# ---- word_to_byte_stream ----
==> word_to_byte_stream/clk_routes.png <==
The bar under the picture is 100 um long.
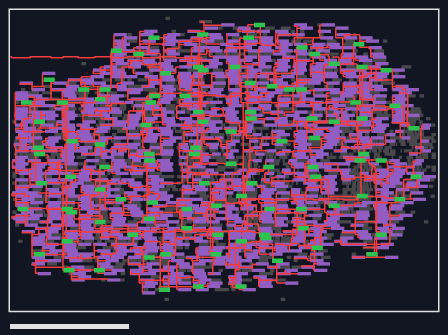

File: config.mk
export PLATFORM = sky130hd
export DESIGN_NAME = word_to_byte_stream
export DESIGN_NICKNAME = d
export VERILOG_FILES = /design/src/rtl/word_to_byte_stream.sv
export SDC_FILE = /design/constraint.sdc
export NUM_CORES = 1
export LEC_CHECK = 0
export CORE_ASPECT_RATIO = 0.7
export CORE_MARGIN = 1.5
export CORE_UTILIZATION = 50
export DETAILED_ROUTE_END_ITERATION = 12
export PLACE_DENSITY = 0.75
export SYNTH_ARGS = -nofsm -noshare
export SYNTH_HDL_FRONTEND = slang
export SYNTH_SLANG_ARGS = --single-unit
File: constraint.sdc
create_clock -name clk_pll -period 10.7 [get_ports clk_pll]
set_input_delay 1.07 -clock clk_pll [delete_from_list [all_inputs] [get_ports clk_pll]]
set_output_delay 1.07 -clock clk_pll [all_outputs]
set_load 0.05 [all_outputs]
File: src/rtl/word_to_byte_stream.sv
// FIFO-buffered word-to-byte serialiser feeding the FTDI FT245 write port.
// Words are queued, then emitted one byte per cycle whenever ftdi_full is low.
module word_to_byte_stream #(
  parameter int IN_WIDTH  = 64,
  parameter int DEPTH     = 16,
  parameter bit MSB_FIRST = 1'b1
) (
  input  logic                      clk_pll,
  input  logic                      rst,
  input  logic [IN_WIDTH-1:0]       din,
  input  logic                      din_valid,
  output logic                      din_ready,
  input  logic                      ftdi_full,
  output logic                      ftdi_wr_en,
  output logic [7:0]                ftdi_data,
  output logic [$clog2(DEPTH):0]    fifo_level,
  output logic                      overflow
);

  localparam int NBYTES = IN_WIDTH / 8;
  localparam int AW     = $clog2(DEPTH);
  localparam int IW     = (NBYTES > 1) ? $clog2(NBYTES) : 1;

  localparam logic [AW:0]   LVL_FULL = (AW+1)'(DEPTH);
  localparam logic [IW-1:0] IDX_LAST = IW'(NBYTES - 1);

  typedef enum logic [1:0] {
    IDLE,
    LOAD,
    SEND
  } state_t;

  logic [IN_WIDTH-1:0] mem [DEPTH];
  logic [AW-1:0]       wptr;
  logic [AW-1:0]       rptr;
  logic [IN_WIDTH-1:0] rd_data;
  logic [IN_WIDTH-1:0] word_q;

  state_t        state_q;
  state_t        state_n;
  logic [IW-1:0] idx_q;
  logic [IW-1:0] idx_n;
  logic          push;
  logic          pop;
  logic          load;
  logic          has_word;
  logic          wr_n;
  logic [7:0]    data_n;
  logic [7:0]    byte_arr [NBYTES];
  logic [7:0]    cur_byte;

  assign din_ready = (fifo_level != LVL_FULL);
  assign push      = din_valid && din_ready;
  assign has_word  = (fifo_level != '0);

  always_ff @(posedge clk_pll) begin
    if (push) begin
      mem[wptr] <= din;
    end
  end

  always_ff @(posedge clk_pll) begin
    if (rst) begin
      wptr       <= '0;
      rptr       <= '0;
      rd_data    <= '0;
      fifo_level <= '0;
      overflow   <= 1'b0;
    end else begin
      if (push) begin
        wptr <= wptr + 1'b1;
      end
      if (pop) begin
        rd_data <= mem[rptr];
        rptr    <= rptr + 1'b1;
      end
      if (push && !pop) begin
        fifo_level <= fifo_level + 1'b1;
      end else if (pop && !push) begin
        fifo_level <= fifo_level - 1'b1;
      end
      if (din_valid && !din_ready) begin
        overflow <= 1'b1;
      end
    end
  end

  // Byte lane order is fixed at elaboration; idx always counts 0..NBYTES-1.
  always_comb begin
    for (int i = 0; i < NBYTES; i++) begin
      if (MSB_FIRST) begin
        byte_arr[i] = word_q[IN_WIDTH-1-8*i -: 8];
      end else begin
        byte_arr[i] = word_q[8*i +: 8];
      end
    end
  end

  assign cur_byte = byte_arr[idx_q];

  always_comb begin
    state_n = state_q;
    idx_n   = idx_q;
    pop     = 1'b0;
    load    = 1'b0;
    wr_n    = 1'b0;
    data_n  = ftdi_data;
    case (state_q)
      IDLE: begin
        if (has_word) begin
          pop     = 1'b1;
          state_n = LOAD;
        end
      end
      LOAD: begin
        load    = 1'b1;
        idx_n   = '0;
        state_n = SEND;
      end
      SEND: begin
        if (!ftdi_full) begin
          wr_n   = 1'b1;
          data_n = cur_byte;
          idx_n  = idx_q + 1'b1;
          if (idx_q == IDX_LAST) begin
            idx_n = '0;
            if (has_word) begin
              pop     = 1'b1;
              state_n = LOAD;
            end else begin
              state_n = IDLE;
            end
          end
        end
      end
      default: begin
        state_n = IDLE;
      end
    endcase
  end

  always_ff @(posedge clk_pll) begin
    if (rst) begin
      state_q    <= IDLE;
      idx_q      <= '0;
      word_q     <= '0;
      ftdi_wr_en <= 1'b0;
      ftdi_data  <= 8'h00;
    end else begin
      state_q    <= state_n;
      idx_q      <= idx_n;
      ftdi_wr_en <= wr_n;
      ftdi_data  <= data_n;
      if (load) begin
        word_q <= rd_data;
      end
    end
  end

endmodule

# ---- comp_mult_pipe ----
File: src/rtl/comp_mult_pipe.sv
// Fully pipelined signed complex multiplier with per-transaction conjugate mode.
// Stage 1 forms the four partial products, stage 2 combines them, and later stages only add delay.
module comp_mult_pipe #(
  parameter int DWIDTH = 8,
  parameter int PIPE   = 3
) (
  input  logic                         clk,
  input  logic                         rst_n,
  input  logic                         sw_rst,
  input  logic                         op_val,
  output logic                         op_rdy,
  input  logic [4*DWIDTH-1:0]          op_data,
  input  logic                         op_conj,
  output logic                         res_val,
  input  logic                         res_rdy,
  output logic [2*(2*DWIDTH+1)-1:0]    res_data
);

  localparam int PW = 2 * DWIDTH;
  localparam int RW = PW + 1;

  logic signed [DWIDTH-1:0] x1, y1, x2, y2;
  logic signed [PW-1:0]     m_xx, m_yy, m_xy, m_yx;
  logic signed [PW-1:0]     p_xx, p_yy, p_xy, p_yx;
  logic                     conj_q;
  logic signed [RW-1:0]     xr_n, yr_n;
  logic signed [RW-1:0]     xr_q [2:PIPE];
  logic signed [RW-1:0]     yr_q [2:PIPE];
  logic [PIPE:1]            v;
  logic                     en;
  logic                     accept;

  assign x1 = op_data[4*DWIDTH-1 -: DWIDTH];
  assign y1 = op_data[3*DWIDTH-1 -: DWIDTH];
  assign x2 = op_data[2*DWIDTH-1 -: DWIDTH];
  assign y2 = op_data[DWIDTH-1   -: DWIDTH];

  // The whole pipeline moves as one; only a held result at the output can stop it.
  assign en     = ~v[PIPE] | res_rdy;
  assign op_rdy = en & ~sw_rst;
  assign accept = op_val & op_rdy;

  assign m_xx = PW'(x1) * PW'(x2);
  assign m_yy = PW'(y1) * PW'(y2);
  assign m_xy = PW'(x1) * PW'(y2);
  assign m_yx = PW'(x2) * PW'(y1);

  always_ff @(posedge clk or negedge rst_n) begin
    if (!rst_n) begin
      p_xx   <= '0;
      p_yy   <= '0;
      p_xy   <= '0;
      p_yx   <= '0;
      conj_q <= 1'b0;
    end else if (sw_rst) begin
      p_xx   <= '0;
      p_yy   <= '0;
      p_xy   <= '0;
      p_yx   <= '0;
      conj_q <= 1'b0;
    end else if (en) begin
      // Bubbles carry zero data so res_data reads 0 whenever res_val is low.
      p_xx   <= accept ? m_xx : '0;
      p_yy   <= accept ? m_yy : '0;
      p_xy   <= accept ? m_xy : '0;
      p_yx   <= accept ? m_yx : '0;
      conj_q <= accept & op_conj;
    end
  end

  // One extra bit over the product width keeps the worst-case sum exact.
  assign xr_n = conj_q ? (RW'(p_xx) + RW'(p_yy)) : (RW'(p_xx) - RW'(p_yy));
  assign yr_n = conj_q ? (RW'(p_yx) - RW'(p_xy)) : (RW'(p_xy) + RW'(p_yx));

  always_ff @(posedge clk or negedge rst_n) begin
    if (!rst_n) begin
      for (int k = 2; k <= PIPE; k++) begin
        xr_q[k] <= '0;
        yr_q[k] <= '0;
      end
    end else if (sw_rst) begin
      for (int k = 2; k <= PIPE; k++) begin
        xr_q[k] <= '0;
        yr_q[k] <= '0;
      end
    end else if (en) begin
      xr_q[2] <= xr_n;
      yr_q[2] <= yr_n;
      for (int k = 3; k <= PIPE; k++) begin
        xr_q[k] <= xr_q[k-1];
        yr_q[k] <= yr_q[k-1];
      end
    end
  end

  always_ff @(posedge clk or negedge rst_n) begin
    if (!rst_n) begin
      v <= '0;
    end else if (sw_rst) begin
      v <= '0;
    end else if (en) begin
      v <= {v[PIPE-1:1], accept};
    end
  end

  assign res_val  = v[PIPE];
  assign res_data = {xr_q[PIPE], yr_q[PIPE]};

endmodule
File: config.mk
export PLATFORM = sky130hd
export DESIGN_NAME = comp_mult_pipe
export DESIGN_NICKNAME = d
export VERILOG_FILES = /design/src/rtl/comp_mult_pipe.sv
export SDC_FILE = /design/constraint.sdc
export NUM_CORES = 1
export LEC_CHECK = 0
export ABC_AREA = 1
export CAP_MARGIN = 20
export CORE_ASPECT_RATIO = 0.5
export CORE_MARGIN = 5
export CORE_UTILIZATION = 48
export CTS_CLUSTER_SIZE = 8
export DETAILED_ROUTE_END_ITERATION = 10
export PLACE_DENSITY = 0.65
export RECOVER_POWER = 50
export SYNTH_ARGS = -nofsm -noshare
export SYNTH_HDL_FRONTEND = slang
export SYNTH_SLANG_ARGS = --single-unit
File: constraint.sdc
create_clock -name clk -period 2.8 [get_ports clk]
set_clock_uncertainty 0.15 [all_clocks]
set_input_delay 0.84 -clock clk [delete_from_list [all_inputs] [get_ports clk]]
set_output_delay 0.84 -clock clk [all_outputs]
set_load 0.01 [all_outputs]
# ---- wishbone_arbiter ----
`config.mk`:
```
export PLATFORM = sky130hd
export DESIGN_NAME = wishbone_arbiter
export DESIGN_NICKNAME = d
export VERILOG_FILES = /design/src/rtl/wishbone_arbiter.sv
export SDC_FILE = /design/constraint.sdc
export NUM_CORES = 1
export LEC_CHECK = 0
export CAP_MARGIN = 20
export CORE_MARGIN = 3
export CORE_UTILIZATION = 17
export DETAILED_ROUTE_END_ITERATION = 16
export PLACE_DENSITY = 0.85
export SYNTH_ARGS = -nofsm -noshare
export SYNTH_HDL_FRONTEND = slang
export SYNTH_SLANG_ARGS = --single-unit
```
`constraint.sdc`:
```
create_clock -name clk_i -period 1.15 [get_ports clk_i]
set_input_delay 0.23 -clock clk_i [delete_from_list [all_inputs] [get_ports clk_i]]
set_output_delay 0.23 -clock clk_i [all_outputs]
set_load 0.02 [all_outputs]
```
`src/rtl/wishbone_arbiter.sv`:
```
// wishbone_arbiter: N-master to single-slave Wishbone arbiter with registered one-hot grant.
// Define WB_ARB_TIMEOUT_EN to add the stb-without-ack watchdog (error pulse + forced release).
module wishbone_arbiter #(
   parameter int N_MASTERS      = 3,
   parameter int ADDRESS_WIDTH  = 16,
   parameter int DATA_WIDTH     = 8,
   parameter int DATA_BYTES     = 1,
   parameter int ROUND_ROBIN    = 0,
   parameter int TIMEOUT_CYCLES = 255
) (
   input  logic                              clk_i,
   input  logic                              rst_i,
   input  logic [N_MASTERS-1:0]              m_cyc_i,
   input  logic [N_MASTERS-1:0]              m_stb_i,
   input  logic [N_MASTERS-1:0]              m_we_i,
   input  logic [N_MASTERS*ADDRESS_WIDTH-1:0] m_adr_i,
   input  logic [N_MASTERS*DATA_WIDTH-1:0]   m_dat_i,
   input  logic [N_MASTERS*DATA_BYTES-1:0]   m_sel_i,
   input  logic [N_MASTERS*3-1:0]            m_cti_i,
   output logic [DATA_WIDTH-1:0]             m_dat_o,
   output logic [N_MASTERS-1:0]              m_ack_o,
   output logic [N_MASTERS-1:0]              m_err_o,
   output logic [N_MASTERS-1:0]              m_gnt_o,
   output logic [N_MASTERS-1:0]              m_busy_o,
   output logic                              s_cyc_o,
   output logic                              s_stb_o,
   output logic                              s_we_o,
   output logic [ADDRESS_WIDTH-1:0]          s_adr_o,
   output logic [DATA_WIDTH-1:0]             s_dat_o,
   output logic [DATA_BYTES-1:0]             s_sel_o,
   output logic [2:0]                        s_cti_o,
   input  logic [DATA_WIDTH-1:0]             s_dat_i,
   input  logic                              s_ack_i
);

   localparam int IW = (N_MASTERS > 1) ? $clog2(N_MASTERS) : 1;

   typedef enum logic {
      S_IDLE,
      S_OWNED
   } state_t;

   state_t               r_state;
   state_t               w_state_nxt;
   logic [N_MASTERS-1:0] r_gnt;
   logic [N_MASTERS-1:0] w_gnt_nxt;
   logic [IW-1:0]        r_last;
   logic [IW-1:0]        w_last_nxt;
   logic [N_MASTERS-1:0] w_req;
   logic [IW-1:0]        w_win;
   logic                 w_any;
   logic                 w_own_cyc;
   logic                 w_own_stb;
   logic                 w_to;

   // Distance from the preferred start point; smallest distance wins.
   always_comb begin : p_pick
      int v_d;
      int v_best;
      w_win  = '0;
      w_any  = 1'b0;
      v_best = N_MASTERS;
      for (int i = 0; i < N_MASTERS; i++) begin
         v_d = i;
         if (ROUND_ROBIN != 0) begin
            v_d = i - int'(r_last) - 1;
            if (v_d < 0) v_d = v_d + N_MASTERS;
         end
         if (w_req[i] && (v_d < v_best)) begin
            v_best = v_d;
            w_win  = IW'(i);
            w_any  = 1'b1;
         end
      end
   end

   always_ff @(posedge clk_i) begin
      if (rst_i) begin
         r_state <= S_IDLE;
         r_gnt   <= '0;
         r_last  <= IW'(N_MASTERS - 1);
      end else begin
         r_state <= w_state_nxt;
         r_gnt   <= w_gnt_nxt;
         r_last  <= w_last_nxt;
      end
   end

   always_comb begin
      w_state_nxt = r_state;
      w_gnt_nxt   = r_gnt;
      w_last_nxt  = r_last;
      unique case (r_state)
         S_IDLE: begin
            if (w_any) begin
               w_state_nxt = S_OWNED;
               w_gnt_nxt   = N_MASTERS'(1) << w_win;
               w_last_nxt  = w_win;
            end
         end
         S_OWNED: begin
            if (!w_own_cyc || w_to) begin
               w_state_nxt = S_IDLE;
               w_gnt_nxt   = '0;
            end
         end
      endcase
   end

   // Grant is one-hot or zero, so an AND-OR mux yields zeros when idle.
   always_comb begin
      w_own_cyc = |(r_gnt & m_cyc_i);
      w_own_stb = |(r_gnt & m_stb_i);
      s_we_o    = |(r_gnt & m_we_i);
      s_adr_o   = '0;
      s_dat_o   = '0;
      s_sel_o   = '0;
      s_cti_o   = '0;
      for (int i = 0; i < N_MASTERS; i++) begin
         if (r_gnt[i]) begin
            s_adr_o = s_adr_o | m_adr_i[i*ADDRESS_WIDTH +: ADDRESS_WIDTH];
            s_dat_o = s_dat_o | m_dat_i[i*DATA_WIDTH +: DATA_WIDTH];
            s_sel_o = s_sel_o | m_sel_i[i*DATA_BYTES +: DATA_BYTES];
            s_cti_o = s_cti_o | m_cti_i[i*3 +: 3];
         end
      end
   end

   assign s_cyc_o  = w_own_cyc & ~w_to;
   assign s_stb_o  = s_cyc_o & w_own_stb;
   assign m_dat_o  = s_dat_i;
   assign m_ack_o  = s_ack_i ? r_gnt : '0;
   assign m_gnt_o  = r_gnt;
   assign m_busy_o = (r_state == S_OWNED) ? ~r_gnt : '0;

`ifdef WB_ARB_TIMEOUT_EN
   logic [7:0]           r_cnt;
   logic [N_MASTERS-1:0] r_excl;

   assign w_to    = (r_state == S_OWNED) && (r_cnt == 8'(TIMEOUT_CYCLES));
   assign w_req   = m_cyc_i & ~r_excl;
   assign m_err_o = w_to ? r_gnt : '0;

   // A timed-out master stays excluded until it has dropped cyc.
   always_ff @(posedge clk_i) begin
      if (rst_i) begin
         r_cnt  <= '0;
         r_excl <= '0;
      end else begin
         r_excl <= (r_excl | (w_to ? r_gnt : '0)) & m_cyc_i;
         if ((r_state != S_OWNED) || s_ack_i || w_to) begin
            r_cnt <= '0;
         end else if (s_stb_o) begin
            r_cnt <= r_cnt + 8'd1;
         end
      end
   end
`else
   logic [7:0] w_unused_to;

   assign w_unused_to = 8'(TIMEOUT_CYCLES);
   assign w_to        = 1'b0;
   assign w_req       = m_cyc_i;
   assign m_err_o     = '0;
`endif

endmodule

```
# ---- expr_eval_flat ----
## config.mk

```make
export PLATFORM = sky130hd
export DESIGN_NAME = expr_eval_flat
export DESIGN_NICKNAME = d
export VERILOG_FILES = /design/src/rtl/expr_eval_if.sv /design/src/rtl/expr_eval.sv /design/src/flat_wrapper.sv
export SDC_FILE = /design/constraint.sdc
export NUM_CORES = 1
export LEC_CHECK = 0
export CAP_MARGIN = 25
export CORE_ASPECT_RATIO = 0.6
export CORE_UTILIZATION = 50
export CTS_BUF_LIST = sky130_fd_sc_hd__clkbuf_4
export CTS_CLUSTER_SIZE = 30
export DETAILED_ROUTE_END_ITERATION = 12
export PLACE_DENSITY = 0.75
export SYNTH_ARGS = -nofsm -noshare
export SYNTH_HDL_FRONTEND = slang
export SYNTH_SLANG_ARGS = --single-unit
```

## constraint.sdc

```tcl
create_clock -name clk -period 4.6 [get_ports clk]
set_input_delay 0.92 -clock clk [delete_from_list [all_inputs] [get_ports clk]]
set_output_delay 0.92 -clock clk [all_outputs]
set_load 0.05 [all_outputs]
```

## src/rtl/expr_eval_if.sv

```systemverilog
// Character-stream and result bundle for expr_eval.
// The master side feeds characters; the slave side (the evaluator) reports status and value.
interface expr_eval_if #(
  parameter int WIDTH = 16
) ();
  logic             restart;
  logic             in_valid;
  logic [7:0]       in;
  logic             ok;
  logic             err;
  logic [WIDTH-1:0] value;

  modport master (output restart, in_valid, in, input ok, err, value);
  modport slave  (input restart, in_valid, in, output ok, err, value);
endinterface

```

## src/rtl/expr_eval.sv

```systemverilog
// Streaming evaluator for single-digit expressions D(opD)* with '*' binding tighter than '+'.
// WIDTH must match the WIDTH of the connected expr_eval_if instance.
module expr_eval #(
  parameter int WIDTH = 16
) (
  input  logic        clk,
  input  logic        clr,
  expr_eval_if.slave  bus
);

  localparam logic [1:0] S_DIG = 2'd0;
  localparam logic [1:0] S_OP  = 2'd1;
  localparam logic [1:0] S_ERR = 2'd2;

  logic [1:0]       state_q, state_d;
  logic [WIDTH-1:0] sum_q, sum_d;
  logic [WIDTH-1:0] term_q, term_d;
  logic             mul_pend_q, mul_pend_d;
  logic             ok_q, ok_d;
  logic             err_q, err_d;
  logic [WIDTH-1:0] value_q, value_d;

  logic             is_digit, is_plus, is_star;
  logic [WIDTH-1:0] digit_w;

  // ASCII '0'..'9' are 8'h30..8'h39, so the low nibble is already the digit value.
  assign is_digit = (bus.in >= 8'h30) && (bus.in <= 8'h39);
  assign is_plus  = (bus.in == 8'h2B);
  assign is_star  = (bus.in == 8'h2A);
  assign digit_w  = WIDTH'(bus.in[3:0]);

  // NOTE: every variable gets a default before any branch so no latch is inferred.
  always_comb begin
    state_d    = state_q;
    sum_d      = sum_q;
    term_d     = term_q;
    mul_pend_d = mul_pend_q;

    if (bus.restart) begin
      state_d    = S_DIG;
      sum_d      = '0;
      term_d     = '0;
      mul_pend_d = 1'b0;
    end else if (bus.in_valid) begin
      case (state_q)
        S_DIG: begin
          if (is_digit) begin
            term_d     = mul_pend_q ? WIDTH'(term_q * digit_w) : digit_w;
            mul_pend_d = 1'b0;
            state_d    = S_OP;
          end else begin
            state_d = S_ERR;
          end
        end
        S_OP: begin
          if (is_plus) begin
            sum_d      = sum_q + term_q;
            mul_pend_d = 1'b0;
            state_d    = S_DIG;
          end else if (is_star) begin
            mul_pend_d = 1'b1;
            state_d    = S_DIG;
          end else begin
            state_d = S_ERR;
          end
        end
        default: state_d = S_ERR;
      endcase
    end

    ok_d    = (state_d == S_OP);
    err_d   = (state_d == S_ERR);
    value_d = ok_d ? WIDTH'(sum_d + term_d) : '0;
  end

  // NOTE: sequential state uses non-blocking assignments so all registers update together.
  always_ff @(posedge clk or negedge clr) begin
    if (!clr) begin
      state_q    <= S_DIG;
      sum_q      <= '0;
      term_q     <= '0;
      mul_pend_q <= 1'b0;
      ok_q       <= 1'b0;
      err_q      <= 1'b0;
      value_q    <= '0;
    end else begin
      state_q    <= state_d;
      sum_q      <= sum_d;
      term_q     <= term_d;
      mul_pend_q <= mul_pend_d;
      ok_q       <= ok_d;
      err_q      <= err_d;
      value_q    <= value_d;
    end
  end

  assign bus.ok    = ok_q;
  assign bus.err   = err_q;
  assign bus.value = value_q;

endmodule

```

## src/flat_wrapper.sv

```systemverilog
// flat-port wrapper written by rule: the top's interface ports become plain ports
module expr_eval_flat 
#(
  parameter int WIDTH = 16
)
  (clk, clr, bus_restart, bus_in_valid, bus_in, bus_ok, bus_err, bus_value);
  expr_eval_if #(.WIDTH(WIDTH)) bus_i ();
  input  logic clk;
  input  logic clr;
  input wire logic [$bits(bus_i.restart)-1:0] bus_restart;
  input wire logic [$bits(bus_i.in_valid)-1:0] bus_in_valid;
  input wire logic [$bits(bus_i.in)-1:0] bus_in;
  output wire logic [$bits(bus_i.ok)-1:0] bus_ok;
  output wire logic [$bits(bus_i.err)-1:0] bus_err;
  output wire logic [$bits(bus_i.value)-1:0] bus_value;
  assign bus_i.restart = bus_restart;
  assign bus_i.in_valid = bus_in_valid;
  assign bus_i.in = bus_in;
  assign bus_ok = bus_i.ok;
  assign bus_err = bus_i.err;
  assign bus_value = bus_i.value;
  expr_eval #(.WIDTH(WIDTH)) u_core (.clk(clk), .clr(clr), .bus(bus_i));
endmodule
```

==> expr_eval_flat/clk_routes.png <==
The bar under the picture is 50 um long.
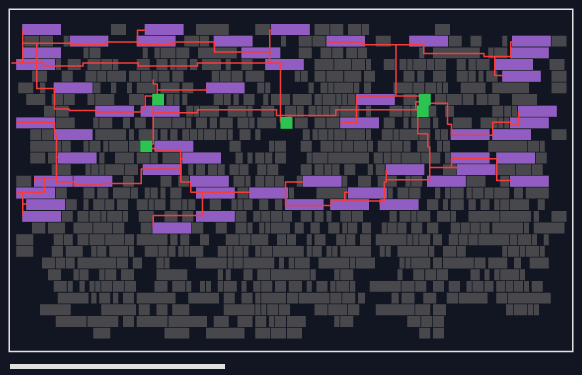
- green: clock drivers (count 5)
- red: clock wires (length 678 um)
- purple: flip-flops (count 53)
- routed clock nets: 6
Clk pwr share: 33.1%
Power Clock: 0.000268 W
latest clock arrival within the worst-skew pair: 380 ps
clock skew: 9.51 ps

==> notes.org, expr_eval_flat <==
* Flow results

** Run status
- The flow ran to the end, but the final reports show violations.
- Violations in the final reports :: setup timing

** Final timing
- Transition time of the tightest slew-check pin :: 590 ps
- Setup Viol. Count Final :: 5
- Crit path setup slack, layout :: -394 ps
- The worst path uses 109% of the clock period.

** Clock tree
- Clock Pin Slew Worst Setup and Hold Paths :: about 160 ps

** Finish
- Most used logic cell in the final layout :: buf_4
- Area taken by flip-flops and latches :: 0.00133 mm^2
- Utilization after layout :: 70.2%
- The finished layout holds between 800 and 900 standard cells, fillers aside.
- The layout stage reports a final design area of 0.00662 mm^2.

** Critical path
- Category of the critical setup timing path :: in -> reg
- The worst register-to-register path has a depth of 21.
- Along the critical path, the tally of buffer and inverter instances is 3.

** Die
- Placement Rows :: 27
- Effective utilization at floorplan :: 52.9%

** Global routing
- Total congestion overflow :: 0

** Synthesis
- Summing all multiplexer cells gives an area fraction of 1.10%.
- In this run, the synthesized area fraction spent on AND-OR/OR-AND gates is recorded as between 10% and 20%.

** Pwr
- In the power breakdown, the biggest contributor is sequential cells.
- In this run the power density over the cells is 123 mW/mm^2.
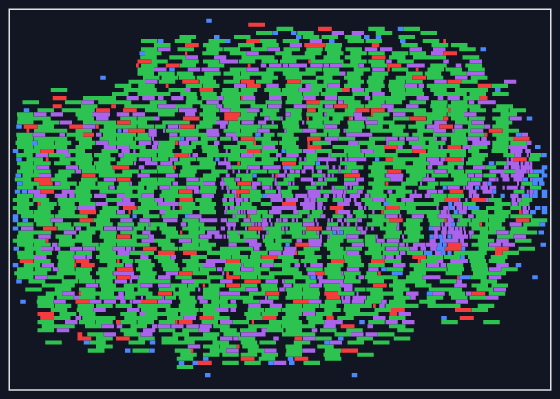
(word_to_byte_stream/placement_by_type.png)
- green: sequential cells (cells 1,180; share of their area 69%)
- purple: combinational and other logic (cells 858; share of their area 21%)
- red: clock drivers and dummy loads (cells 194; share of their area 7.3%)
- blue: remaining buffers and delay cells (cells 124; share of their area 2.4%)
placeable core area: 0.0884 mm^2
Placement Rows: 91
utilization after layout: 57.2%
final design area excluding fillers: 0.0505 mm^2
fraction of area in registers: 67.1%

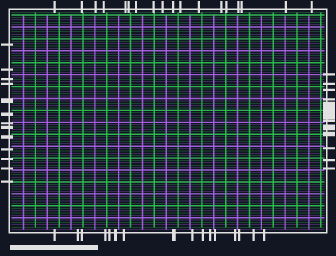
(word_to_byte_stream/power_grid.png)
The bar under the picture is 100 um long. Pins as bars on the die edge.
- purple: VSS
- green: VDD
- signal pins: 84
- rows: 91
- met1 rails: 92
- met5 straps: 18
die boundary width: 361 um
y dimension of the die: 253 um

## Picture notes: word_to_byte_stream/clk_routes.png
- red: clock wires (length 12,200 um)
- green: clock drivers (count 102)
- purple: flip-flops (count 1,180)
- flops lie: widely spread
- routed clock nets: 103
latest clock arrival within the worst-skew pair: 700 ps
Power Clock: 0.00390 W

==> notes.org, word_to_byte_stream <==
* Flow results

** Synthesis
- Primary FF master, synth :: edfxtp_1
- Compound-Gate Fraction of Synth Area :: 3.16%
- Cell area after technology mapping :: between 0.04 and 0.05 mm^2
- By count the netlist is led by 1,024 x edfxtp_1, 272 x mux4_2, 202 x nand2_1, 156 x dfxtp_1, 139 x mux2i_1.
- Post-synthesis, Yosys gives the total cell area as approximately 0.045 mm^2.
- Summing the areas of all and, or, nand and nor instances in the mapped netlist gives 2.41% of the synthesized area.
- The synthesized netlist contains 37 unique library cells.

** Run
- Stage-log warning count :: 35

** Critical path
- The worst register-to-register path has a depth of 12.
- Along the worst path, the maximum fanout reaches 19.
- The STA report counts the stages on the worst setup path as 12.
- Worst Setup Start Kind :: flip-flop
- Count of buffer and inverter cells on the critical path :: 2

** Finish
- Count of multi-input gates :: around 850
- Final cell count without fillers :: 3,518

** Pwr
- Peak supply drop :: 0.169 mV
- Sequential Power :: 0.00555 W
- Post-layout power :: 0.0118 W
- The analysis attributes to cell leakage a power of 15.3 nW.

** Run status
- The flow ran to the end, and the final reports show no timing, DRC or antenna violations.

** Final timing
- Setup repair after global routing left no endpoint under its margin.

** Placement
- Including well taps, the total number of placed cells is about 3,300.
- Per the detailed placement report, the placed cell area equals about 0.047 mm^2.

** Global routing
- GR peak layer :: met1

** Die
- Tap cell instance count :: 1,162
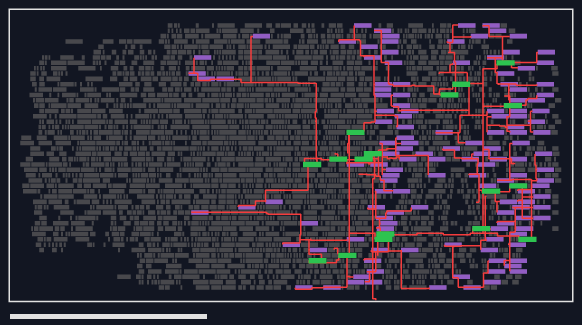
(comp_mult_pipe/clk_routes.png)
The bar under the picture is 100 um long.
- green: clock drivers (count 17)
- purple: flip-flops (count 136)
- red: clock wires (length 2,130 um)
- routed clock nets: 18

==> notes.org, comp_mult_pipe <==
* Flow results

** Run status
- The flow ran to the end, but the final reports show violations.
- Violations in the final reports :: setup timing

** Pwr
- The share of total power dissipated in combinational logic is 81.0%.

** Critical path
- The arrival time of data at the worst endpoint is listed as around 4600 ps.
- Worst path depth :: 22
- Count of cells along the worst register-to-register path :: 16

** Final timing
- Setup Viol. Count Final :: 49
- Hold Slack :: 322 ps
- Transition time of the tightest slew-check pin :: 1140 ps
- Per the final report, max-transition violations number 0.
- Crit path setup slack, layout :: -1610 ps

** Synthesis
- Cell accounting for the most synthesized area :: fa_1
- The share of the Yosys chip area taken by registers is 18.6%.
- After synthesis, the cell types taking the most area are fa_1 24%, dfrtp_1 19%, inv_1 13%, nand2_1 12%, ha_1 10%.
- Chip area estimate from yosys synthesis :: between 0.015 and 0.02 mm^2
- Syn_nets :: 2,864

** Global routing
- Total global routing track utilization :: 25.4%

** Clock tree
- The H-tree was split into 4 levels.

** Route
- Top Layer Used :: met5
- Per the log, the first TritonRoute iteration ended with a DRC count of between 1,000 and 1,500.
- The detailed router reports a met3 wire length of between 3000 and 4000 um.
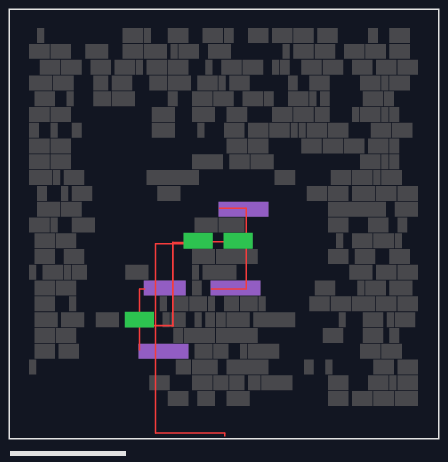
(wishbone_arbiter/clk_routes.png)
The bar under the picture is 20 um long.
- purple: flip-flops (count 4)
- red: clock wires (length 120 um)
- green: clock drivers (count 3)
- routed clock nets: 4

==> notes.org, wishbone_arbiter <==
* Flow results

** Run status
- The run finished, with violations left.
- Violations in the final reports :: setup timing

** Finish
- In this run the layout overhead on the synthesized area is reported as 204%.
- The filler cells instantiated in the layout total ~400.

** Clock tree
- Once the clock tree was built, the setup fixing pass inserted 4 buffers.

** Run
- The stage logs contain a warning count of 29.

** Die
- Y dimension of the die :: 73.8 um

** Pwr
- Logic power comb :: approximately 0.0011 W
- For this design the ratio of total power to cell area is 653 mW/mm^2.
- Clk pwr share :: 18.9%

** Route
- Detailed routing inserted a total of 1,503 vias.

** Final timing
- Crit path setup slack, layout :: -431 ps
- Setup Viol. Count Final :: 41
- Setup repair after global routing could not meet its margin everywhere.

** Synthesis
- Counting distinct cell types in the post-synthesis netlist gives 19.

** Hold path
- Class of the tightest hold or removal check :: in -> out

** Critical path
- Worst Setup Start Kind :: flip-flop
- For this design, the slowest cell found on the critical path is dfxtp_4.

** Global routing
- Grt met1 use :: between 10% and 20%
- The first global-routing pass estimated 7330 um of wire.

# ---- char_rle ----
==> char_rle/clocks.png <==
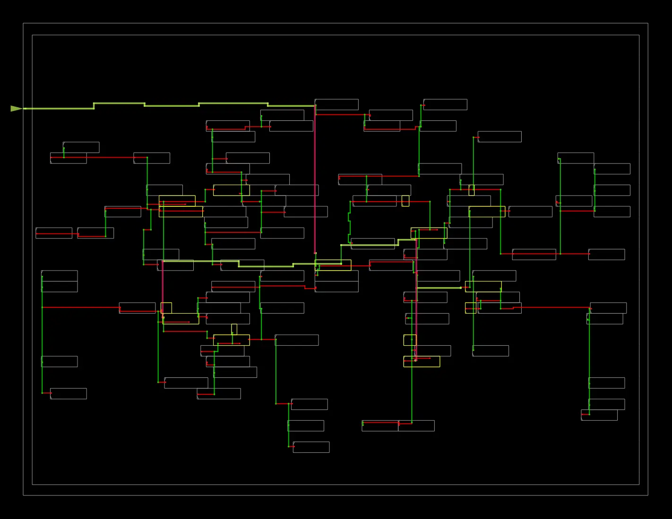

## src/rtl/char_stream_pkg.sv

```systemverilog
// ---------------------------------------------------------------------------
// char_stream_pkg
//   Shared types for the character-stream path.
//   - DW_DEF / CW_DEF : default character width and run-count width
//   - run_t           : one encoded run {character, count, last-of-stream}
//   - rle_state_e     : run-length encoder states
// ---------------------------------------------------------------------------
package char_stream_pkg;

    localparam int DW_DEF = 8;
    localparam int CW_DEF = 4;

    // Field order matches the packed vector that flows through run_fifo.
    typedef struct packed {
        logic [DW_DEF-1:0] ch;
        logic [CW_DEF-1:0] cnt;
        logic              last;
    } run_t;

    typedef enum logic [1:0] {
        IDLE  = 2'd0,   // no open run
        RUN   = 2'd1,   // a run is open and may still grow
        FLUSH = 2'd2    // stream ended, final run waits for FIFO space
    } rle_state_e;

endpackage

```

## src/rtl/char_rle_run_fifo.sv

```systemverilog
// ---------------------------------------------------------------------------
// run_fifo
//   Synchronous FIFO with a registered head entry.
//   Ports:
//     clk, rst      : clock, asynchronous active-low reset
//     push/push_data: write one entry (ignored when full)
//     pop           : drop the head entry (ignored when empty)
//     head_data     : current head entry, all zeros when empty
//     full/empty    : occupancy flags
//     count         : number of stored entries, 0..DEPTH
//   A pushed entry is visible at the head the cycle after the push.
// ---------------------------------------------------------------------------
module run_fifo #(
    parameter int W     = 13,
    parameter int DEPTH = 4
) (
    input  logic                     clk,
    input  logic                     rst,
    input  logic                     push,
    input  logic [W-1:0]             push_data,
    input  logic                     pop,
    output logic [W-1:0]             head_data,
    output logic                     full,
    output logic                     empty,
    output logic [$clog2(DEPTH):0]   count
);

    localparam int PW = $clog2(DEPTH);
    localparam logic [PW:0]   FULL_CNT = (PW+1)'(DEPTH);
    localparam logic [PW-1:0] PTR_ONE  = PW'(1);
    localparam logic [PW:0]   CNT_ONE  = (PW+1)'(1);

    logic [W-1:0]  mem [DEPTH];
    logic [PW-1:0] wr_ptr_q, wr_ptr_d;
    logic [PW-1:0] rd_ptr_q, rd_ptr_d;
    logic [PW:0]   count_q, count_d;
    logic [W-1:0]  head_q, head_d;
    logic          push_ok;
    logic          pop_ok;

    always_comb begin
        push_ok  = push && (count_q != FULL_CNT);
        pop_ok   = pop && (count_q != '0);
        wr_ptr_d = push_ok ? wr_ptr_q + PTR_ONE : wr_ptr_q;
        rd_ptr_d = pop_ok  ? rd_ptr_q + PTR_ONE : rd_ptr_q;
        count_d  = count_q;
        if (push_ok && !pop_ok) begin
            count_d = count_q + CNT_ONE;
        end else if (!push_ok && pop_ok) begin
            count_d = count_q - CNT_ONE;
        end
        // Next head: the entry being written this cycle bypasses the array
        // when it lands exactly in the slot that becomes the head.
        if (count_d == '0) begin
            head_d = '0;
        end else if (push_ok && (wr_ptr_q == rd_ptr_d)) begin
            head_d = push_data;
        end else begin
            head_d = mem[rd_ptr_d];
        end
    end

    always_ff @(posedge clk) begin
        if (push_ok) begin
            mem[wr_ptr_q] <= push_data;
        end
    end

    always_ff @(posedge clk or negedge rst) begin
        if (!rst) begin
            wr_ptr_q <= '0;
            rd_ptr_q <= '0;
            count_q  <= '0;
            head_q   <= '0;
        end else begin
            wr_ptr_q <= wr_ptr_d;
            rd_ptr_q <= rd_ptr_d;
            count_q  <= count_d;
            head_q   <= head_d;
        end
    end

    assign head_data = head_q;
    assign full      = (count_q == FULL_CNT);
    assign empty     = (count_q == '0);
    assign count     = count_q;

endmodule

```

## src/rtl/char_rle.sv

```systemverilog
// ---------------------------------------------------------------------------
// char_rle
//   Run-length encoder for an 8-bit character stream. Each accepted
//   character extends the open run or closes it and opens a new one;
//   closed runs go through a small FIFO as (char, count, last) entries.
//   in_last closes the stream: the final run is pushed tagged as last.
//   Ports:
//     clk, rst                          : clock, async active-low reset
//     in_valid/in_ready/in_char/in_last : input character beat
//     out_valid/out_ready               : output handshake (FIFO head)
//     out_char/out_count/out_last       : head run entry
// ---------------------------------------------------------------------------
module char_rle
    import char_stream_pkg::*;
#(
    parameter int DW    = DW_DEF,
    parameter int CW    = CW_DEF,
    parameter int DEPTH = 4
) (
    input  logic          clk,
    input  logic          rst,
    input  logic          in_valid,
    output logic          in_ready,
    input  logic [DW-1:0] in_char,
    input  logic          in_last,
    output logic          out_valid,
    input  logic          out_ready,
    output logic [DW-1:0] out_char,
    output logic [CW-1:0] out_count,
    output logic          out_last
);

    localparam int            RW      = DW + CW + 1;
    localparam logic [CW-1:0] CNT_MAX = '1;
    localparam logic [CW-1:0] CNT_ONE = CW'(1);

    rle_state_e    state_q, state_d;
    logic [DW-1:0] cur_char_q, cur_char_d;
    logic [CW-1:0] cur_cnt_q, cur_cnt_d;

    logic                   accept;
    logic                   push;
    logic [RW-1:0]          push_data;
    logic [RW-1:0]          head_data;
    logic                   fifo_full;
    logic                   fifo_empty;
    logic [$clog2(DEPTH):0] fifo_count;
    logic                   pop;

    always_comb begin
        state_d    = state_q;
        cur_char_d = cur_char_q;
        cur_cnt_d  = cur_cnt_q;
        push       = 1'b0;
        push_data  = '0;
        in_ready   = !fifo_full && (state_q != FLUSH);
        accept     = in_valid && in_ready;

        unique case (state_q)
            IDLE: begin
                if (accept) begin
                    cur_char_d = in_char;
                    cur_cnt_d  = CNT_ONE;
                    state_d    = in_last ? FLUSH : RUN;
                end
            end
            RUN: begin
                if (accept) begin
                    if ((in_char == cur_char_q) && (cur_cnt_q != CNT_MAX)) begin
                        cur_cnt_d = cur_cnt_q + CNT_ONE;
                    end else begin
                        // Different character or saturated count: close the
                        // run. accept implies the FIFO has room for it.
                        push       = 1'b1;
                        push_data  = {cur_char_q, cur_cnt_q, 1'b0};
                        cur_char_d = in_char;
                        cur_cnt_d  = CNT_ONE;
                    end
                    if (in_last) begin
                        state_d = FLUSH;
                    end
                end
            end
            FLUSH: begin
                if (!fifo_full) begin
                    push      = 1'b1;
                    push_data = {cur_char_q, cur_cnt_q, 1'b1};
                    state_d   = IDLE;
                end
            end
            default: begin
                state_d = IDLE;
            end
        endcase
    end

    always_ff @(posedge clk or negedge rst) begin
        if (!rst) begin
            state_q    <= IDLE;
            cur_char_q <= '0;
            cur_cnt_q  <= '0;
        end else begin
            state_q    <= state_d;
            cur_char_q <= cur_char_d;
            cur_cnt_q  <= cur_cnt_d;
        end
    end

    assign pop = out_ready && !fifo_empty;

    run_fifo #(
        .W     (RW),
        .DEPTH (DEPTH)
    ) u_run_fifo (
        .clk       (clk),
        .rst       (rst),
        .push      (push),
        .push_data (push_data),
        .pop       (pop),
        .head_data (head_data),
        .full      (fifo_full),
        .empty     (fifo_empty),
        .count     (fifo_count)
    );

    assign out_valid                       = (fifo_count != '0);
    assign {out_char, out_count, out_last} = head_data;

endmodule

```

## config.mk

```make
export PLATFORM = sky130hd
export DESIGN_NAME = char_rle
export DESIGN_NICKNAME = d
export VERILOG_FILES = /design/src/rtl/char_stream_pkg.sv /design/src/rtl/char_rle_run_fifo.sv /design/src/rtl/char_rle.sv
export SDC_FILE = /design/constraint.sdc
export NUM_CORES = 1
export LEC_CHECK = 0
export ABC_AREA = 1
export CORE_ASPECT_RATIO = 0.75
export CORE_MARGIN = 2
export CORE_UTILIZATION = 25
export DETAILED_ROUTE_END_ITERATION = 8
export DONT_BUFFER_PORTS = 1
export GPL_TIMING_DRIVEN = 0
export PLACE_DENSITY = 0.43
export RECOVER_POWER = 50
export SYNTH_ARGS = -nofsm -noshare
export SYNTH_HDL_FRONTEND = slang
export SYNTH_HIERARCHICAL = 1
export SYNTH_SLANG_ARGS = --single-unit
```

## constraint.sdc

```tcl
create_clock -name clk -period 7.2 [get_ports clk]
set_input_delay 1.44 -clock clk [delete_from_list [all_inputs] [get_ports clk]]
set_output_delay 1.44 -clock clk [all_outputs]
set_load 0.05 [all_outputs]
```

# ---- capture_ctrl ----
**src/rtl/capture_ctrl.sv**
```systemverilog
// capture_ctrl: logic-analyzer capture sequencer (pre-trigger fill, arm, post-trigger fill); optional forced trigger via CAPT_TIMEOUT_EN
module capture_ctrl #(
  parameter int DEPTH         = 512,
  parameter int ADDR_W        = 9,
  parameter int TIMEOUT_SMPLS = 4096
) (
  input  logic              clk,
  input  logic              rst_n,
  input  logic              start,
  input  logic              abort,
  input  logic              wrt_smpl,
  input  logic [ADDR_W-1:0] trig_pos,
  input  logic              triggered,
  output logic              armed,
  output logic              we,
  output logic [ADDR_W-1:0] waddr,
  output logic [ADDR_W-1:0] trig_addr,
  output logic              capture_done,
  output logic              timed_out
);
  typedef enum logic [2:0] {IDLE, PRETRIG, ARMED, POSTTRIG, DONE} state_t;
  state_t state;
  logic [ADDR_W-1:0] tp, smpl_cnt, post_cnt, tp_next;
  logic [ADDR_W:0] pre_target;
  logic capturing, pre_done, trig_hit, force_trig, fire, post_last;
  assign capturing  = state == PRETRIG || state == ARMED || state == POSTTRIG;
  assign we         = wrt_smpl & capturing;
  assign tp_next    = (trig_pos == '0) ? ADDR_W'(1) : trig_pos;
  assign pre_target = (ADDR_W+1)'(DEPTH) - {1'b0, tp};
  assign pre_done   = ({1'b0, smpl_cnt} + (ADDR_W+1)'(1)) == pre_target;
  assign trig_hit   = state == ARMED && armed && triggered;
  assign fire       = trig_hit | force_trig;
  assign post_last  = we && (state == ARMED ? tp == ADDR_W'(1) : post_cnt + ADDR_W'(1) == tp);
`ifdef CAPT_TIMEOUT_EN
  localparam int TW = $clog2(TIMEOUT_SMPLS + 1);
  logic [TW-1:0] arm_cnt;
  assign force_trig = state == ARMED && we && !trig_hit && arm_cnt == TW'(TIMEOUT_SMPLS - 1);
  // counts armed-state writes and flags a forced trigger until the next start/abort
  always_ff @(posedge clk or negedge rst_n)
    if (!rst_n) begin
      arm_cnt   <= '0;
      timed_out <= 1'b0;
    end else if (abort || start) begin
      arm_cnt   <= '0;
      timed_out <= 1'b0;
    end else begin
      if (state == ARMED && we) arm_cnt <= arm_cnt + TW'(1);
      if (force_trig) timed_out <= 1'b1;
    end
`else
  assign force_trig = 1'b0;
  assign timed_out  = 1'b0;
`endif
  // capture sequencer: state, write address, counters and registered status outputs
  always_ff @(posedge clk or negedge rst_n)
    if (!rst_n) begin
      state        <= IDLE;
      armed        <= 1'b0;
      capture_done <= 1'b0;
      waddr        <= '0;
      trig_addr    <= '0;
      tp           <= '0;
      smpl_cnt     <= '0;
      post_cnt     <= '0;
    end else if (abort) begin
      state        <= IDLE;
      armed        <= 1'b0;
      capture_done <= 1'b0;
    end else if (start) begin
      state        <= PRETRIG;
      armed        <= 1'b0;
      capture_done <= 1'b0;
      waddr        <= '0;
      smpl_cnt     <= '0;
      post_cnt     <= '0;
      tp           <= tp_next;
    end else begin
      if (we) waddr <= waddr + ADDR_W'(1);
      case (state)
        PRETRIG:
          if (we) begin
            smpl_cnt <= smpl_cnt + ADDR_W'(1);
            if (pre_done) begin
              state <= ARMED;
              armed <= 1'b1;
            end
          end
        ARMED:
          if (fire) begin
            trig_addr    <= waddr;
            post_cnt     <= {{(ADDR_W-1){1'b0}}, we};
            state        <= post_last ? DONE : POSTTRIG;
            armed        <= !post_last;
            capture_done <= post_last;
          end
        POSTTRIG:
          if (we) begin
            post_cnt <= post_cnt + ADDR_W'(1);
            if (post_last) begin
              state        <= DONE;
              armed        <= 1'b0;
              capture_done <= 1'b1;
            end
          end
        default: ;
      endcase
    end
endmodule

```
**config.mk**
```make
export PLATFORM = sky130hd
export DESIGN_NAME = capture_ctrl
export DESIGN_NICKNAME = d
export VERILOG_FILES = /design/src/rtl/capture_ctrl.sv
export SDC_FILE = /design/constraint.sdc
export NUM_CORES = 1
export LEC_CHECK = 0
export CORE_MARGIN = 2
export CORE_UTILIZATION = 30
export CTS_BUF_LIST = sky130_fd_sc_hd__clkbuf_8 sky130_fd_sc_hd__clkbuf_16
export DETAILED_ROUTE_END_ITERATION = 12
export PLACE_DENSITY = 0.59
export SLEW_MARGIN = 20
export SYNTH_ARGS = -nofsm -noshare
export SYNTH_HDL_FRONTEND = slang
export SYNTH_SLANG_ARGS = --single-unit
```
**constraint.sdc**
```tcl
create_clock -name clk -period 3.5 [get_ports clk]
set_clock_uncertainty 0.2 [all_clocks]
set_input_delay 0.35 -clock clk [delete_from_list [all_inputs] [get_ports clk]]
set_output_delay 0.35 -clock clk [all_outputs]
set_load 0.01 [all_outputs]
```
# ---- alu_issue_queue ----
File: src/rtl/alu_issue_queue.sv
// alu_issue_queue: in-order operand queue ahead of the ALU with forwarding-bus snoop on stored operands
module alu_issue_queue #(
  parameter int DEPTH = 2
) (
  input  logic        clk,
  input  logic        rst_n,
  input  logic        flush,
  input  logic        in_valid,
  output logic        in_ready,
  input  logic [4:0]  in_rs1,
  input  logic [4:0]  in_rs2,
  input  logic [31:0] in_rs1_val,
  input  logic [31:0] in_rs2_val,
  input  logic [31:0] in_imm,
  input  logic        in_use_imm,
  input  logic [4:0]  in_rd,
  input  logic [2:0]  in_alu_ctrl,
  input  logic        fwd_valid,
  input  logic [4:0]  fwd_rd,
  input  logic [31:0] fwd_data,
  output logic        out_valid,
  input  logic        out_ready,
  output logic [31:0] alu_a,
  output logic [31:0] alu_b,
  output logic [2:0]  alu_ctrl,
  output logic [4:0]  alu_rd
);
  localparam int AW = $clog2(DEPTH);
  localparam logic [AW:0] FULL = (AW+1)'(DEPTH);
  logic [31:0] a_q [DEPTH], a_d [DEPTH], b_q [DEPTH], b_d [DEPTH];
  logic [4:0]  rs1_q [DEPTH], rs1_d [DEPTH], rs2_q [DEPTH], rs2_d [DEPTH], rd_q [DEPTH], rd_d [DEPTH];
  logic [2:0]  ctrl_q [DEPTH], ctrl_d [DEPTH];
  logic        breg_q [DEPTH], breg_d [DEPTH];
  logic [AW-1:0] wp_q, wp_d, rp_q, rp_d;
  logic [AW:0]   cnt_q, cnt_d;
  logic fwd_hit, push, pop;
  assign in_ready  = cnt_q != FULL;
  assign out_valid = cnt_q != '0;
  assign fwd_hit   = fwd_valid && fwd_rd != 5'd0;
  assign push      = in_valid && in_ready && !flush;
  assign pop       = out_valid && out_ready && !flush;
  assign alu_a     = out_valid ? a_q[rp_q] : 32'd0;
  assign alu_b     = out_valid ? b_q[rp_q] : 32'd0;
  assign alu_ctrl  = out_valid ? ctrl_q[rp_q] : 3'd0;
  assign alu_rd    = out_valid ? rd_q[rp_q] : 5'd0;
  // snoop-patch live entries, then write the new entry (forwarded value wins over the regfile read)
  always_comb begin
    a_d = a_q;
    b_d = b_q;
    rs1_d = rs1_q;
    rs2_d = rs2_q;
    rd_d = rd_q;
    ctrl_d = ctrl_q;
    breg_d = breg_q;
    for (int i = 0; i < DEPTH; i++) begin
      if (fwd_hit && ({1'b0, AW'(i) - rp_q} < cnt_q)) begin
        a_d[i] = rs1_q[i] == fwd_rd ? fwd_data : a_q[i];
        b_d[i] = breg_q[i] && rs2_q[i] == fwd_rd ? fwd_data : b_q[i];
      end
    end
    if (push) begin
      a_d[wp_q]    = fwd_hit && in_rs1 == fwd_rd ? fwd_data : in_rs1_val;
      b_d[wp_q]    = in_use_imm ? in_imm : fwd_hit && in_rs2 == fwd_rd ? fwd_data : in_rs2_val;
      rs1_d[wp_q]  = in_rs1;
      rs2_d[wp_q]  = in_rs2;
      breg_d[wp_q] = !in_use_imm;
      ctrl_d[wp_q] = in_alu_ctrl;
      rd_d[wp_q]   = in_rd;
    end
    wp_d  = flush ? '0 : wp_q + AW'(push);
    rp_d  = flush ? '0 : rp_q + AW'(pop);
    cnt_d = flush ? '0 : cnt_q + (AW+1)'(push) - (AW+1)'(pop);
  end
  // state registers; reset empties the queue and clears every entry
  always_ff @(posedge clk or negedge rst_n) begin
    if (!rst_n) begin
      a_q    <= '{default: '0};
      b_q    <= '{default: '0};
      rs1_q  <= '{default: '0};
      rs2_q  <= '{default: '0};
      rd_q   <= '{default: '0};
      ctrl_q <= '{default: '0};
      breg_q <= '{default: '0};
      wp_q   <= '0;
      rp_q   <= '0;
      cnt_q  <= '0;
    end else begin
      a_q    <= a_d;
      b_q    <= b_d;
      rs1_q  <= rs1_d;
      rs2_q  <= rs2_d;
      rd_q   <= rd_d;
      ctrl_q <= ctrl_d;
      breg_q <= breg_d;
      wp_q   <= wp_d;
      rp_q   <= rp_d;
      cnt_q  <= cnt_d;
    end
  end
endmodule

File: config.mk
export PLATFORM = sky130hd
export DESIGN_NAME = alu_issue_queue
export DESIGN_NICKNAME = d
export VERILOG_FILES = /design/src/rtl/alu_issue_queue.sv
export SDC_FILE = /design/constraint.sdc
export NUM_CORES = 1
export LEC_CHECK = 0
export ABC_AREA = 1
export CAP_MARGIN = 25
export CORE_MARGIN = 3
export CORE_UTILIZATION = 52
export CTS_CLUSTER_DIAMETER = 100
export DETAILED_ROUTE_END_ITERATION = 16
export GPL_TIMING_DRIVEN = 0
export PLACE_DENSITY = 0.81
export SLEW_MARGIN = 10
export SYNTH_ARGS = -nofsm -noshare
export SYNTH_HDL_FRONTEND = slang
export SYNTH_SLANG_ARGS = --single-unit
File: constraint.sdc
create_clock -name clk -period 2.5 [get_ports clk]
set_clock_uncertainty 0.15 [all_clocks]
set_input_delay 0.375 -clock clk [delete_from_list [all_inputs] [get_ports clk]]
set_output_delay 0.375 -clock clk [all_outputs]
set_load 0.01 [all_outputs]
==> alu_issue_queue/wires.png <==
The bar under the picture is 50 um long.
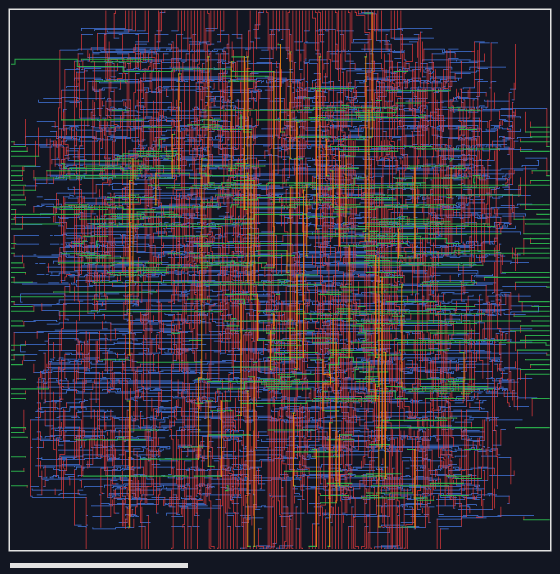
- green: metal 3 (wire length 4,280 um)
- red: metal 2 (wire length 18,600 um)
- orange: metal 4 (wire length 1,730 um)
- blue: metal 1 (wire length 15,200 um)

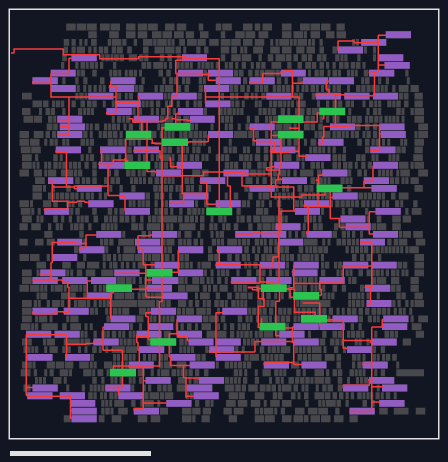
(alu_issue_queue/clk_routes.png)
The bar under the picture is 50 um long.
- purple: flip-flops (count 170)
- green: clock drivers (count 17)
- red: clock wires (length 2,280 um)
- routed clock nets: 18
Power Clock: 0.00278 W
latest clock arrival within the worst-skew pair: 450 ps

==> notes.org, alu_issue_queue <==
* Flow results

** Finish
- Once layout is complete, the utilization of the core stands at 70.2%.
- Final design area excluding fillers :: 0.0144 mm^2
- Multi-input combinational area share :: 37.8%
- In the finished layout, the clock tree contains a buffer count of 19.

** Route
- Top Layer Used :: met4

** Synthesis
- For this run, the register share of the synthesized area comes to 38.6%.
- The area recorded from the Yosys report for this design is 0.0110 mm^2.
- Synth Area per Inst :: 6.56 um^2
- After synthesis, the cell types taking the most area are dfrtp_1 39%, nand2_1 18%, nand3_1 18%, inv_1 7.6%, o21ai_0 4.1%.

** Global routing
- Grt met1 use :: 44.4%
- The first global-routing pass estimated between 60,000 and 70,000 um of wire.
- Met2 track demand over resource in global routing :: 54.5%

** Run
- Count of max-cap constraint violations :: 0

** Final timing
- Final Critical Period :: 2500 ps
- Crit path setup slack, layout :: -0.612 ps
- For this run, the final setup violation count is recorded as 1.

** Critical path
- Traced cell by cell, the critical path runs through nor2_1, inv_1, clkbuf_8, clkbuf_8, o21ai_0, a21oi_1, dlygate4sd2_1.

** Clock tree
- CTS tree :: built
- The clock passes through at most 2 buffers.
- The post-CTS hold buffer count recorded in the log is 1.

** Hold path
- Along the worst hold path, the cell count comes to 2.

** Placement
- Input and output buffers added on the ports amount to 226.

** Run status
- The final reports fail on setup timing.
- The flow ran to the end, but the final reports show violations.
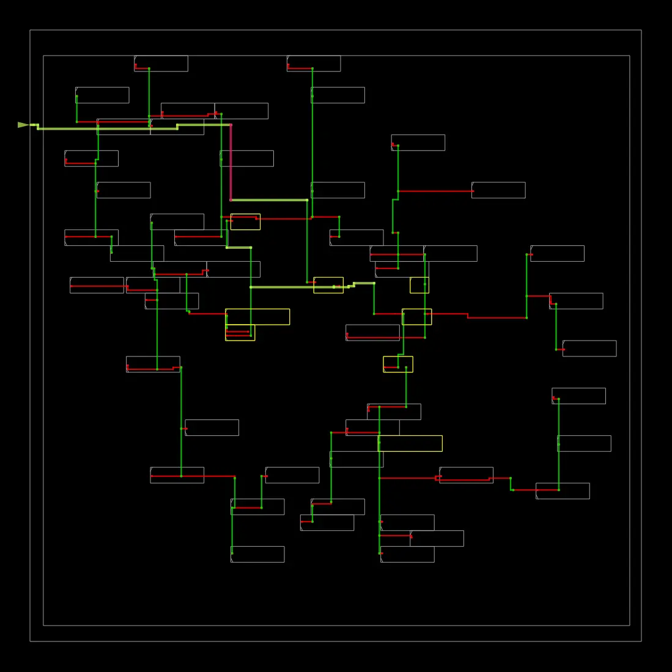
(capture_ctrl/clocks.png)
TritonCTS Buffers: 5
number of clock buffers in the layout: 5
Power Clock: 0.000498 W

==> notes.org, capture_ctrl <==
* Flow results

** Finish
- Area taken by flip-flops and latches :: 0.00123 mm^2
- Fraction of area in registers :: 33.4%
- After the last flow step, the layout net total stands at 378.
- The design has 49 sequential cells.
- After filler insertion, the fill cell instance count of the layout stands at 994.
- The area growth from synthesis to layout is 19.9%.

** Run
- The stage logs contain a warning count of 26.

** Critical path
- CP top delay family :: simple AND/OR/NAND/NOR gates

** Synthesis
- Fraction of registers with async set or reset after synthesis :: 100%
- The commonest cells after synthesis are 49 x dfrtp_1, 26 x o21ai_1, 25 x nand2_1, 25 x nor2_1, 16 x nand3_1.
- In this run, synthesis produced a sequential element count of 49.
- Largest cells by area :: dfrtp_1 40%, mux2_1 5.1%, o21ai_1 4.2%, xnor2_1 3.1%, nand2_1 3.1%
- Yosys reports that the leading cell type by area covers 40.0% of the netlist area.

** Global routing
- Initial antenna violation count :: 0
- Global routing used approximately 2.5% of the available met3 tracks.
- Number of global-route vias before repair :: around 2,500
- GR peak layer :: met2
- Met2 track demand over resource in global routing :: 23.1%

** Final timing
- Slew Limit Headroom :: 46.5%
- Final Cycle Share :: just over 80%

** Pwr
- In this run the VDD rail shows a maximum IR drop of around 0.21 mV.
- Group drawing the most power :: sequential cells

** Clock tree
- The report puts the hold buffer count at CTS at 1.

** Run status
- Result of the run :: finished, final reports clean

** Route
- The script logs the mean routed wire length per placed instance as about 15 um.
- Met1 routed wirelength after detailed routing :: 3440 um
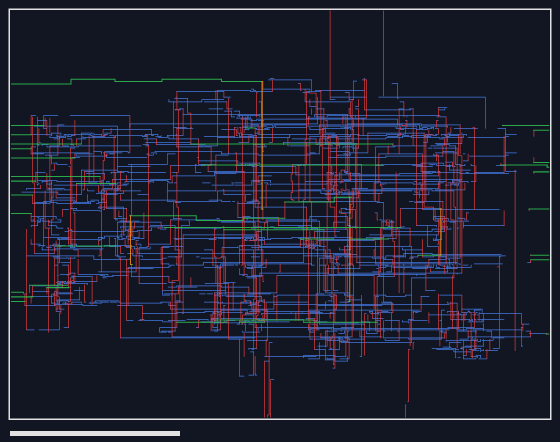
(char_rle/wires.png)
The bar under the picture is 50 um long.
- red: metal 2 (wire length 4,080 um)
- orange: metal 4 (wire length 95.9 um)
- green: metal 3 (wire length 683 um)
- blue: metal 1 (wire length 5,590 um)

## Picture notes: char_rle/clocks.png
number of sinks driven by the clock tree: 86
TritonCTS Buffers: 9
latest clock arrival within the worst-skew pair: 340 ps
number of clock buffers in the layout: 10

==> notes.org, char_rle <==
* Flow results

** Run status
- The run finished with clean final reports.

** Synthesis
- Mapped Cells :: 480
- Cell with the most instances after synthesis :: nand2_1

** Die
- Die boundary width :: 159 um

** Route
- Top Layer Used :: met4
- The routed layout has 2,977 vias.
- Dividing the detail-routed via count by the number of cells gives 4.03.
- The violation tally recorded at the end of detailed-routing iteration 0 is 244.
- Met1 routed wirelength after detailed routing :: 5590 um

** Pwr
- The design draws 0.00243 W.
- The power report attributes to the combinational group a share of 45.3%.
- Of the total power, the clock network draws 18.9%.
- In this run, flip-flops and latches consume 35.8% of the power.

** Final timing
- Max-slew violation total from the final report :: 0

** Placement
- Placed Cells :: 722

** Clock tree
- Clock Pin Slew Worst Setup and Hold Paths :: 60 ps
- Once the clock tree was built, the setup fixing pass inserted 0 buffers.

** Critical path
- STA classifies the critical path endpoint as a flip-flop.

** Finish
- Multi-input combinational area share :: 31.8%
- The flow measured a signed area growth from synthesis to layout of 12.6%.
- ClkCell Share :: 5.78%

** Hold path
- The min-delay analysis places its worst path in the category reg -> reg.

# ---- mem_stage_sram_ctrl ----
==> mem_stage_sram_ctrl/placement_by_type.png <==
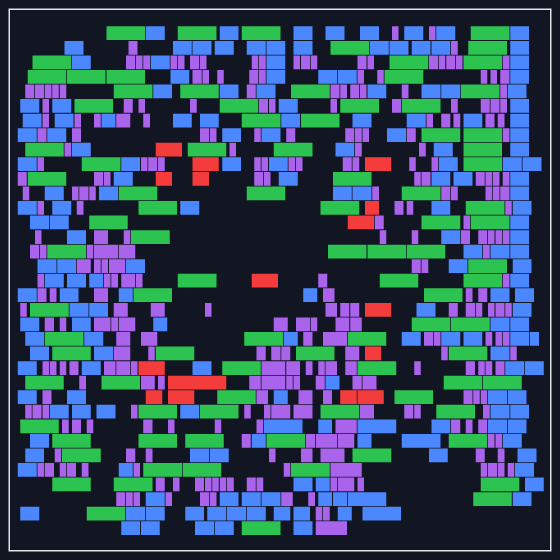

--- src/rtl/mem_stage_sram_ctrl.sv ---
// Memory-stage controller: turns a single load/store from the EXE/MEM register
// into a WAIT_CYCLES-long synchronous SRAM access and stalls the pipeline meanwhile.
module mem_stage_sram_ctrl #(
    parameter int DATA_W      = 32,
    parameter int ADDR_W      = 16,
    parameter int BASE_ADDR   = 1024,
    parameter int WAIT_CYCLES = 5
) (
    input  logic              clk,
    input  logic              rst,
    input  logic              mem_read,
    input  logic              mem_write,
    input  logic              wb_enable_in,
    input  logic [31:0]       address,
    input  logic [DATA_W-1:0] write_data,
    output logic [DATA_W-1:0] read_data,
    output logic              wb_enable_out,
    output logic              ready,
    output logic              sram_en,
    output logic              sram_we,
    output logic [ADDR_W-1:0] sram_addr,
    output logic [DATA_W-1:0] sram_wdata,
    input  logic [DATA_W-1:0] sram_rdata
);

    typedef enum logic [1:0] {
        IDLE   = 2'd0,
        ACCESS = 2'd1,
        DONE   = 2'd2
    } state_t;

    localparam logic [7:0]  CNT_INIT = 8'(WAIT_CYCLES - 1);
    localparam logic [31:0] BASE32   = 32'(BASE_ADDR);

    state_t            state;
    state_t            state_nxt;
    logic [7:0]        counter;
    logic              req;
    logic              last_beat;
    logic [31:0]       offset;
    logic [ADDR_W-1:0] word_addr;
    logic              unused_offset_bits;

    assign req = mem_read | mem_write;

    // Subtraction wraps modulo 2^32, so after truncation addresses below the
    // base land modulo 2^ADDR_W without any special case.
    assign offset             = address - BASE32;
    assign word_addr          = offset[ADDR_W+1:2];
    assign unused_offset_bits = ^{offset[31:ADDR_W+2], offset[1:0]};

    assign last_beat = (state == ACCESS) && (counter == 8'd0);

    always_ff @(posedge clk) begin
        if (rst) state <= IDLE;
        else     state <= state_nxt;
    end

    always_comb begin
        state_nxt = state;
        case (state)
            IDLE:    if (req) state_nxt = ACCESS;
            ACCESS:  if (counter == 8'd0) state_nxt = DONE;
            DONE:    state_nxt = IDLE;
            default: state_nxt = IDLE;
        endcase
    end

    // DONE releases the pipeline even if the request lines are still high:
    // that request belongs to the instruction leaving on this edge.
    always_comb begin
        ready         = ((state == IDLE) && !req) || (state == DONE);
        wb_enable_out = wb_enable_in & ready;
    end

    always_ff @(posedge clk) begin
        if (rst) begin
            counter    <= 8'd0;
            read_data  <= '0;
            sram_en    <= 1'b0;
            sram_we    <= 1'b0;
            sram_addr  <= '0;
            sram_wdata <= '0;
        end else begin
            case (state)
                IDLE: begin
                    if (req) begin
                        sram_en    <= 1'b1;
                        sram_we    <= mem_write;
                        sram_addr  <= word_addr;
                        sram_wdata <= write_data;
                        counter    <= CNT_INIT;
                    end
                end
                ACCESS: begin
                    if (last_beat) begin
                        if (!sram_we) read_data <= sram_rdata;
                        sram_en <= 1'b0;
                        sram_we <= 1'b0;
                    end else begin
                        counter <= counter - 8'd1;
                    end
                end
                default: ;
            endcase
        end
    end

endmodule

--- config.mk ---
export PLATFORM = sky130hd
export DESIGN_NAME = mem_stage_sram_ctrl
export DESIGN_NICKNAME = d
export VERILOG_FILES = /design/src/rtl/mem_stage_sram_ctrl.sv
export SDC_FILE = /design/constraint.sdc
export NUM_CORES = 1
export LEC_CHECK = 0
export CAP_MARGIN = 25
export CORE_UTILIZATION = 35
export CTS_CLUSTER_DIAMETER = 80
export DETAILED_ROUTE_END_ITERATION = 12
export HOLD_SLACK_MARGIN = 0.02
export PLACE_DENSITY = 0.76
export SKIP_LAST_GASP = 1
export SYNTH_ARGS = -nofsm -noshare
export SYNTH_HDL_FRONTEND = slang
export SYNTH_SLANG_ARGS = --single-unit
--- constraint.sdc ---
create_clock -name clk -period 1.95 [get_ports clk]
set_input_delay 0.2925 -clock clk [delete_from_list [all_inputs] [get_ports clk]]
set_output_delay 0.2925 -clock clk [all_outputs]
set_load 0.02 [all_outputs]
# ---- rr_grant_encoder ----
<file path="config.mk">
export PLATFORM = sky130hd
export DESIGN_NAME = rr_grant_encoder
export DESIGN_NICKNAME = d
export VERILOG_FILES = /design/src/rtl/arb_pkg.sv /design/src/rtl/rr_pick.sv /design/src/rtl/rr_grant_encoder.sv
export SDC_FILE = /design/constraint.sdc
export NUM_CORES = 1
export LEC_CHECK = 0
export CORE_AREA = 2 2 39 41
export DETAILED_ROUTE_END_ITERATION = 12
export DIE_AREA = 0 0 41 43
export PLACE_DENSITY = 0.58
export RECOVER_POWER = 50
export SLEW_MARGIN = 0
export SYNTH_ARGS = -nofsm -noshare
export SYNTH_HDL_FRONTEND = slang
export SYNTH_SLANG_ARGS = --single-unit
</file>
<file path="constraint.sdc">
create_clock -name clk -period 3.25 [get_ports clk]
set_input_delay 0.975 -clock clk [delete_from_list [all_inputs] [get_ports clk]]
set_output_delay 0.975 -clock clk [all_outputs]
set_load 0.005 [all_outputs]
</file>
<file path="src/rtl/arb_pkg.sv">
// Shared types and defaults for the round-robin grant encoder.
// Holds the arbiter state enum and the default N / watchdog limit.
package arb_pkg;

    // Default index width; requester count is 2**ARB_N_DEFAULT.
    localparam int ARB_N_DEFAULT       = 2;

    // Default watchdog limit, in GRANT cycles.
    localparam int ARB_TIMEOUT_DEFAULT = 16;

    typedef enum logic {
        ARB_IDLE  = 1'b0,
        ARB_GRANT = 1'b1
    } arb_state_e;

endpackage : arb_pkg

</file>
<file path="src/rtl/rr_pick.sv">
// Combinational rotating-priority picker.
// Ports: req (2**N request bits), ptr (highest-priority index),
//        any (some request set), idx (chosen requester index).
module rr_pick
    import arb_pkg::*;
#(
    parameter int N = ARB_N_DEFAULT
) (
    input  logic [(1<<N)-1:0] req,
    input  logic [N-1:0]      ptr,
    output logic              any,
    output logic [N-1:0]      idx
);

    localparam int R = 1 << N;

    logic [R-1:0] rot;
    logic [N-1:0] enc;

    // Rotate right by ptr: rot[0] is requester ptr,
    // rot[1] is requester ptr+1, and so on, mod 2**N.
    always_comb begin
        rot = '0;
        for (int i = 0; i < R; i++) begin
            rot[i] = req[N'(i) + ptr];
        end
    end

    // Fixed priority: lowest set bit of the rotated vector.
    always_comb begin
        enc = '0;
        for (int i = R - 1; i >= 0; i--) begin
            if (rot[i]) begin
                enc = N'(i);
            end
        end
    end

    assign any = |req;

    // Undo the rotation; N-bit add wraps naturally.
    assign idx = enc + ptr;

endmodule : rr_pick

</file>
<file path="src/rtl/rr_grant_encoder.sv">
// Round-robin arbiter giving a registered binary grant index.
// Ports: clk, rst_n (sync, active-low), req, done,
//        grant_valid, grant_idx, timeout.
// Optional watchdog: define ARB_TIMEOUT_EN to enable it.
module rr_grant_encoder
    import arb_pkg::*;
#(
    parameter int N              = ARB_N_DEFAULT,
    parameter int TIMEOUT_CYCLES = ARB_TIMEOUT_DEFAULT
) (
    input  logic              clk,
    input  logic              rst_n,
    input  logic [(1<<N)-1:0] req,
    input  logic              done,
    output logic              grant_valid,
    output logic [N-1:0]      grant_idx,
    output logic              timeout
);

    if (TIMEOUT_CYCLES < 2) begin : g_bad_timeout
        $error("rr_grant_encoder: TIMEOUT_CYCLES must be >= 2");
    end

    arb_state_e   state_q;
    arb_state_e   state_d;
    logic [N-1:0] ptr_q;
    logic [N-1:0] ptr_d;
    logic [N-1:0] grant_idx_q;
    logic [N-1:0] grant_idx_d;
    logic         grant_valid_q;
    logic         grant_valid_d;

    logic         pick_any;
    logic [N-1:0] pick_idx;

    // Release request from the watchdog (0 when it is absent).
    logic         force_rel;

    rr_pick #(
        .N   (N)
    ) u_pick (
        .req (req),
        .ptr (ptr_q),
        .any (pick_any),
        .idx (pick_idx)
    );

`ifdef ARB_TIMEOUT_EN

    localparam int CW = $clog2(TIMEOUT_CYCLES + 1);

    logic [CW-1:0] cnt_q;
    logic [CW-1:0] cnt_d;
    logic [CW-1:0] cnt_inc;
    logic          timeout_q;
    logic          timeout_d;

    assign cnt_inc = cnt_q + 1'b1;

    // Fires in the GRANT cycle that brings the count to the limit.
    assign force_rel = (state_q == ARB_GRANT)
                    && (cnt_inc == CW'(TIMEOUT_CYCLES));

    always_comb begin
        cnt_d     = '0;
        timeout_d = 1'b0;
        if (state_q == ARB_GRANT) begin
            cnt_d = cnt_inc;
            // done takes precedence; the pulse only marks a
            // release the grantee did not ask for.
            timeout_d = force_rel && !done;
        end
    end

    always_ff @(posedge clk) begin
        if (!rst_n) begin
            cnt_q     <= '0;
            timeout_q <= 1'b0;
        end else begin
            cnt_q     <= cnt_d;
            timeout_q <= timeout_d;
        end
    end

    assign timeout = timeout_q;

`else

    assign force_rel = 1'b0;
    assign timeout   = 1'b0;

`endif

    always_comb begin
        state_d       = state_q;
        ptr_d         = ptr_q;
        grant_idx_d   = grant_idx_q;
        grant_valid_d = grant_valid_q;

        unique case (state_q)
            ARB_IDLE: begin
                grant_valid_d = 1'b0;
                if (pick_any) begin
                    grant_idx_d   = pick_idx;
                    grant_valid_d = 1'b1;
                    state_d       = ARB_GRANT;
                end
            end
            ARB_GRANT: begin
                // req is ignored here; only a release moves us.
                if (done || force_rel) begin
                    grant_valid_d = 1'b0;
                    ptr_d         = grant_idx_q + 1'b1;
                    state_d       = ARB_IDLE;
                end
            end
            default: begin
                state_d       = ARB_IDLE;
                grant_valid_d = 1'b0;
            end
        endcase
    end

    always_ff @(posedge clk) begin
        if (!rst_n) begin
            state_q       <= ARB_IDLE;
            ptr_q         <= '0;
            grant_idx_q   <= '0;
            grant_valid_q <= 1'b0;
        end else begin
            state_q       <= state_d;
            ptr_q         <= ptr_d;
            grant_idx_q   <= grant_idx_d;
            grant_valid_q <= grant_valid_d;
        end
    end

    assign grant_valid = grant_valid_q;
    assign grant_idx   = grant_idx_q;

endmodule : rr_grant_encoder

</file>
==> mem_stage_sram_ctrl/wires.png <==
The bar under the picture is 20 um long.
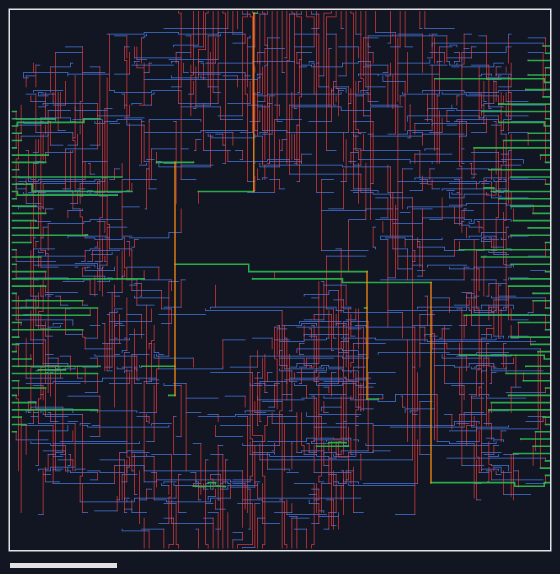
- orange: metal 4 (wire length 138 um)
- blue: metal 1 (wire length 3,900 um)
- green: metal 3 (wire length 815 um)
- red: metal 2 (wire length 4,700 um)
total global routing track utilization: 19.0%
vias post-DR: 3,442

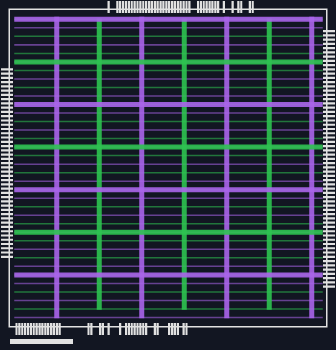
(mem_stage_sram_ctrl/power_grid.png)
The bar under the picture is 20 um long. Pins as bars on the die edge.
- purple: VSS
- green: VDD
- met1 rails: 36
- met4 straps: 7
- rows: 35
peak supply drop: 0.710 mV
placeable core area: 0.00937 mm^2

Notes on mem_stage_sram_ctrl/placement_by_type.png above:
- green: sequential cells (cells 92; share of their area 34%)
- purple: combinational and other logic (cells 304; share of their area 27%)
- red: clock drivers and dummy loads (cells 16; share of their area 3.8%)
- blue: remaining buffers and delay cells (cells 189; share of their area 35%)
Placement Rows: 35
fraction of area in registers: 33.0%
utilization after layout: 59.5%
final design area excluding fillers: 0.00558 mm^2

==> notes.org, mem_stage_sram_ctrl <==
* Flow results

** Critical path
- CP required :: 2230 ps
- Walking the worst path, the cells encountered are or3_1, or3_1, or4_1, a21oi_1.
- The timing report gives the biggest stage delay along the critical path as 510 ps.
- Capture instance of the worst register-to-register path :: counter[7]

** Route
- Routed length on met3 :: 815 um
- Initial DRT Pass Iterations :: 4
- Met1 routed wirelength after detailed routing :: 3900 um

** Global routing
- Per the GRT congestion report, total overflow comes to 0.
- For met2 alone, demand over resource in global routing was 35.2%.
- The via count of the first global-routing pass is 3,413.

** Synthesis
- The synthesis report gives the async set-or-reset register share as 0%.
- The synthesized netlist was found by Yosys to have 424 cells.
- Largest type area fraction :: 53.8%
- Top logic family :: simple AND/OR/NAND/NOR gates

** Clock tree
- Number of levels in the clock H-tree :: 3

** Finish
- Number of clock buffers in the layout :: 9
- Final non-clock buffer share :: 34.0%

** Pwr
- Net Switching :: roughly 0.0032 W

** Run status
- The run finished with clean final reports.

** Final timing
- Slew Limit Headroom :: between 60% and 70%

** Placement
- The congestion estimate from routability-driven global placement came to 0.753.
- In this run the tool buffered the top-level ports with 168 buffer cells.
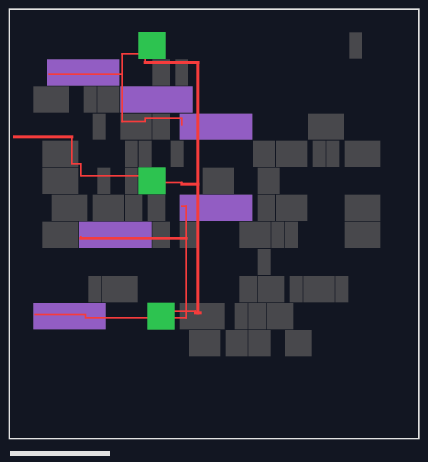
(rr_grant_encoder/clk_routes.png)
The bar under the picture is 10 um long.
- red: clock wires (length 120 um)
- green: clock drivers (count 3)
- purple: flip-flops (count 6)
- routed clock nets: 4

==> notes.org, rr_grant_encoder <==
* Flow results

** Pwr
- Summing internal, switching and leakage power gives 0.000216 W.
- The flow reports power dissipated in the clock network as 0.0000725 W.

** Critical path
- The critical path's slowest stage uses the library cell clkdlybuf4s50_1.
- Per the timing report, the most critical flop-to-flop path finishes at grant_idx[1].

** Synthesis
- Fraction of registers with async set or reset after synthesis :: 0%
- Chip area estimate from yosys synthesis :: 423 um^2
- In the synthesized netlist, mux cells make up 2.37% of the area.

** Finish
- There are 6 flip-flops and latches.
- Per the final layout report, the fraction of cells sized above drive strength 1 comes to 4.76%.
- Final design area excluding fillers :: 512 um^2
- Most used logic cell in the final layout :: nor2_1

** Clock tree
- Number of buffers on the longest clock path :: 2
- CTS-repair resized insts :: 0

** Route
- Initial DRT Pass Iterations :: 4
- After detailed routing, the met3 layer carries 67 um of wire.

** Hold path
- According to the hold report, the worst path is of the reg -> reg type.

** Run status
- The flow ran to the end, and the final reports show no timing, DRC or antenna violations.

** Final timing
- The final max-slew violation count recorded for this run is 0.

# ---- atm_txn_logger ----
--- src/rtl/atm_txn_logger.sv ---
// atm_txn_logger
// Turns each completed or failed ATM operation into one log record, buffers the
// records in a first-word-fall-through FIFO with a registered head, and keeps
// saturating statistics for dropped records and wrong-password attempts.

module atm_txn_logger #(
    parameter int card_width    = 3,
    parameter int balance_width = 20,
    parameter int depth         = 8,
    parameter int cnt_width     = 8
) (
    input  logic                                            clk,
    input  logic                                            rst,
    input  logic [card_width-1:0]                           card_number,
    input  logic [1:0]                                      operation,
    input  logic [balance_width-1:0]                        updated_balance,
    input  logic                                            op_done,
    input  logic                                            error,
    input  logic                                            wrong_psw,
    input  logic                                            clear_stats,
    input  logic                                            log_ready,
    output logic                                            log_valid,
    output logic [cnt_width+card_width+3+balance_width-1:0] log_data,
    output logic [$clog2(depth):0]                          fifo_count,
    output logic [cnt_width-1:0]                            overflow_cnt,
    output logic [cnt_width-1:0]                            wrong_psw_cnt
);

    localparam int REC_W = cnt_width + card_width + 3 + balance_width;
    localparam int PTR_W = $clog2(depth);
    localparam int CNT_W = PTR_W + 1;
    localparam logic [CNT_W-1:0]     DEPTH_C = CNT_W'(depth);
    localparam logic [CNT_W-1:0]     ONE_C   = CNT_W'(1);
    localparam logic [PTR_W-1:0]     PTR_ONE = PTR_W'(1);
    localparam logic [cnt_width-1:0] SAT_C   = {cnt_width{1'b1}};
    localparam logic [cnt_width-1:0] CNT_ONE = cnt_width'(1);

    logic [REC_W-1:0]     mem_r [depth];
    logic [PTR_W-1:0]     wr_ptr_r;
    logic [PTR_W-1:0]     rd_ptr_r;
    logic [CNT_W-1:0]     count_r;
    logic [REC_W-1:0]     log_data_r;
    logic                 log_valid_r;
    logic [cnt_width-1:0] seq_r;
    logic [cnt_width-1:0] overflow_cnt_r;
    logic [cnt_width-1:0] wrong_psw_cnt_r;
    logic                 evt_q_r;
    logic                 psw_q_r;

    logic                 evt_s;
    logic                 push_req_s;
    logic                 pop_s;
    logic                 full_s;
    logic                 accept_s;
    logic                 drop_s;
    logic                 psw_rise_s;
    logic [REC_W-1:0]     record_s;
    logic [PTR_W-1:0]     rd_ptr_nxt_s;
    logic [CNT_W-1:0]     remain_s;
    logic [CNT_W-1:0]     count_nxt_s;
    logic [REC_W-1:0]     head_nxt_s;

    assign log_valid     = log_valid_r;
    assign log_data      = log_data_r;
    assign fifo_count    = count_r;
    assign overflow_cnt  = overflow_cnt_r;
    assign wrong_psw_cnt = wrong_psw_cnt_r;

    // Event edge detection, push/pop arbitration and next-head selection.
    always_comb begin
        evt_s        = op_done | error;
        push_req_s   = evt_s & ~evt_q_r;
        psw_rise_s   = wrong_psw & ~psw_q_r;
        pop_s        = (count_r != {CNT_W{1'b0}}) & log_ready;
        full_s       = (count_r == DEPTH_C);
        // A full FIFO still takes a record when the head leaves on the same edge.
        accept_s     = push_req_s & (~full_s | pop_s);
        drop_s       = push_req_s & ~accept_s;
        record_s     = {seq_r, card_number, operation, error, updated_balance};
        rd_ptr_nxt_s = rd_ptr_r;
        remain_s     = count_r;
        count_nxt_s  = count_r;
        head_nxt_s   = log_data_r;

        if (pop_s) begin
            rd_ptr_nxt_s = rd_ptr_r + PTR_ONE;
            remain_s     = count_r - ONE_C;
        end else begin
            rd_ptr_nxt_s = rd_ptr_r;
            remain_s     = count_r;
        end

        case ({accept_s, pop_s})
            2'b10:   count_nxt_s = count_r + ONE_C;
            2'b01:   count_nxt_s = count_r - ONE_C;
            default: count_nxt_s = count_r;
        endcase

        // With nothing left behind the head, the incoming record bypasses
        // storage; with nothing at all, the last value is simply kept.
        if (remain_s == {CNT_W{1'b0}}) begin
            if (accept_s) begin
                head_nxt_s = record_s;
            end else begin
                head_nxt_s = log_data_r;
            end
        end else begin
            head_nxt_s = mem_r[rd_ptr_nxt_s];
        end
    end

    // FIFO storage, pointers, occupancy, registered head and sequence number.
    always_ff @(posedge clk) begin
        if (rst) begin
            for (int i = 0; i < depth; i++) begin
                mem_r[i] <= {REC_W{1'b0}};
            end
            wr_ptr_r    <= {PTR_W{1'b0}};
            rd_ptr_r    <= {PTR_W{1'b0}};
            count_r     <= {CNT_W{1'b0}};
            log_data_r  <= {REC_W{1'b0}};
            log_valid_r <= 1'b0;
            seq_r       <= {cnt_width{1'b0}};
            evt_q_r     <= 1'b0;
        end else begin
            if (accept_s) begin
                mem_r[wr_ptr_r] <= record_s;
                wr_ptr_r        <= wr_ptr_r + PTR_ONE;
            end
            // Dropped records still consume a sequence number so gaps show drops.
            if (push_req_s) begin
                seq_r <= seq_r + CNT_ONE;
            end
            rd_ptr_r    <= rd_ptr_nxt_s;
            count_r     <= count_nxt_s;
            log_data_r  <= head_nxt_s;
            log_valid_r <= (count_nxt_s != {CNT_W{1'b0}});
            evt_q_r     <= evt_s;
        end
    end

    // Saturating statistics counters; a clear beats a coincident increment.
    always_ff @(posedge clk) begin
        if (rst) begin
            overflow_cnt_r  <= {cnt_width{1'b0}};
            wrong_psw_cnt_r <= {cnt_width{1'b0}};
            psw_q_r         <= 1'b0;
        end else begin
            psw_q_r <= wrong_psw;
            if (clear_stats) begin
                overflow_cnt_r  <= {cnt_width{1'b0}};
                wrong_psw_cnt_r <= {cnt_width{1'b0}};
            end else begin
                if (drop_s && (overflow_cnt_r != SAT_C)) begin
                    overflow_cnt_r <= overflow_cnt_r + CNT_ONE;
                end
                if (psw_rise_s && (wrong_psw_cnt_r != SAT_C)) begin
                    wrong_psw_cnt_r <= wrong_psw_cnt_r + CNT_ONE;
                end
            end
        end
    end

endmodule
--- config.mk ---
export PLATFORM = sky130hd
export DESIGN_NAME = atm_txn_logger
export DESIGN_NICKNAME = d
export VERILOG_FILES = /design/src/rtl/atm_txn_logger.sv
export SDC_FILE = /design/constraint.sdc
export NUM_CORES = 1
export LEC_CHECK = 0
export CAP_MARGIN = 20
export CORE_MARGIN = 2
export CORE_UTILIZATION = 65
export CTS_CLUSTER_SIZE = 12
export DETAILED_ROUTE_END_ITERATION = 10
export PLACE_DENSITY = 0.95
export SLEW_MARGIN = 20
export SYNTH_ARGS = -nofsm -noshare
export SYNTH_HDL_FRONTEND = slang
export SYNTH_SLANG_ARGS = --single-unit
--- constraint.sdc ---
create_clock -name clk -period 9.2 [get_ports clk]
set_clock_uncertainty 0.2 [all_clocks]
set_input_delay 1.84 -clock clk [delete_from_list [all_inputs] [get_ports clk]]
set_output_delay 1.84 -clock clk [all_outputs]
set_load 0.01 [all_outputs]
# ---- rx_frame_param ----
File: src/rtl/rx_frame_param.sv
// DDR nibble receiver: assembles bytes, skips a fixed preamble, captures a header
// and streams payload bytes with addresses and per-frame status.
module rx_frame_param #(
  parameter int ADDR_W    = 13,
  parameter int HDR_OFF   = 24,
  parameter int HDR_BYTES = 1
) (
  input  logic                   rxclk,
  input  logic                   rst_n,
  input  logic                   rxctl,
  input  logic [3:0]             rxd,
  output logic [7:0]             dout,
  output logic                   dout_vld,
  output logic [ADDR_W-1:0]      addr,
  output logic [8*HDR_BYTES-1:0] hdr,
  output logic                   hdr_vld,
  output logic [ADDR_W:0]        frame_len,
  output logic                   frame_done,
  output logic                   frame_err
);

  // state | meaning
  // SYNC  | after reset, wait for rxctl = 0 before trusting frame boundaries
  // IDLE  | between frames
  // SKIP  | discarding bytes before the header
  // HDR   | capturing header bytes
  // PAY   | delivering payload bytes
  typedef enum logic [2:0] {SYNC, IDLE, SKIP, HDR, PAY} state_t;

  localparam int PRE = HDR_OFF + HDR_BYTES;
  localparam int PW  = $clog2(PRE + 1);
  localparam logic [PW-1:0]   OFF_C   = PW'(HDR_OFF);
  localparam logic [PW-1:0]   PRE_C   = PW'(PRE);
  localparam logic [PW-1:0]   LASTH_C = PW'(PRE - 1);
  localparam logic [ADDR_W:0] PAY_MAX = {1'b1, {ADDR_W{1'b0}}};

  state_t state, state_nxt;

  logic [3:0] rxd_r, rxd_f;
  logic       ctl_r, ctl_f, v1, v2;
  logic [7:0] byte_q;
  logic       dv_q, ber_q;

  logic [PW-1:0]          pre_cnt, pre_nxt, hdr_idx, pre_cnt_d;
  logic [ADDR_W:0]        pay_cnt, pay_inc, pay_cnt_d, len_d;
  logic                   err_acc, err_acc_d, err_base;
  logic [8*HDR_BYTES-1:0] hdr_sh, hdr_sh_d, hdr_d;
  logic [7:0]             dout_d;
  logic [ADDR_W-1:0]      addr_d;
  logic                   dout_vld_d, hdr_vld_d, done_d, err_d;
  logic                   in_pre, is_skip, is_hdr, active, last, hdr_last;
  logic                   pay_ok, ovf, runt, clr;

  always_ff @(negedge rxclk or negedge rst_n) begin
    if (!rst_n) begin
      rxd_f <= '0;
      ctl_f <= 1'b0;
    end else begin
      rxd_f <= rxd;
      ctl_f <= rxctl;
    end
  end

  // v1/v2 mark pipeline stages holding real samples, so SYNC cannot exit on reset zeros
  always_ff @(posedge rxclk or negedge rst_n) begin
    if (!rst_n) begin
      rxd_r  <= '0;
      ctl_r  <= 1'b0;
      v1     <= 1'b0;
      v2     <= 1'b0;
      byte_q <= '0;
      dv_q   <= 1'b0;
      ber_q  <= 1'b0;
    end else begin
      rxd_r  <= rxd;
      ctl_r  <= rxctl;
      v1     <= 1'b1;
      v2     <= v1;
      byte_q <= {rxd_f, rxd_r};
      dv_q   <= ctl_r;
      ber_q  <= ctl_r & ~ctl_f;
    end
  end

  // ctl_r already holds the next cycle's DV, so the last byte is known while it is processed
  always_comb begin
    in_pre   = pre_cnt < PRE_C;
    is_skip  = pre_cnt < OFF_C;
    is_hdr   = in_pre && !is_skip;
    active   = (state != SYNC) && dv_q;
    last     = active && !ctl_r;
    hdr_idx  = pre_cnt - OFF_C;
    hdr_last = is_hdr && (pre_cnt == LASTH_C);
    pay_ok   = !in_pre && (pay_cnt != PAY_MAX);
    ovf      = active && !in_pre && (pay_cnt == PAY_MAX);
    runt     = last && in_pre && !hdr_last;
    err_base = (state == IDLE) ? 1'b0 : err_acc;
    pre_nxt  = in_pre ? pre_cnt + 1'b1 : pre_cnt;
    clr      = last || (state == SYNC);
  end

  always_ff @(posedge rxclk or negedge rst_n) begin
    if (!rst_n) state <= SYNC;
    else        state <= state_nxt;
  end

  always_comb begin
    state_nxt = state;
    case (state)
      SYNC: if (v2 && !dv_q) state_nxt = IDLE;
      default: begin
        if (!active || last)    state_nxt = IDLE;
        else if (pre_nxt < OFF_C) state_nxt = SKIP;
        else if (pre_nxt < PRE_C) state_nxt = HDR;
        else                      state_nxt = PAY;
      end
    endcase
  end

  always_comb begin
    hdr_sh_d = hdr_sh;
    for (int i = 0; i < HDR_BYTES; i++)
      if (active && is_hdr && (hdr_idx == PW'(i))) hdr_sh_d[8*i +: 8] = byte_q;
    hdr_d      = hdr;
    hdr_vld_d  = 1'b0;
    if (active && hdr_last) begin
      hdr_d     = hdr_sh_d;
      hdr_vld_d = 1'b1;
    end
    dout_d     = dout;
    addr_d     = addr;
    dout_vld_d = 1'b0;
    if (active && pay_ok) begin
      dout_d     = byte_q;
      addr_d     = pay_cnt[ADDR_W-1:0];
      dout_vld_d = 1'b1;
    end
    pay_inc   = (active && pay_ok) ? pay_cnt + 1'b1 : pay_cnt;
    pay_cnt_d = clr ? '0 : pay_inc;
    pre_cnt_d = clr ? '0 : (active ? pre_nxt : pre_cnt);
    err_acc_d = clr ? 1'b0 : (err_base | (active & ber_q) | ovf);
    done_d    = last;
    err_d     = last && (err_base | ber_q | ovf | runt);
    len_d     = last ? pay_inc : frame_len;
  end

  always_ff @(posedge rxclk or negedge rst_n) begin
    if (!rst_n) begin
      pre_cnt    <= '0;
      pay_cnt    <= '0;
      err_acc    <= 1'b0;
      hdr_sh     <= '0;
      hdr        <= '0;
      hdr_vld    <= 1'b0;
      dout       <= '0;
      addr       <= '0;
      dout_vld   <= 1'b0;
      frame_len  <= '0;
      frame_done <= 1'b0;
      frame_err  <= 1'b0;
    end else begin
      pre_cnt    <= pre_cnt_d;
      pay_cnt    <= pay_cnt_d;
      err_acc    <= err_acc_d;
      hdr_sh     <= hdr_sh_d;
      hdr        <= hdr_d;
      hdr_vld    <= hdr_vld_d;
      dout       <= dout_d;
      addr       <= addr_d;
      dout_vld   <= dout_vld_d;
      frame_len  <= len_d;
      frame_done <= done_d;
      frame_err  <= err_d;
    end
  end

endmodule

File: config.mk
export PLATFORM = sky130hd
export DESIGN_NAME = rx_frame_param
export DESIGN_NICKNAME = d
export VERILOG_FILES = /design/src/rtl/rx_frame_param.sv
export SDC_FILE = /design/constraint.sdc
export NUM_CORES = 1
export LEC_CHECK = 0
export CORE_MARGIN = 2
export CORE_UTILIZATION = 50
export CTS_CLUSTER_DIAMETER = 120
export DETAILED_ROUTE_END_ITERATION = 16
export GPL_TIMING_DRIVEN = 0
export PLACE_DENSITY = 0.71
export SYNTH_ARGS = -nofsm -noshare
export SYNTH_HDL_FRONTEND = slang
export SYNTH_SLANG_ARGS = --single-unit
File: constraint.sdc
create_clock -name rxclk -period 2.6 [get_ports rxclk]
set_input_delay 0.26 -clock rxclk [delete_from_list [all_inputs] [get_ports rxclk]]
set_output_delay 0.26 -clock rxclk [all_outputs]
set_load 0.1 [all_outputs]
# ---- rwt_tag_extract ----
--- config.mk ---
export PLATFORM = sky130hd
export DESIGN_NAME = rwt_tag_extract
export DESIGN_NICKNAME = d
export VERILOG_FILES = /design/src/rtl/rwt_tag_extract.sv
export SDC_FILE = /design/constraint.sdc
export NUM_CORES = 1
export LEC_CHECK = 0
export ABC_AREA = 1
export CORE_MARGIN = 1.5
export CORE_UTILIZATION = 46
export CTS_BUF_LIST = sky130_fd_sc_hd__clkbuf_4 sky130_fd_sc_hd__clkbuf_8 sky130_fd_sc_hd__clkbuf_16
export CTS_CLUSTER_SIZE = 8
export DETAILED_ROUTE_END_ITERATION = 16
export PLACE_DENSITY = 0.91
export SKIP_CTS_REPAIR_TIMING = 1
export SLEW_MARGIN = 10
export SYNTH_ARGS = -nofsm -noshare
export SYNTH_HDL_FRONTEND = slang
export SYNTH_SLANG_ARGS = --single-unit
--- constraint.sdc ---
create_clock -name clk -period 2.7 [get_ports clk]
set_clock_uncertainty 0.2 [all_clocks]
set_input_delay 0.81 -clock clk [delete_from_list [all_inputs] [get_ports clk]]
set_output_delay 0.81 -clock clk [all_outputs]
set_load 0.02 [all_outputs]
--- src/rtl/rwt_tag_extract.sv ---
// Escaped-stream tag extractor: strips escape/control words from an AXI-Stream-like
// input and emits decoded data beats and tag beats through a single output register.
module rwt_tag_extract #(
  parameter int DWIDTH     = 64,
  parameter int TYPE_WIDTH = 7
) (
  input  logic                  clk,
  input  logic                  aresetn,
  input  logic                  use_tags,
  input  logic [DWIDTH-1:0]     tag_escape,
  output logic                  s_axi_ready,
  input  logic                  s_axi_valid,
  input  logic                  s_axi_last,
  input  logic [DWIDTH-1:0]     s_axi_data,
  input  logic                  m_axi_ready,
  output logic                  m_axi_valid,
  output logic                  m_axi_last,
  output logic                  m_axi_tag_valid,
  output logic [DWIDTH-1:0]     m_axi_data,
  output logic [TYPE_WIDTH-1:0] m_axi_tag_type,
  output logic                  error
);

  localparam int TAG_WIDTH = DWIDTH - 1 - TYPE_WIDTH;

  localparam logic [1:0] ST_DATA  = 2'd0;
  localparam logic [1:0] ST_ESC   = 2'd1;
  localparam logic [1:0] ST_CHAIN = 2'd2;

  logic [1:0]            state, state_nxt;
  logic                  s_fire;
  logic                  word_more;
  logic [TYPE_WIDTH-1:0] word_type;
  logic [DWIDTH-1:0]     word_payload;

  logic                  emit;
  logic                  emit_tag;
  logic [TYPE_WIDTH-1:0] emit_type;
  logic [DWIDTH-1:0]     emit_data;
  logic                  take_tag;
  logic                  err_nxt;

  // The register can take a new beat whenever it is empty or being drained this cycle.
  assign s_axi_ready  = ~m_axi_valid | m_axi_ready;
  assign s_fire       = s_axi_valid & s_axi_ready;

  assign word_more    = s_axi_data[DWIDTH-1];
  assign word_type    = s_axi_data[TAG_WIDTH +: TYPE_WIDTH];
  assign word_payload = {{(DWIDTH-TAG_WIDTH){1'b0}}, s_axi_data[TAG_WIDTH-1:0]};

  always_comb begin
    // NOTE: every output of this block gets a default first so no latch is inferred.
    state_nxt = state;
    emit      = 1'b0;
    emit_tag  = 1'b0;
    emit_type = '0;
    emit_data = s_axi_data;
    take_tag  = 1'b0;
    err_nxt   = 1'b0;

    if (s_fire) begin
      case (state)
        ST_DATA: begin
          if (use_tags && (s_axi_data == tag_escape)) begin
            // An escape cannot end a packet: drop it and flag the framing error.
            if (s_axi_last) err_nxt   = 1'b1;
            else            state_nxt = ST_ESC;
          end else begin
            emit = 1'b1;
          end
        end
        ST_ESC: begin
          if (s_axi_data == '0) begin
            emit      = 1'b1;
            emit_data = tag_escape;
            state_nxt = ST_DATA;
          end else if (word_type == '0) begin
            err_nxt   = 1'b1;
            state_nxt = ST_DATA;
          end else begin
            take_tag  = 1'b1;
          end
        end
        ST_CHAIN: take_tag = 1'b1;
        default:  state_nxt = ST_DATA;
      endcase

      // Chained tag words are taken verbatim, even if they equal the escape value.
      if (take_tag) begin
        emit      = 1'b1;
        emit_tag  = 1'b1;
        emit_type = word_type;
        emit_data = word_payload;
        err_nxt   = word_more & s_axi_last;
        state_nxt = (word_more && !s_axi_last) ? ST_CHAIN : ST_DATA;
      end
    end
  end

  always_ff @(posedge clk) begin
    if (!aresetn) begin
      state           <= ST_DATA;
      error           <= 1'b0;
      m_axi_valid     <= 1'b0;
      m_axi_last      <= 1'b0;
      m_axi_tag_valid <= 1'b0;
      m_axi_tag_type  <= '0;
      m_axi_data      <= '0;
    end else begin
      state <= state_nxt;
      error <= err_nxt;
      if (emit) begin
        m_axi_valid     <= 1'b1;
        m_axi_last      <= s_axi_last;
        m_axi_tag_valid <= emit_tag;
        m_axi_tag_type  <= emit_type;
        m_axi_data      <= emit_data;
      end else if (m_axi_ready) begin
        m_axi_valid     <= 1'b0;
      end
    end
  end

endmodule

# ---- fft_frame_feeder ----
$ cat src/rtl/fft_pkg.sv
// Shared types for the FFT datapath.
//   DATA_WIDTH     : width of one real or imaginary component
//   complex_t      : one complex sample, also the frame-buffer RAM word
//   feeder_state_t : read-side states of fft_frame_feeder
package fft_pkg;

  localparam int unsigned DATA_WIDTH = 16;

  typedef struct packed {
    logic [DATA_WIDTH-1:0] re;
    logic [DATA_WIDTH-1:0] im;
  } complex_t;

  typedef enum logic [1:0] {
    FF_IDLE,
    FF_BURST,
    FF_GAP
  } feeder_state_t;

endpackage

$ cat src/rtl/fft_frame_feeder_ram.sv
// Simple dual-port frame buffer RAM: one write port, one read port.
// The read data is registered, so it appears one cycle after the read.
// The array has no reset.
//   clk     : clock
//   we_i    : write enable; waddr_i and wdata_i are the write address and data
//   re_i    : read enable; raddr_i is the read address
//   rdata_o : read data, valid the cycle after re_i
module frame_ram #(
  parameter int unsigned DEPTH  = 32,
  parameter int unsigned WIDTH  = 32,
  parameter int unsigned ADDR_W = $clog2(DEPTH)
) (
  input  logic              clk,
  input  logic              we_i,
  input  logic [ADDR_W-1:0] waddr_i,
  input  logic [WIDTH-1:0]  wdata_i,
  input  logic              re_i,
  input  logic [ADDR_W-1:0] raddr_i,
  output logic [WIDTH-1:0]  rdata_o
);

  logic [WIDTH-1:0] mem_q [DEPTH];
  logic [WIDTH-1:0] rdata_q;

  // Write port.
  always_ff @(posedge clk) begin
    if (we_i) mem_q[waddr_i] <= wdata_i;
  end

  // Registered read port.
  always_ff @(posedge clk) begin
    if (re_i) rdata_q <= mem_q[raddr_i];
  end

  assign rdata_o = rdata_q;

endmodule

$ cat src/rtl/fft_frame_feeder.sv
// Packs a bursty complex sample stream into FFT_SIZE-sample frames in a
// ping-pong buffer. Each complete frame is replayed as an unbroken burst, so
// fft_sc sees din_valid high for exactly FFT_SIZE cycles.
//   clk, rst_n      : clock; synchronous active-low reset
//   s_re/s_im       : input sample; s_valid/s_ready form the handshake
//   flush           : discard the partially filled frame
//   m_re/m_im       : output sample to fft_sc
//   m_valid         : output valid to fft_sc
//   frame_start     : high with the first sample of each burst
module fft_frame_feeder
  import fft_pkg::*;
#(
  parameter int unsigned FFT_SIZE = 16,
  parameter int unsigned MIN_GAP  = 1
) (
  input  logic                  clk,
  input  logic                  rst_n,
  input  logic [DATA_WIDTH-1:0] s_re,
  input  logic [DATA_WIDTH-1:0] s_im,
  input  logic                  s_valid,
  output logic                  s_ready,
  input  logic                  flush,
  output logic [DATA_WIDTH-1:0] m_re,
  output logic [DATA_WIDTH-1:0] m_im,
  output logic                  m_valid,
  output logic                  frame_start
);

  localparam int unsigned PTR_W  = $clog2(FFT_SIZE);
  localparam int unsigned ADDR_W = PTR_W + 1;
  localparam int unsigned GAP_W  = 8;
  localparam logic [PTR_W-1:0] LAST_PTR = PTR_W'(FFT_SIZE - 1);

  // Write side
  logic [PTR_W-1:0] wr_ptr_q, wr_ptr_d;
  logic             wr_bank_q, wr_bank_d;
  logic [1:0]       full_q, full_d;
  logic             wr_en_c, fill_c;
  complex_t         wr_word_c;

  // Read side
  feeder_state_t    state_q, state_d;
  logic [PTR_W-1:0] rd_ptr_q, rd_ptr_d;
  logic             rd_bank_q, rd_bank_d;
  logic [GAP_W-1:0] gap_q, gap_d;
  logic             rd_en_c, rd_first_c, release_c, next_full_c, other_bank_c;
  logic             rd_vld_q, rd_first_q;
  complex_t         rd_word;

  // Output registers
  logic                  m_valid_q, frame_start_q;
  logic [DATA_WIDTH-1:0] m_re_q, m_im_q;

  assign s_ready   = rst_n & ~full_q[wr_bank_q];
  // flush takes priority: a sample offered alongside it is dropped.
  assign wr_en_c   = s_valid & s_ready & ~flush;
  assign fill_c    = wr_en_c & (wr_ptr_q == LAST_PTR);
  assign wr_word_c = '{re: s_re, im: s_im};

  // Write pointer / bank next state.
  always_comb begin
    wr_ptr_d  = wr_ptr_q;
    wr_bank_d = wr_bank_q;
    if (flush) begin
      wr_ptr_d = '0;
    end else if (wr_en_c) begin
      wr_ptr_d = fill_c ? '0 : PTR_W'(wr_ptr_q + 1'b1);
      if (fill_c) wr_bank_d = ~wr_bank_q;
    end
  end

  // Fill and release always touch different banks, so both apply.
  always_comb begin
    full_d = full_q;
    if (release_c) full_d[rd_bank_q] = 1'b0;
    if (fill_c)    full_d[wr_bank_q] = 1'b1;
  end

  // With no forced gap, a bank completing on this same edge still continues
  // the burst seamlessly.
  assign other_bank_c = ~rd_bank_q;
  assign next_full_c  = full_q[other_bank_c] | (fill_c & (wr_bank_q == other_bank_c));

  // Read FSM next state and read-port controls.
  always_comb begin
    state_d   = state_q;
    rd_ptr_d  = rd_ptr_q;
    rd_bank_d = rd_bank_q;
    gap_d     = gap_q;
    rd_en_c   = 1'b0;
    release_c = 1'b0;
    case (state_q)
      FF_IDLE: begin
        if (full_q[rd_bank_q]) begin
          rd_en_c  = 1'b1;
          rd_ptr_d = PTR_W'(1);
          state_d  = FF_BURST;
        end
      end
      FF_BURST: begin
        rd_en_c  = 1'b1;
        rd_ptr_d = PTR_W'(rd_ptr_q + 1'b1);
        if (rd_ptr_q == LAST_PTR) begin
          release_c = 1'b1;
          rd_ptr_d  = '0;
          rd_bank_d = ~rd_bank_q;
          if (MIN_GAP > 0) begin
            state_d = FF_GAP;
            gap_d   = GAP_W'(MIN_GAP - 1);
          end else if (next_full_c) begin
            state_d = FF_BURST;
          end else begin
            state_d = FF_IDLE;
          end
        end
      end
      FF_GAP: begin
        if (gap_q == '0) state_d = FF_IDLE;
        else             gap_d   = GAP_W'(gap_q - 1'b1);
      end
      default: state_d = FF_IDLE;
    endcase
  end

  assign rd_first_c = rd_en_c & (rd_ptr_q == '0);

  frame_ram #(
    .DEPTH (2 * FFT_SIZE),
    .WIDTH ($bits(complex_t))
  ) u_ram (
    .clk     (clk),
    .we_i    (wr_en_c),
    .waddr_i ({wr_bank_q, wr_ptr_q}),
    .wdata_i (wr_word_c),
    .re_i    (rd_en_c),
    .raddr_i ({rd_bank_q, rd_ptr_q}),
    .rdata_o (rd_word)
  );

  // State and pipeline registers; rd_vld_q tracks the RAM read latency.
  always_ff @(posedge clk) begin
    if (!rst_n) begin
      wr_ptr_q      <= '0;
      wr_bank_q     <= 1'b0;
      full_q        <= '0;
      state_q       <= FF_IDLE;
      rd_ptr_q      <= '0;
      rd_bank_q     <= 1'b0;
      gap_q         <= '0;
      rd_vld_q      <= 1'b0;
      rd_first_q    <= 1'b0;
      m_valid_q     <= 1'b0;
      frame_start_q <= 1'b0;
      m_re_q        <= '0;
      m_im_q        <= '0;
    end else begin
      wr_ptr_q      <= wr_ptr_d;
      wr_bank_q     <= wr_bank_d;
      full_q        <= full_d;
      state_q       <= state_d;
      rd_ptr_q      <= rd_ptr_d;
      rd_bank_q     <= rd_bank_d;
      gap_q         <= gap_d;
      rd_vld_q      <= rd_en_c;
      rd_first_q    <= rd_first_c;
      m_valid_q     <= rd_vld_q;
      frame_start_q <= rd_first_q;
      m_re_q        <= rd_vld_q ? rd_word.re : '0;
      m_im_q        <= rd_vld_q ? rd_word.im : '0;
    end
  end

  assign m_valid     = m_valid_q;
  assign frame_start = frame_start_q;
  assign m_re        = m_re_q;
  assign m_im        = m_im_q;

endmodule

$ cat config.mk
export PLATFORM = sky130hd
export DESIGN_NAME = fft_frame_feeder
export DESIGN_NICKNAME = d
export VERILOG_FILES = /design/src/rtl/fft_pkg.sv /design/src/rtl/fft_frame_feeder_ram.sv /design/src/rtl/fft_frame_feeder.sv
export SDC_FILE = /design/constraint.sdc
export NUM_CORES = 1
export LEC_CHECK = 0
export ABC_AREA = 1
export CELL_PAD_IN_SITES_DETAIL_PLACEMENT = 1
export CELL_PAD_IN_SITES_GLOBAL_PLACEMENT = 1
export CORE_MARGIN = 2
export CORE_UTILIZATION = 50
export CTS_BUF_LIST = sky130_fd_sc_hd__clkbuf_8
export CTS_CLUSTER_SIZE = 20
export DETAILED_ROUTE_END_ITERATION = 7
export PLACE_DENSITY_LB_ADDON = 0.1
export SYNTH_ARGS = -nofsm -noshare
export SYNTH_HDL_FRONTEND = slang
export SYNTH_HIERARCHICAL = 1
export SYNTH_SLANG_ARGS = --single-unit
$ cat constraint.sdc
create_clock -name clk -period 3.9 [get_ports clk]
set_input_delay 0.78 -clock clk [delete_from_list [all_inputs] [get_ports clk]]
set_output_delay 0.78 -clock clk [all_outputs]
set_load 0.02 [all_outputs]

==> layout pictures side by side <==
Clock wires, drivers and flops.
shot_01.png
The bar under the picture is 50 um long.
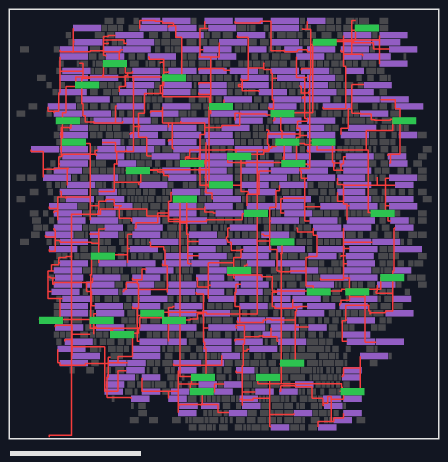
shot_02.png
The bar under the picture is 20 um long.
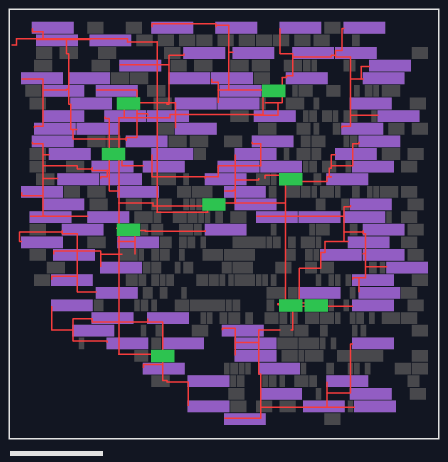
shot_03.png
The bar under the picture is 20 um long.
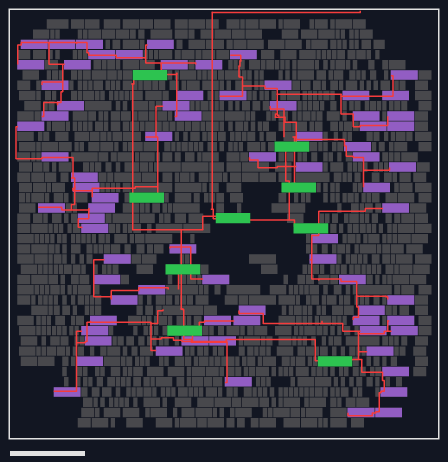
shot_04.png
The bar under the picture is 100 um long.
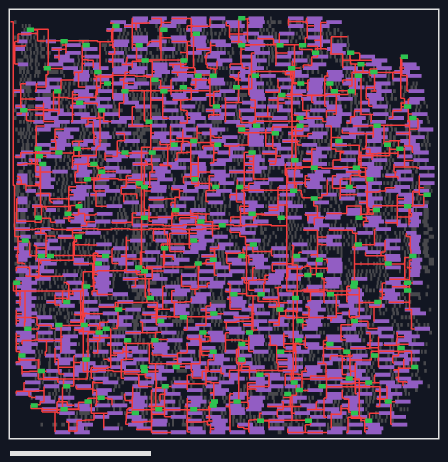
atm_txn_logger: shot_01.png
rwt_tag_extract: shot_03.png
fft_frame_feeder: shot_04.png
rx_frame_param: shot_02.png

Key to shot_02.png:
- red: clock wires (length 1,050 um)
- green: clock drivers (count 9)
- purple: flip-flops (count 100)
- flops lie: widely spread
- routed clock nets: 10

==> rwt_tag_extract/placement_by_type.png <==
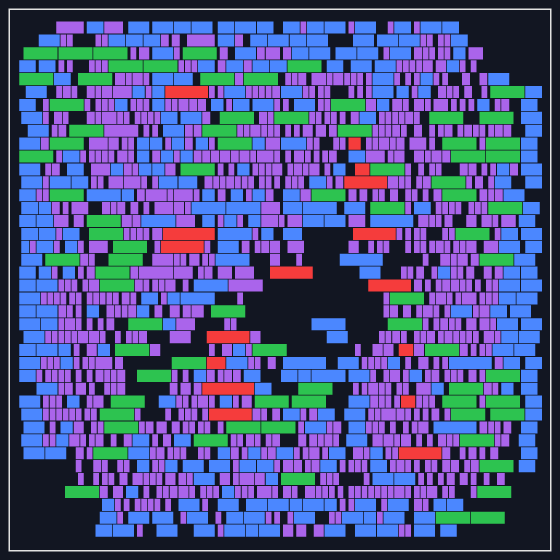
- green: sequential cells (cells 77; share of their area 17%)
- purple: combinational and other logic (cells 883; share of their area 44%)
- red: clock drivers and dummy loads (cells 16; share of their area 3.6%)
- blue: remaining buffers and delay cells (cells 302; share of their area 36%)

==> notes.org, rwt_tag_extract <==
* Flow results

** Run status
- The run finished, with violations left.
- Violations in the final reports :: setup timing

** Final timing
- Upper clock frequency limit :: 0.369 GHz
- Across all setup checks in the final design, the least slack found is -13.6 ps.
- Setup Viol. Count Final :: 1
- The smallest clock period supported by the final layout is computed as 2710 ps.

** Global routing
- GR peak layer :: met2
- Global routing consumed, over all layers together, between 20 and 30% of the routing resources.

** Finish
- Antenna Diode Count :: 7
- The area taken by sequential standard cells is reported as between 0.0015 and 0.002 mm^2.
- Final design area excluding fillers :: 0.00947 mm^2
- Per the run report, area growth between synthesis and finish was 67.5%.
- Share of cells above drive strength 1 :: roughly 15%
- Largest reg by FF count :: m_axi_data

** Synthesis
- Looking at area per cell type in the netlist, the leader is dfxtp_1.

** Pwr
- The power report lists cell-internal power as approximately 0.0026 W.
- Group drawing the most power :: the clock network
- Register share of total power :: between 30% and 40%

** Critical path
- Count of cells along the worst register-to-register path :: 13
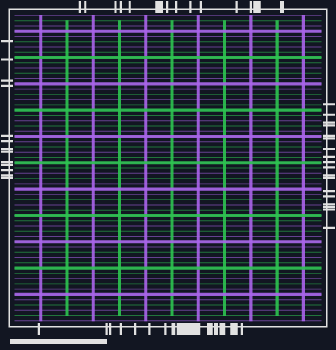
(atm_txn_logger/power_grid.png)
The bar under the picture is 50 um long. Pins as bars on the die edge.
- purple: VSS
- green: VDD
- met4 straps: 11
- signal pins: 87
- met5 straps: 11
- rows: 58

==> notes.org, atm_txn_logger <==
* Flow results

** Finish
- Final non-clock buffer share :: 5.46%
- Area taken by flip-flops and latches :: 0.00959 mm^2

** Synthesis
- Cell with the most instances after synthesis :: and2_1
- Largest type area fraction :: 49.5%
- Per the post-synthesis stats, the area per cell is 12.0 um^2.
- The main area contributors are edfxtp_1 50%, and2_1 12%, dfxtp_1 8.6%, mux2_2 4.7%, o2111ai_1 3.6%.

** Critical path
- Category of the critical setup timing path :: in -> reg

** Final timing
- Setup Viol. Count Final :: 0
- The final hold violation count recorded for this run is 0.

** Die
- The flow inserted 330 tap cells.
- Y dimension of the die :: about 160 um
- After floorplanning, the core was sized to cover 0.0250 mm^2.

** Route
- Routed length on met3 :: 5800 um
- For this run, design rule violations remaining after detail routing come to 0.

** Global routing
- The via count of the first global-routing pass is 12,449.
- Global routing used 6.70% of the available met3 tracks.

** Clock tree
- CTS hold repair buffers :: 0
- CTS reports a maximum clock tree buffer depth of 3.

** Run status
- The run finished with clean final reports.

** Run
- The number of warnings reported in the stage logs is 28.

** Pwr
- Logic power comb :: 0.00132 W

** Placement
- In this run, placement finished with an instance count of 1,673.
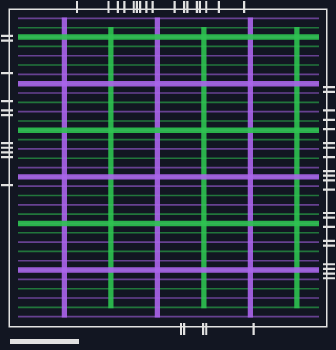
(rx_frame_param/power_grid.png)
The bar under the picture is 20 um long. Pins as bars on the die edge.
- green: VDD
- purple: VSS
- met5 straps: 6
- rows: 32
- met4 straps: 6
- signal pins: 54

==> notes.org, rx_frame_param <==
* Flow results

** Critical path
- Tracing the worst setup path back leads to its startpoint at pay_cnt[0].
- The required time at the worst endpoint is listed as approximately 2900 ps.
- Launch instance of the worst register-to-register path :: pay_cnt[0]
- Per the STA report, the cell with the highest stage delay on the worst path is dfrtp_1.
- For reference, the most critical setup path is categorized as reg -> reg.

** Synthesis
- Sequential cells were found to cover around 64% of the synthesized design area.
- Cell area after technology mapping :: 0.00389 mm^2
- The net count after synthesis is approximately 320.
- The synthesized design contains 0 enable-type register cells.

** Finish
- Final design area excluding fillers :: 0.00479 mm^2
- Multi-input logic gates represent a cell area share of between 20% and 30%.

** Pwr
- Switching power share of the total :: between 30% and 40%

** Run status
- The run finished with clean final reports.

** Hold path
- Hold depth :: 0

** Final timing
- Counting I/O delays and the setup requirement, the final critical path takes about 2300 ps.

** Clock tree
- CTS hold repair buffers :: 1
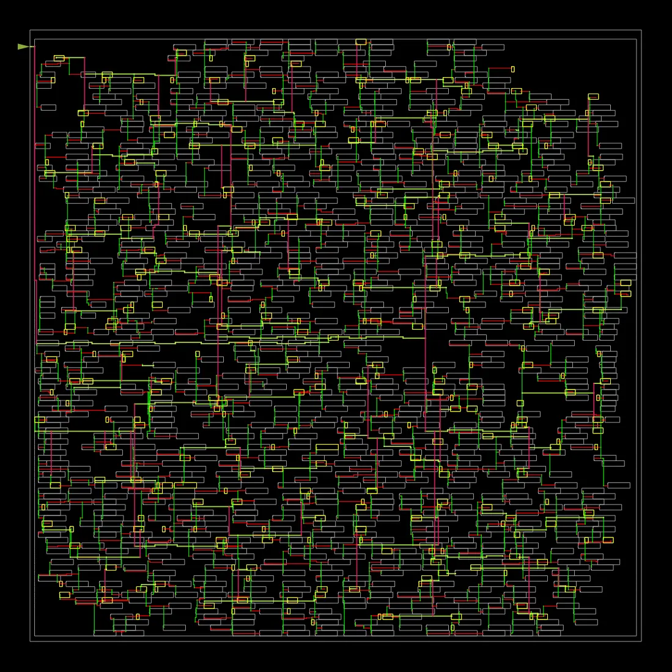
(fft_frame_feeder/clocks.png)
TritonCTS Buffers: 182
number of clock buffers in the layout: 198
clock skew: 40.2 ps

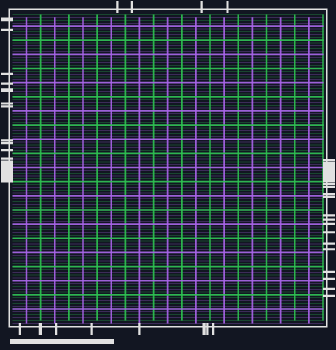
(fft_frame_feeder/power_grid.png)
The bar under the picture is 100 um long. Pins as bars on the die edge.
- purple: VSS
- green: VDD
- met1 rails: 110
- rows: 109
- met4 straps: 22

==> notes.org, fft_frame_feeder <==
* Flow results

** Run status
- The flow ran to the end, and the final reports show no timing, DRC or antenna violations.

** Clock tree
- Number of buffers on the longest clock path :: 3
- CTS-repair resized insts :: 0

** Synthesis
- By area, the combinational part of the netlist is dominated by simple AND/OR/NAND/NOR gates.
- After synthesis, the design contains 3,815 cells according to Yosys.

** Hold path
- The most critical min-delay path falls under reg -> reg.

** Run
- Count of max-cap constraint violations :: 0
- In this run the tools logged warnings totalling 44.

** Route
- Total Routed Length :: 130,000 um
- DR iter-0 viols :: roughly 2,500

** Finish
- Multi-input combinational area share :: between 20% and 30%

** Pwr
- Power Clock :: between 0.009 and 0.01 W

** Global routing
- Total global routing track utilization :: 28.3%
- On met2, the global router reports a usage of 49.0%.

** Critical path
- The number of buffers and inverters on the critical path is 2.


==> notes/layouts.md <==
Pictures saved along the way, in no particular order.

Clock wires, drivers and flops.
Plate I
The bar under the picture is 20 um long.
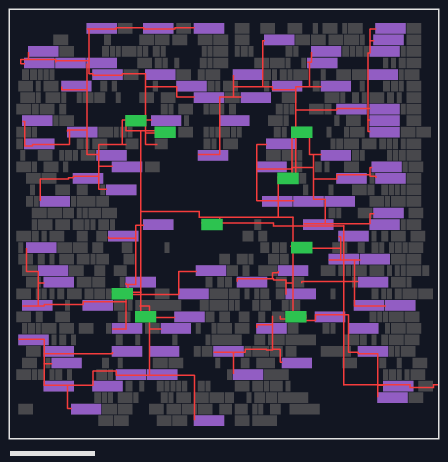
Plate II
The bar under the picture is 20 um long.
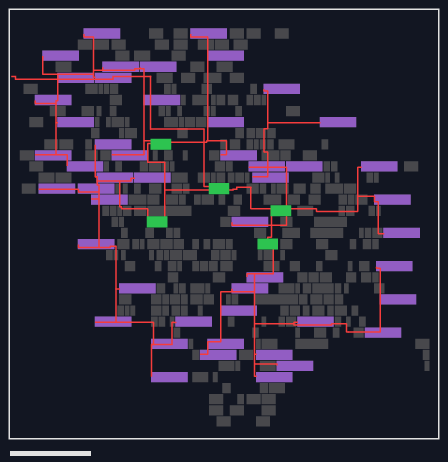
Plate III
The bar under the picture is 50 um long.
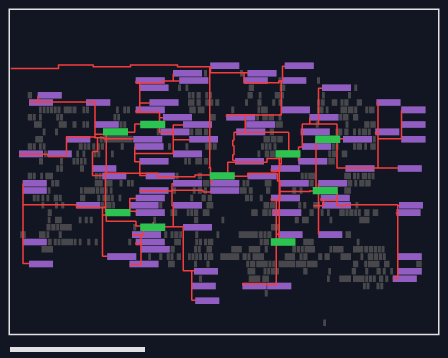
char_rle -> Plate III
capture_ctrl -> Plate II
mem_stage_sram_ctrl -> Plate I


## Gallery

Clock nets.
(a)
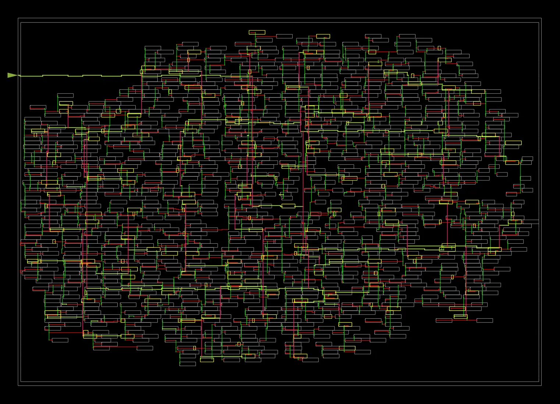
(b)
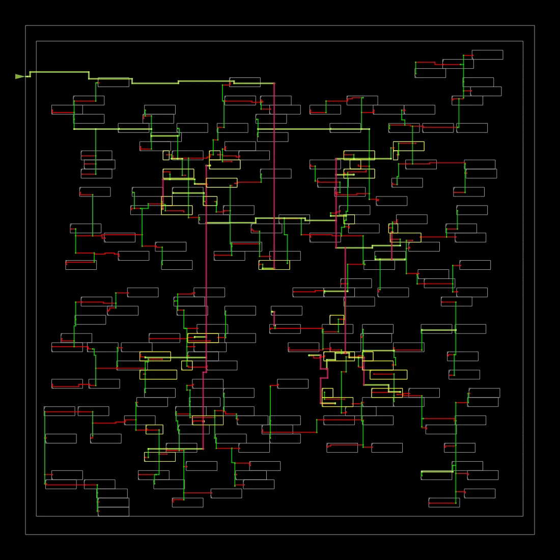
(c)
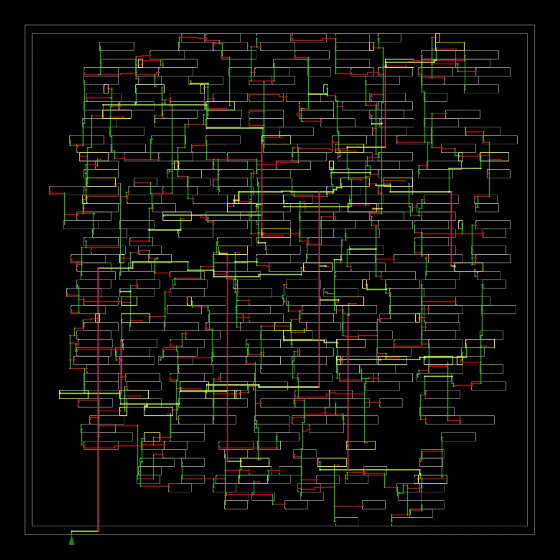
(d)
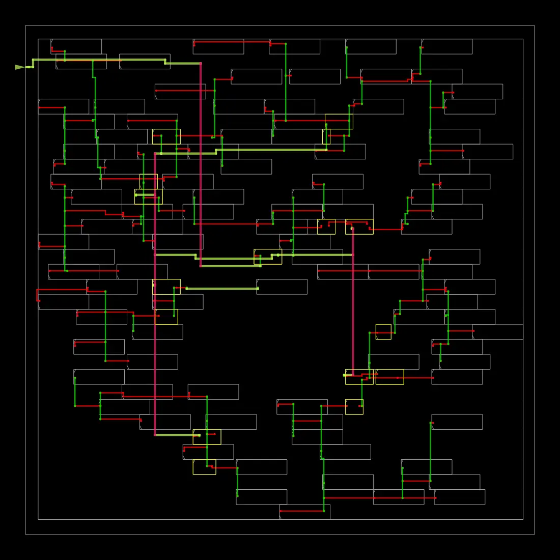
(e)
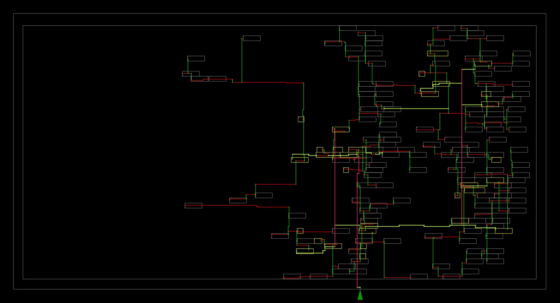
(f)
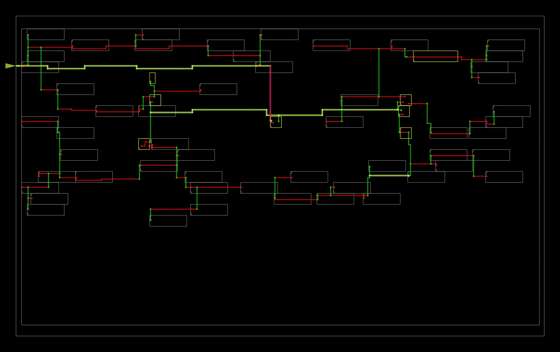
(a) is word_to_byte_stream.
(c) is atm_txn_logger.
(e) is comp_mult_pipe.
(f) is expr_eval_flat.
(d) is rx_frame_param.
(b) is alu_issue_queue.
The one with the fewest clock buffers is (f).
The one with the fewest sequential cells is (f).

Power is estimated from default activity; no workload was simulated.
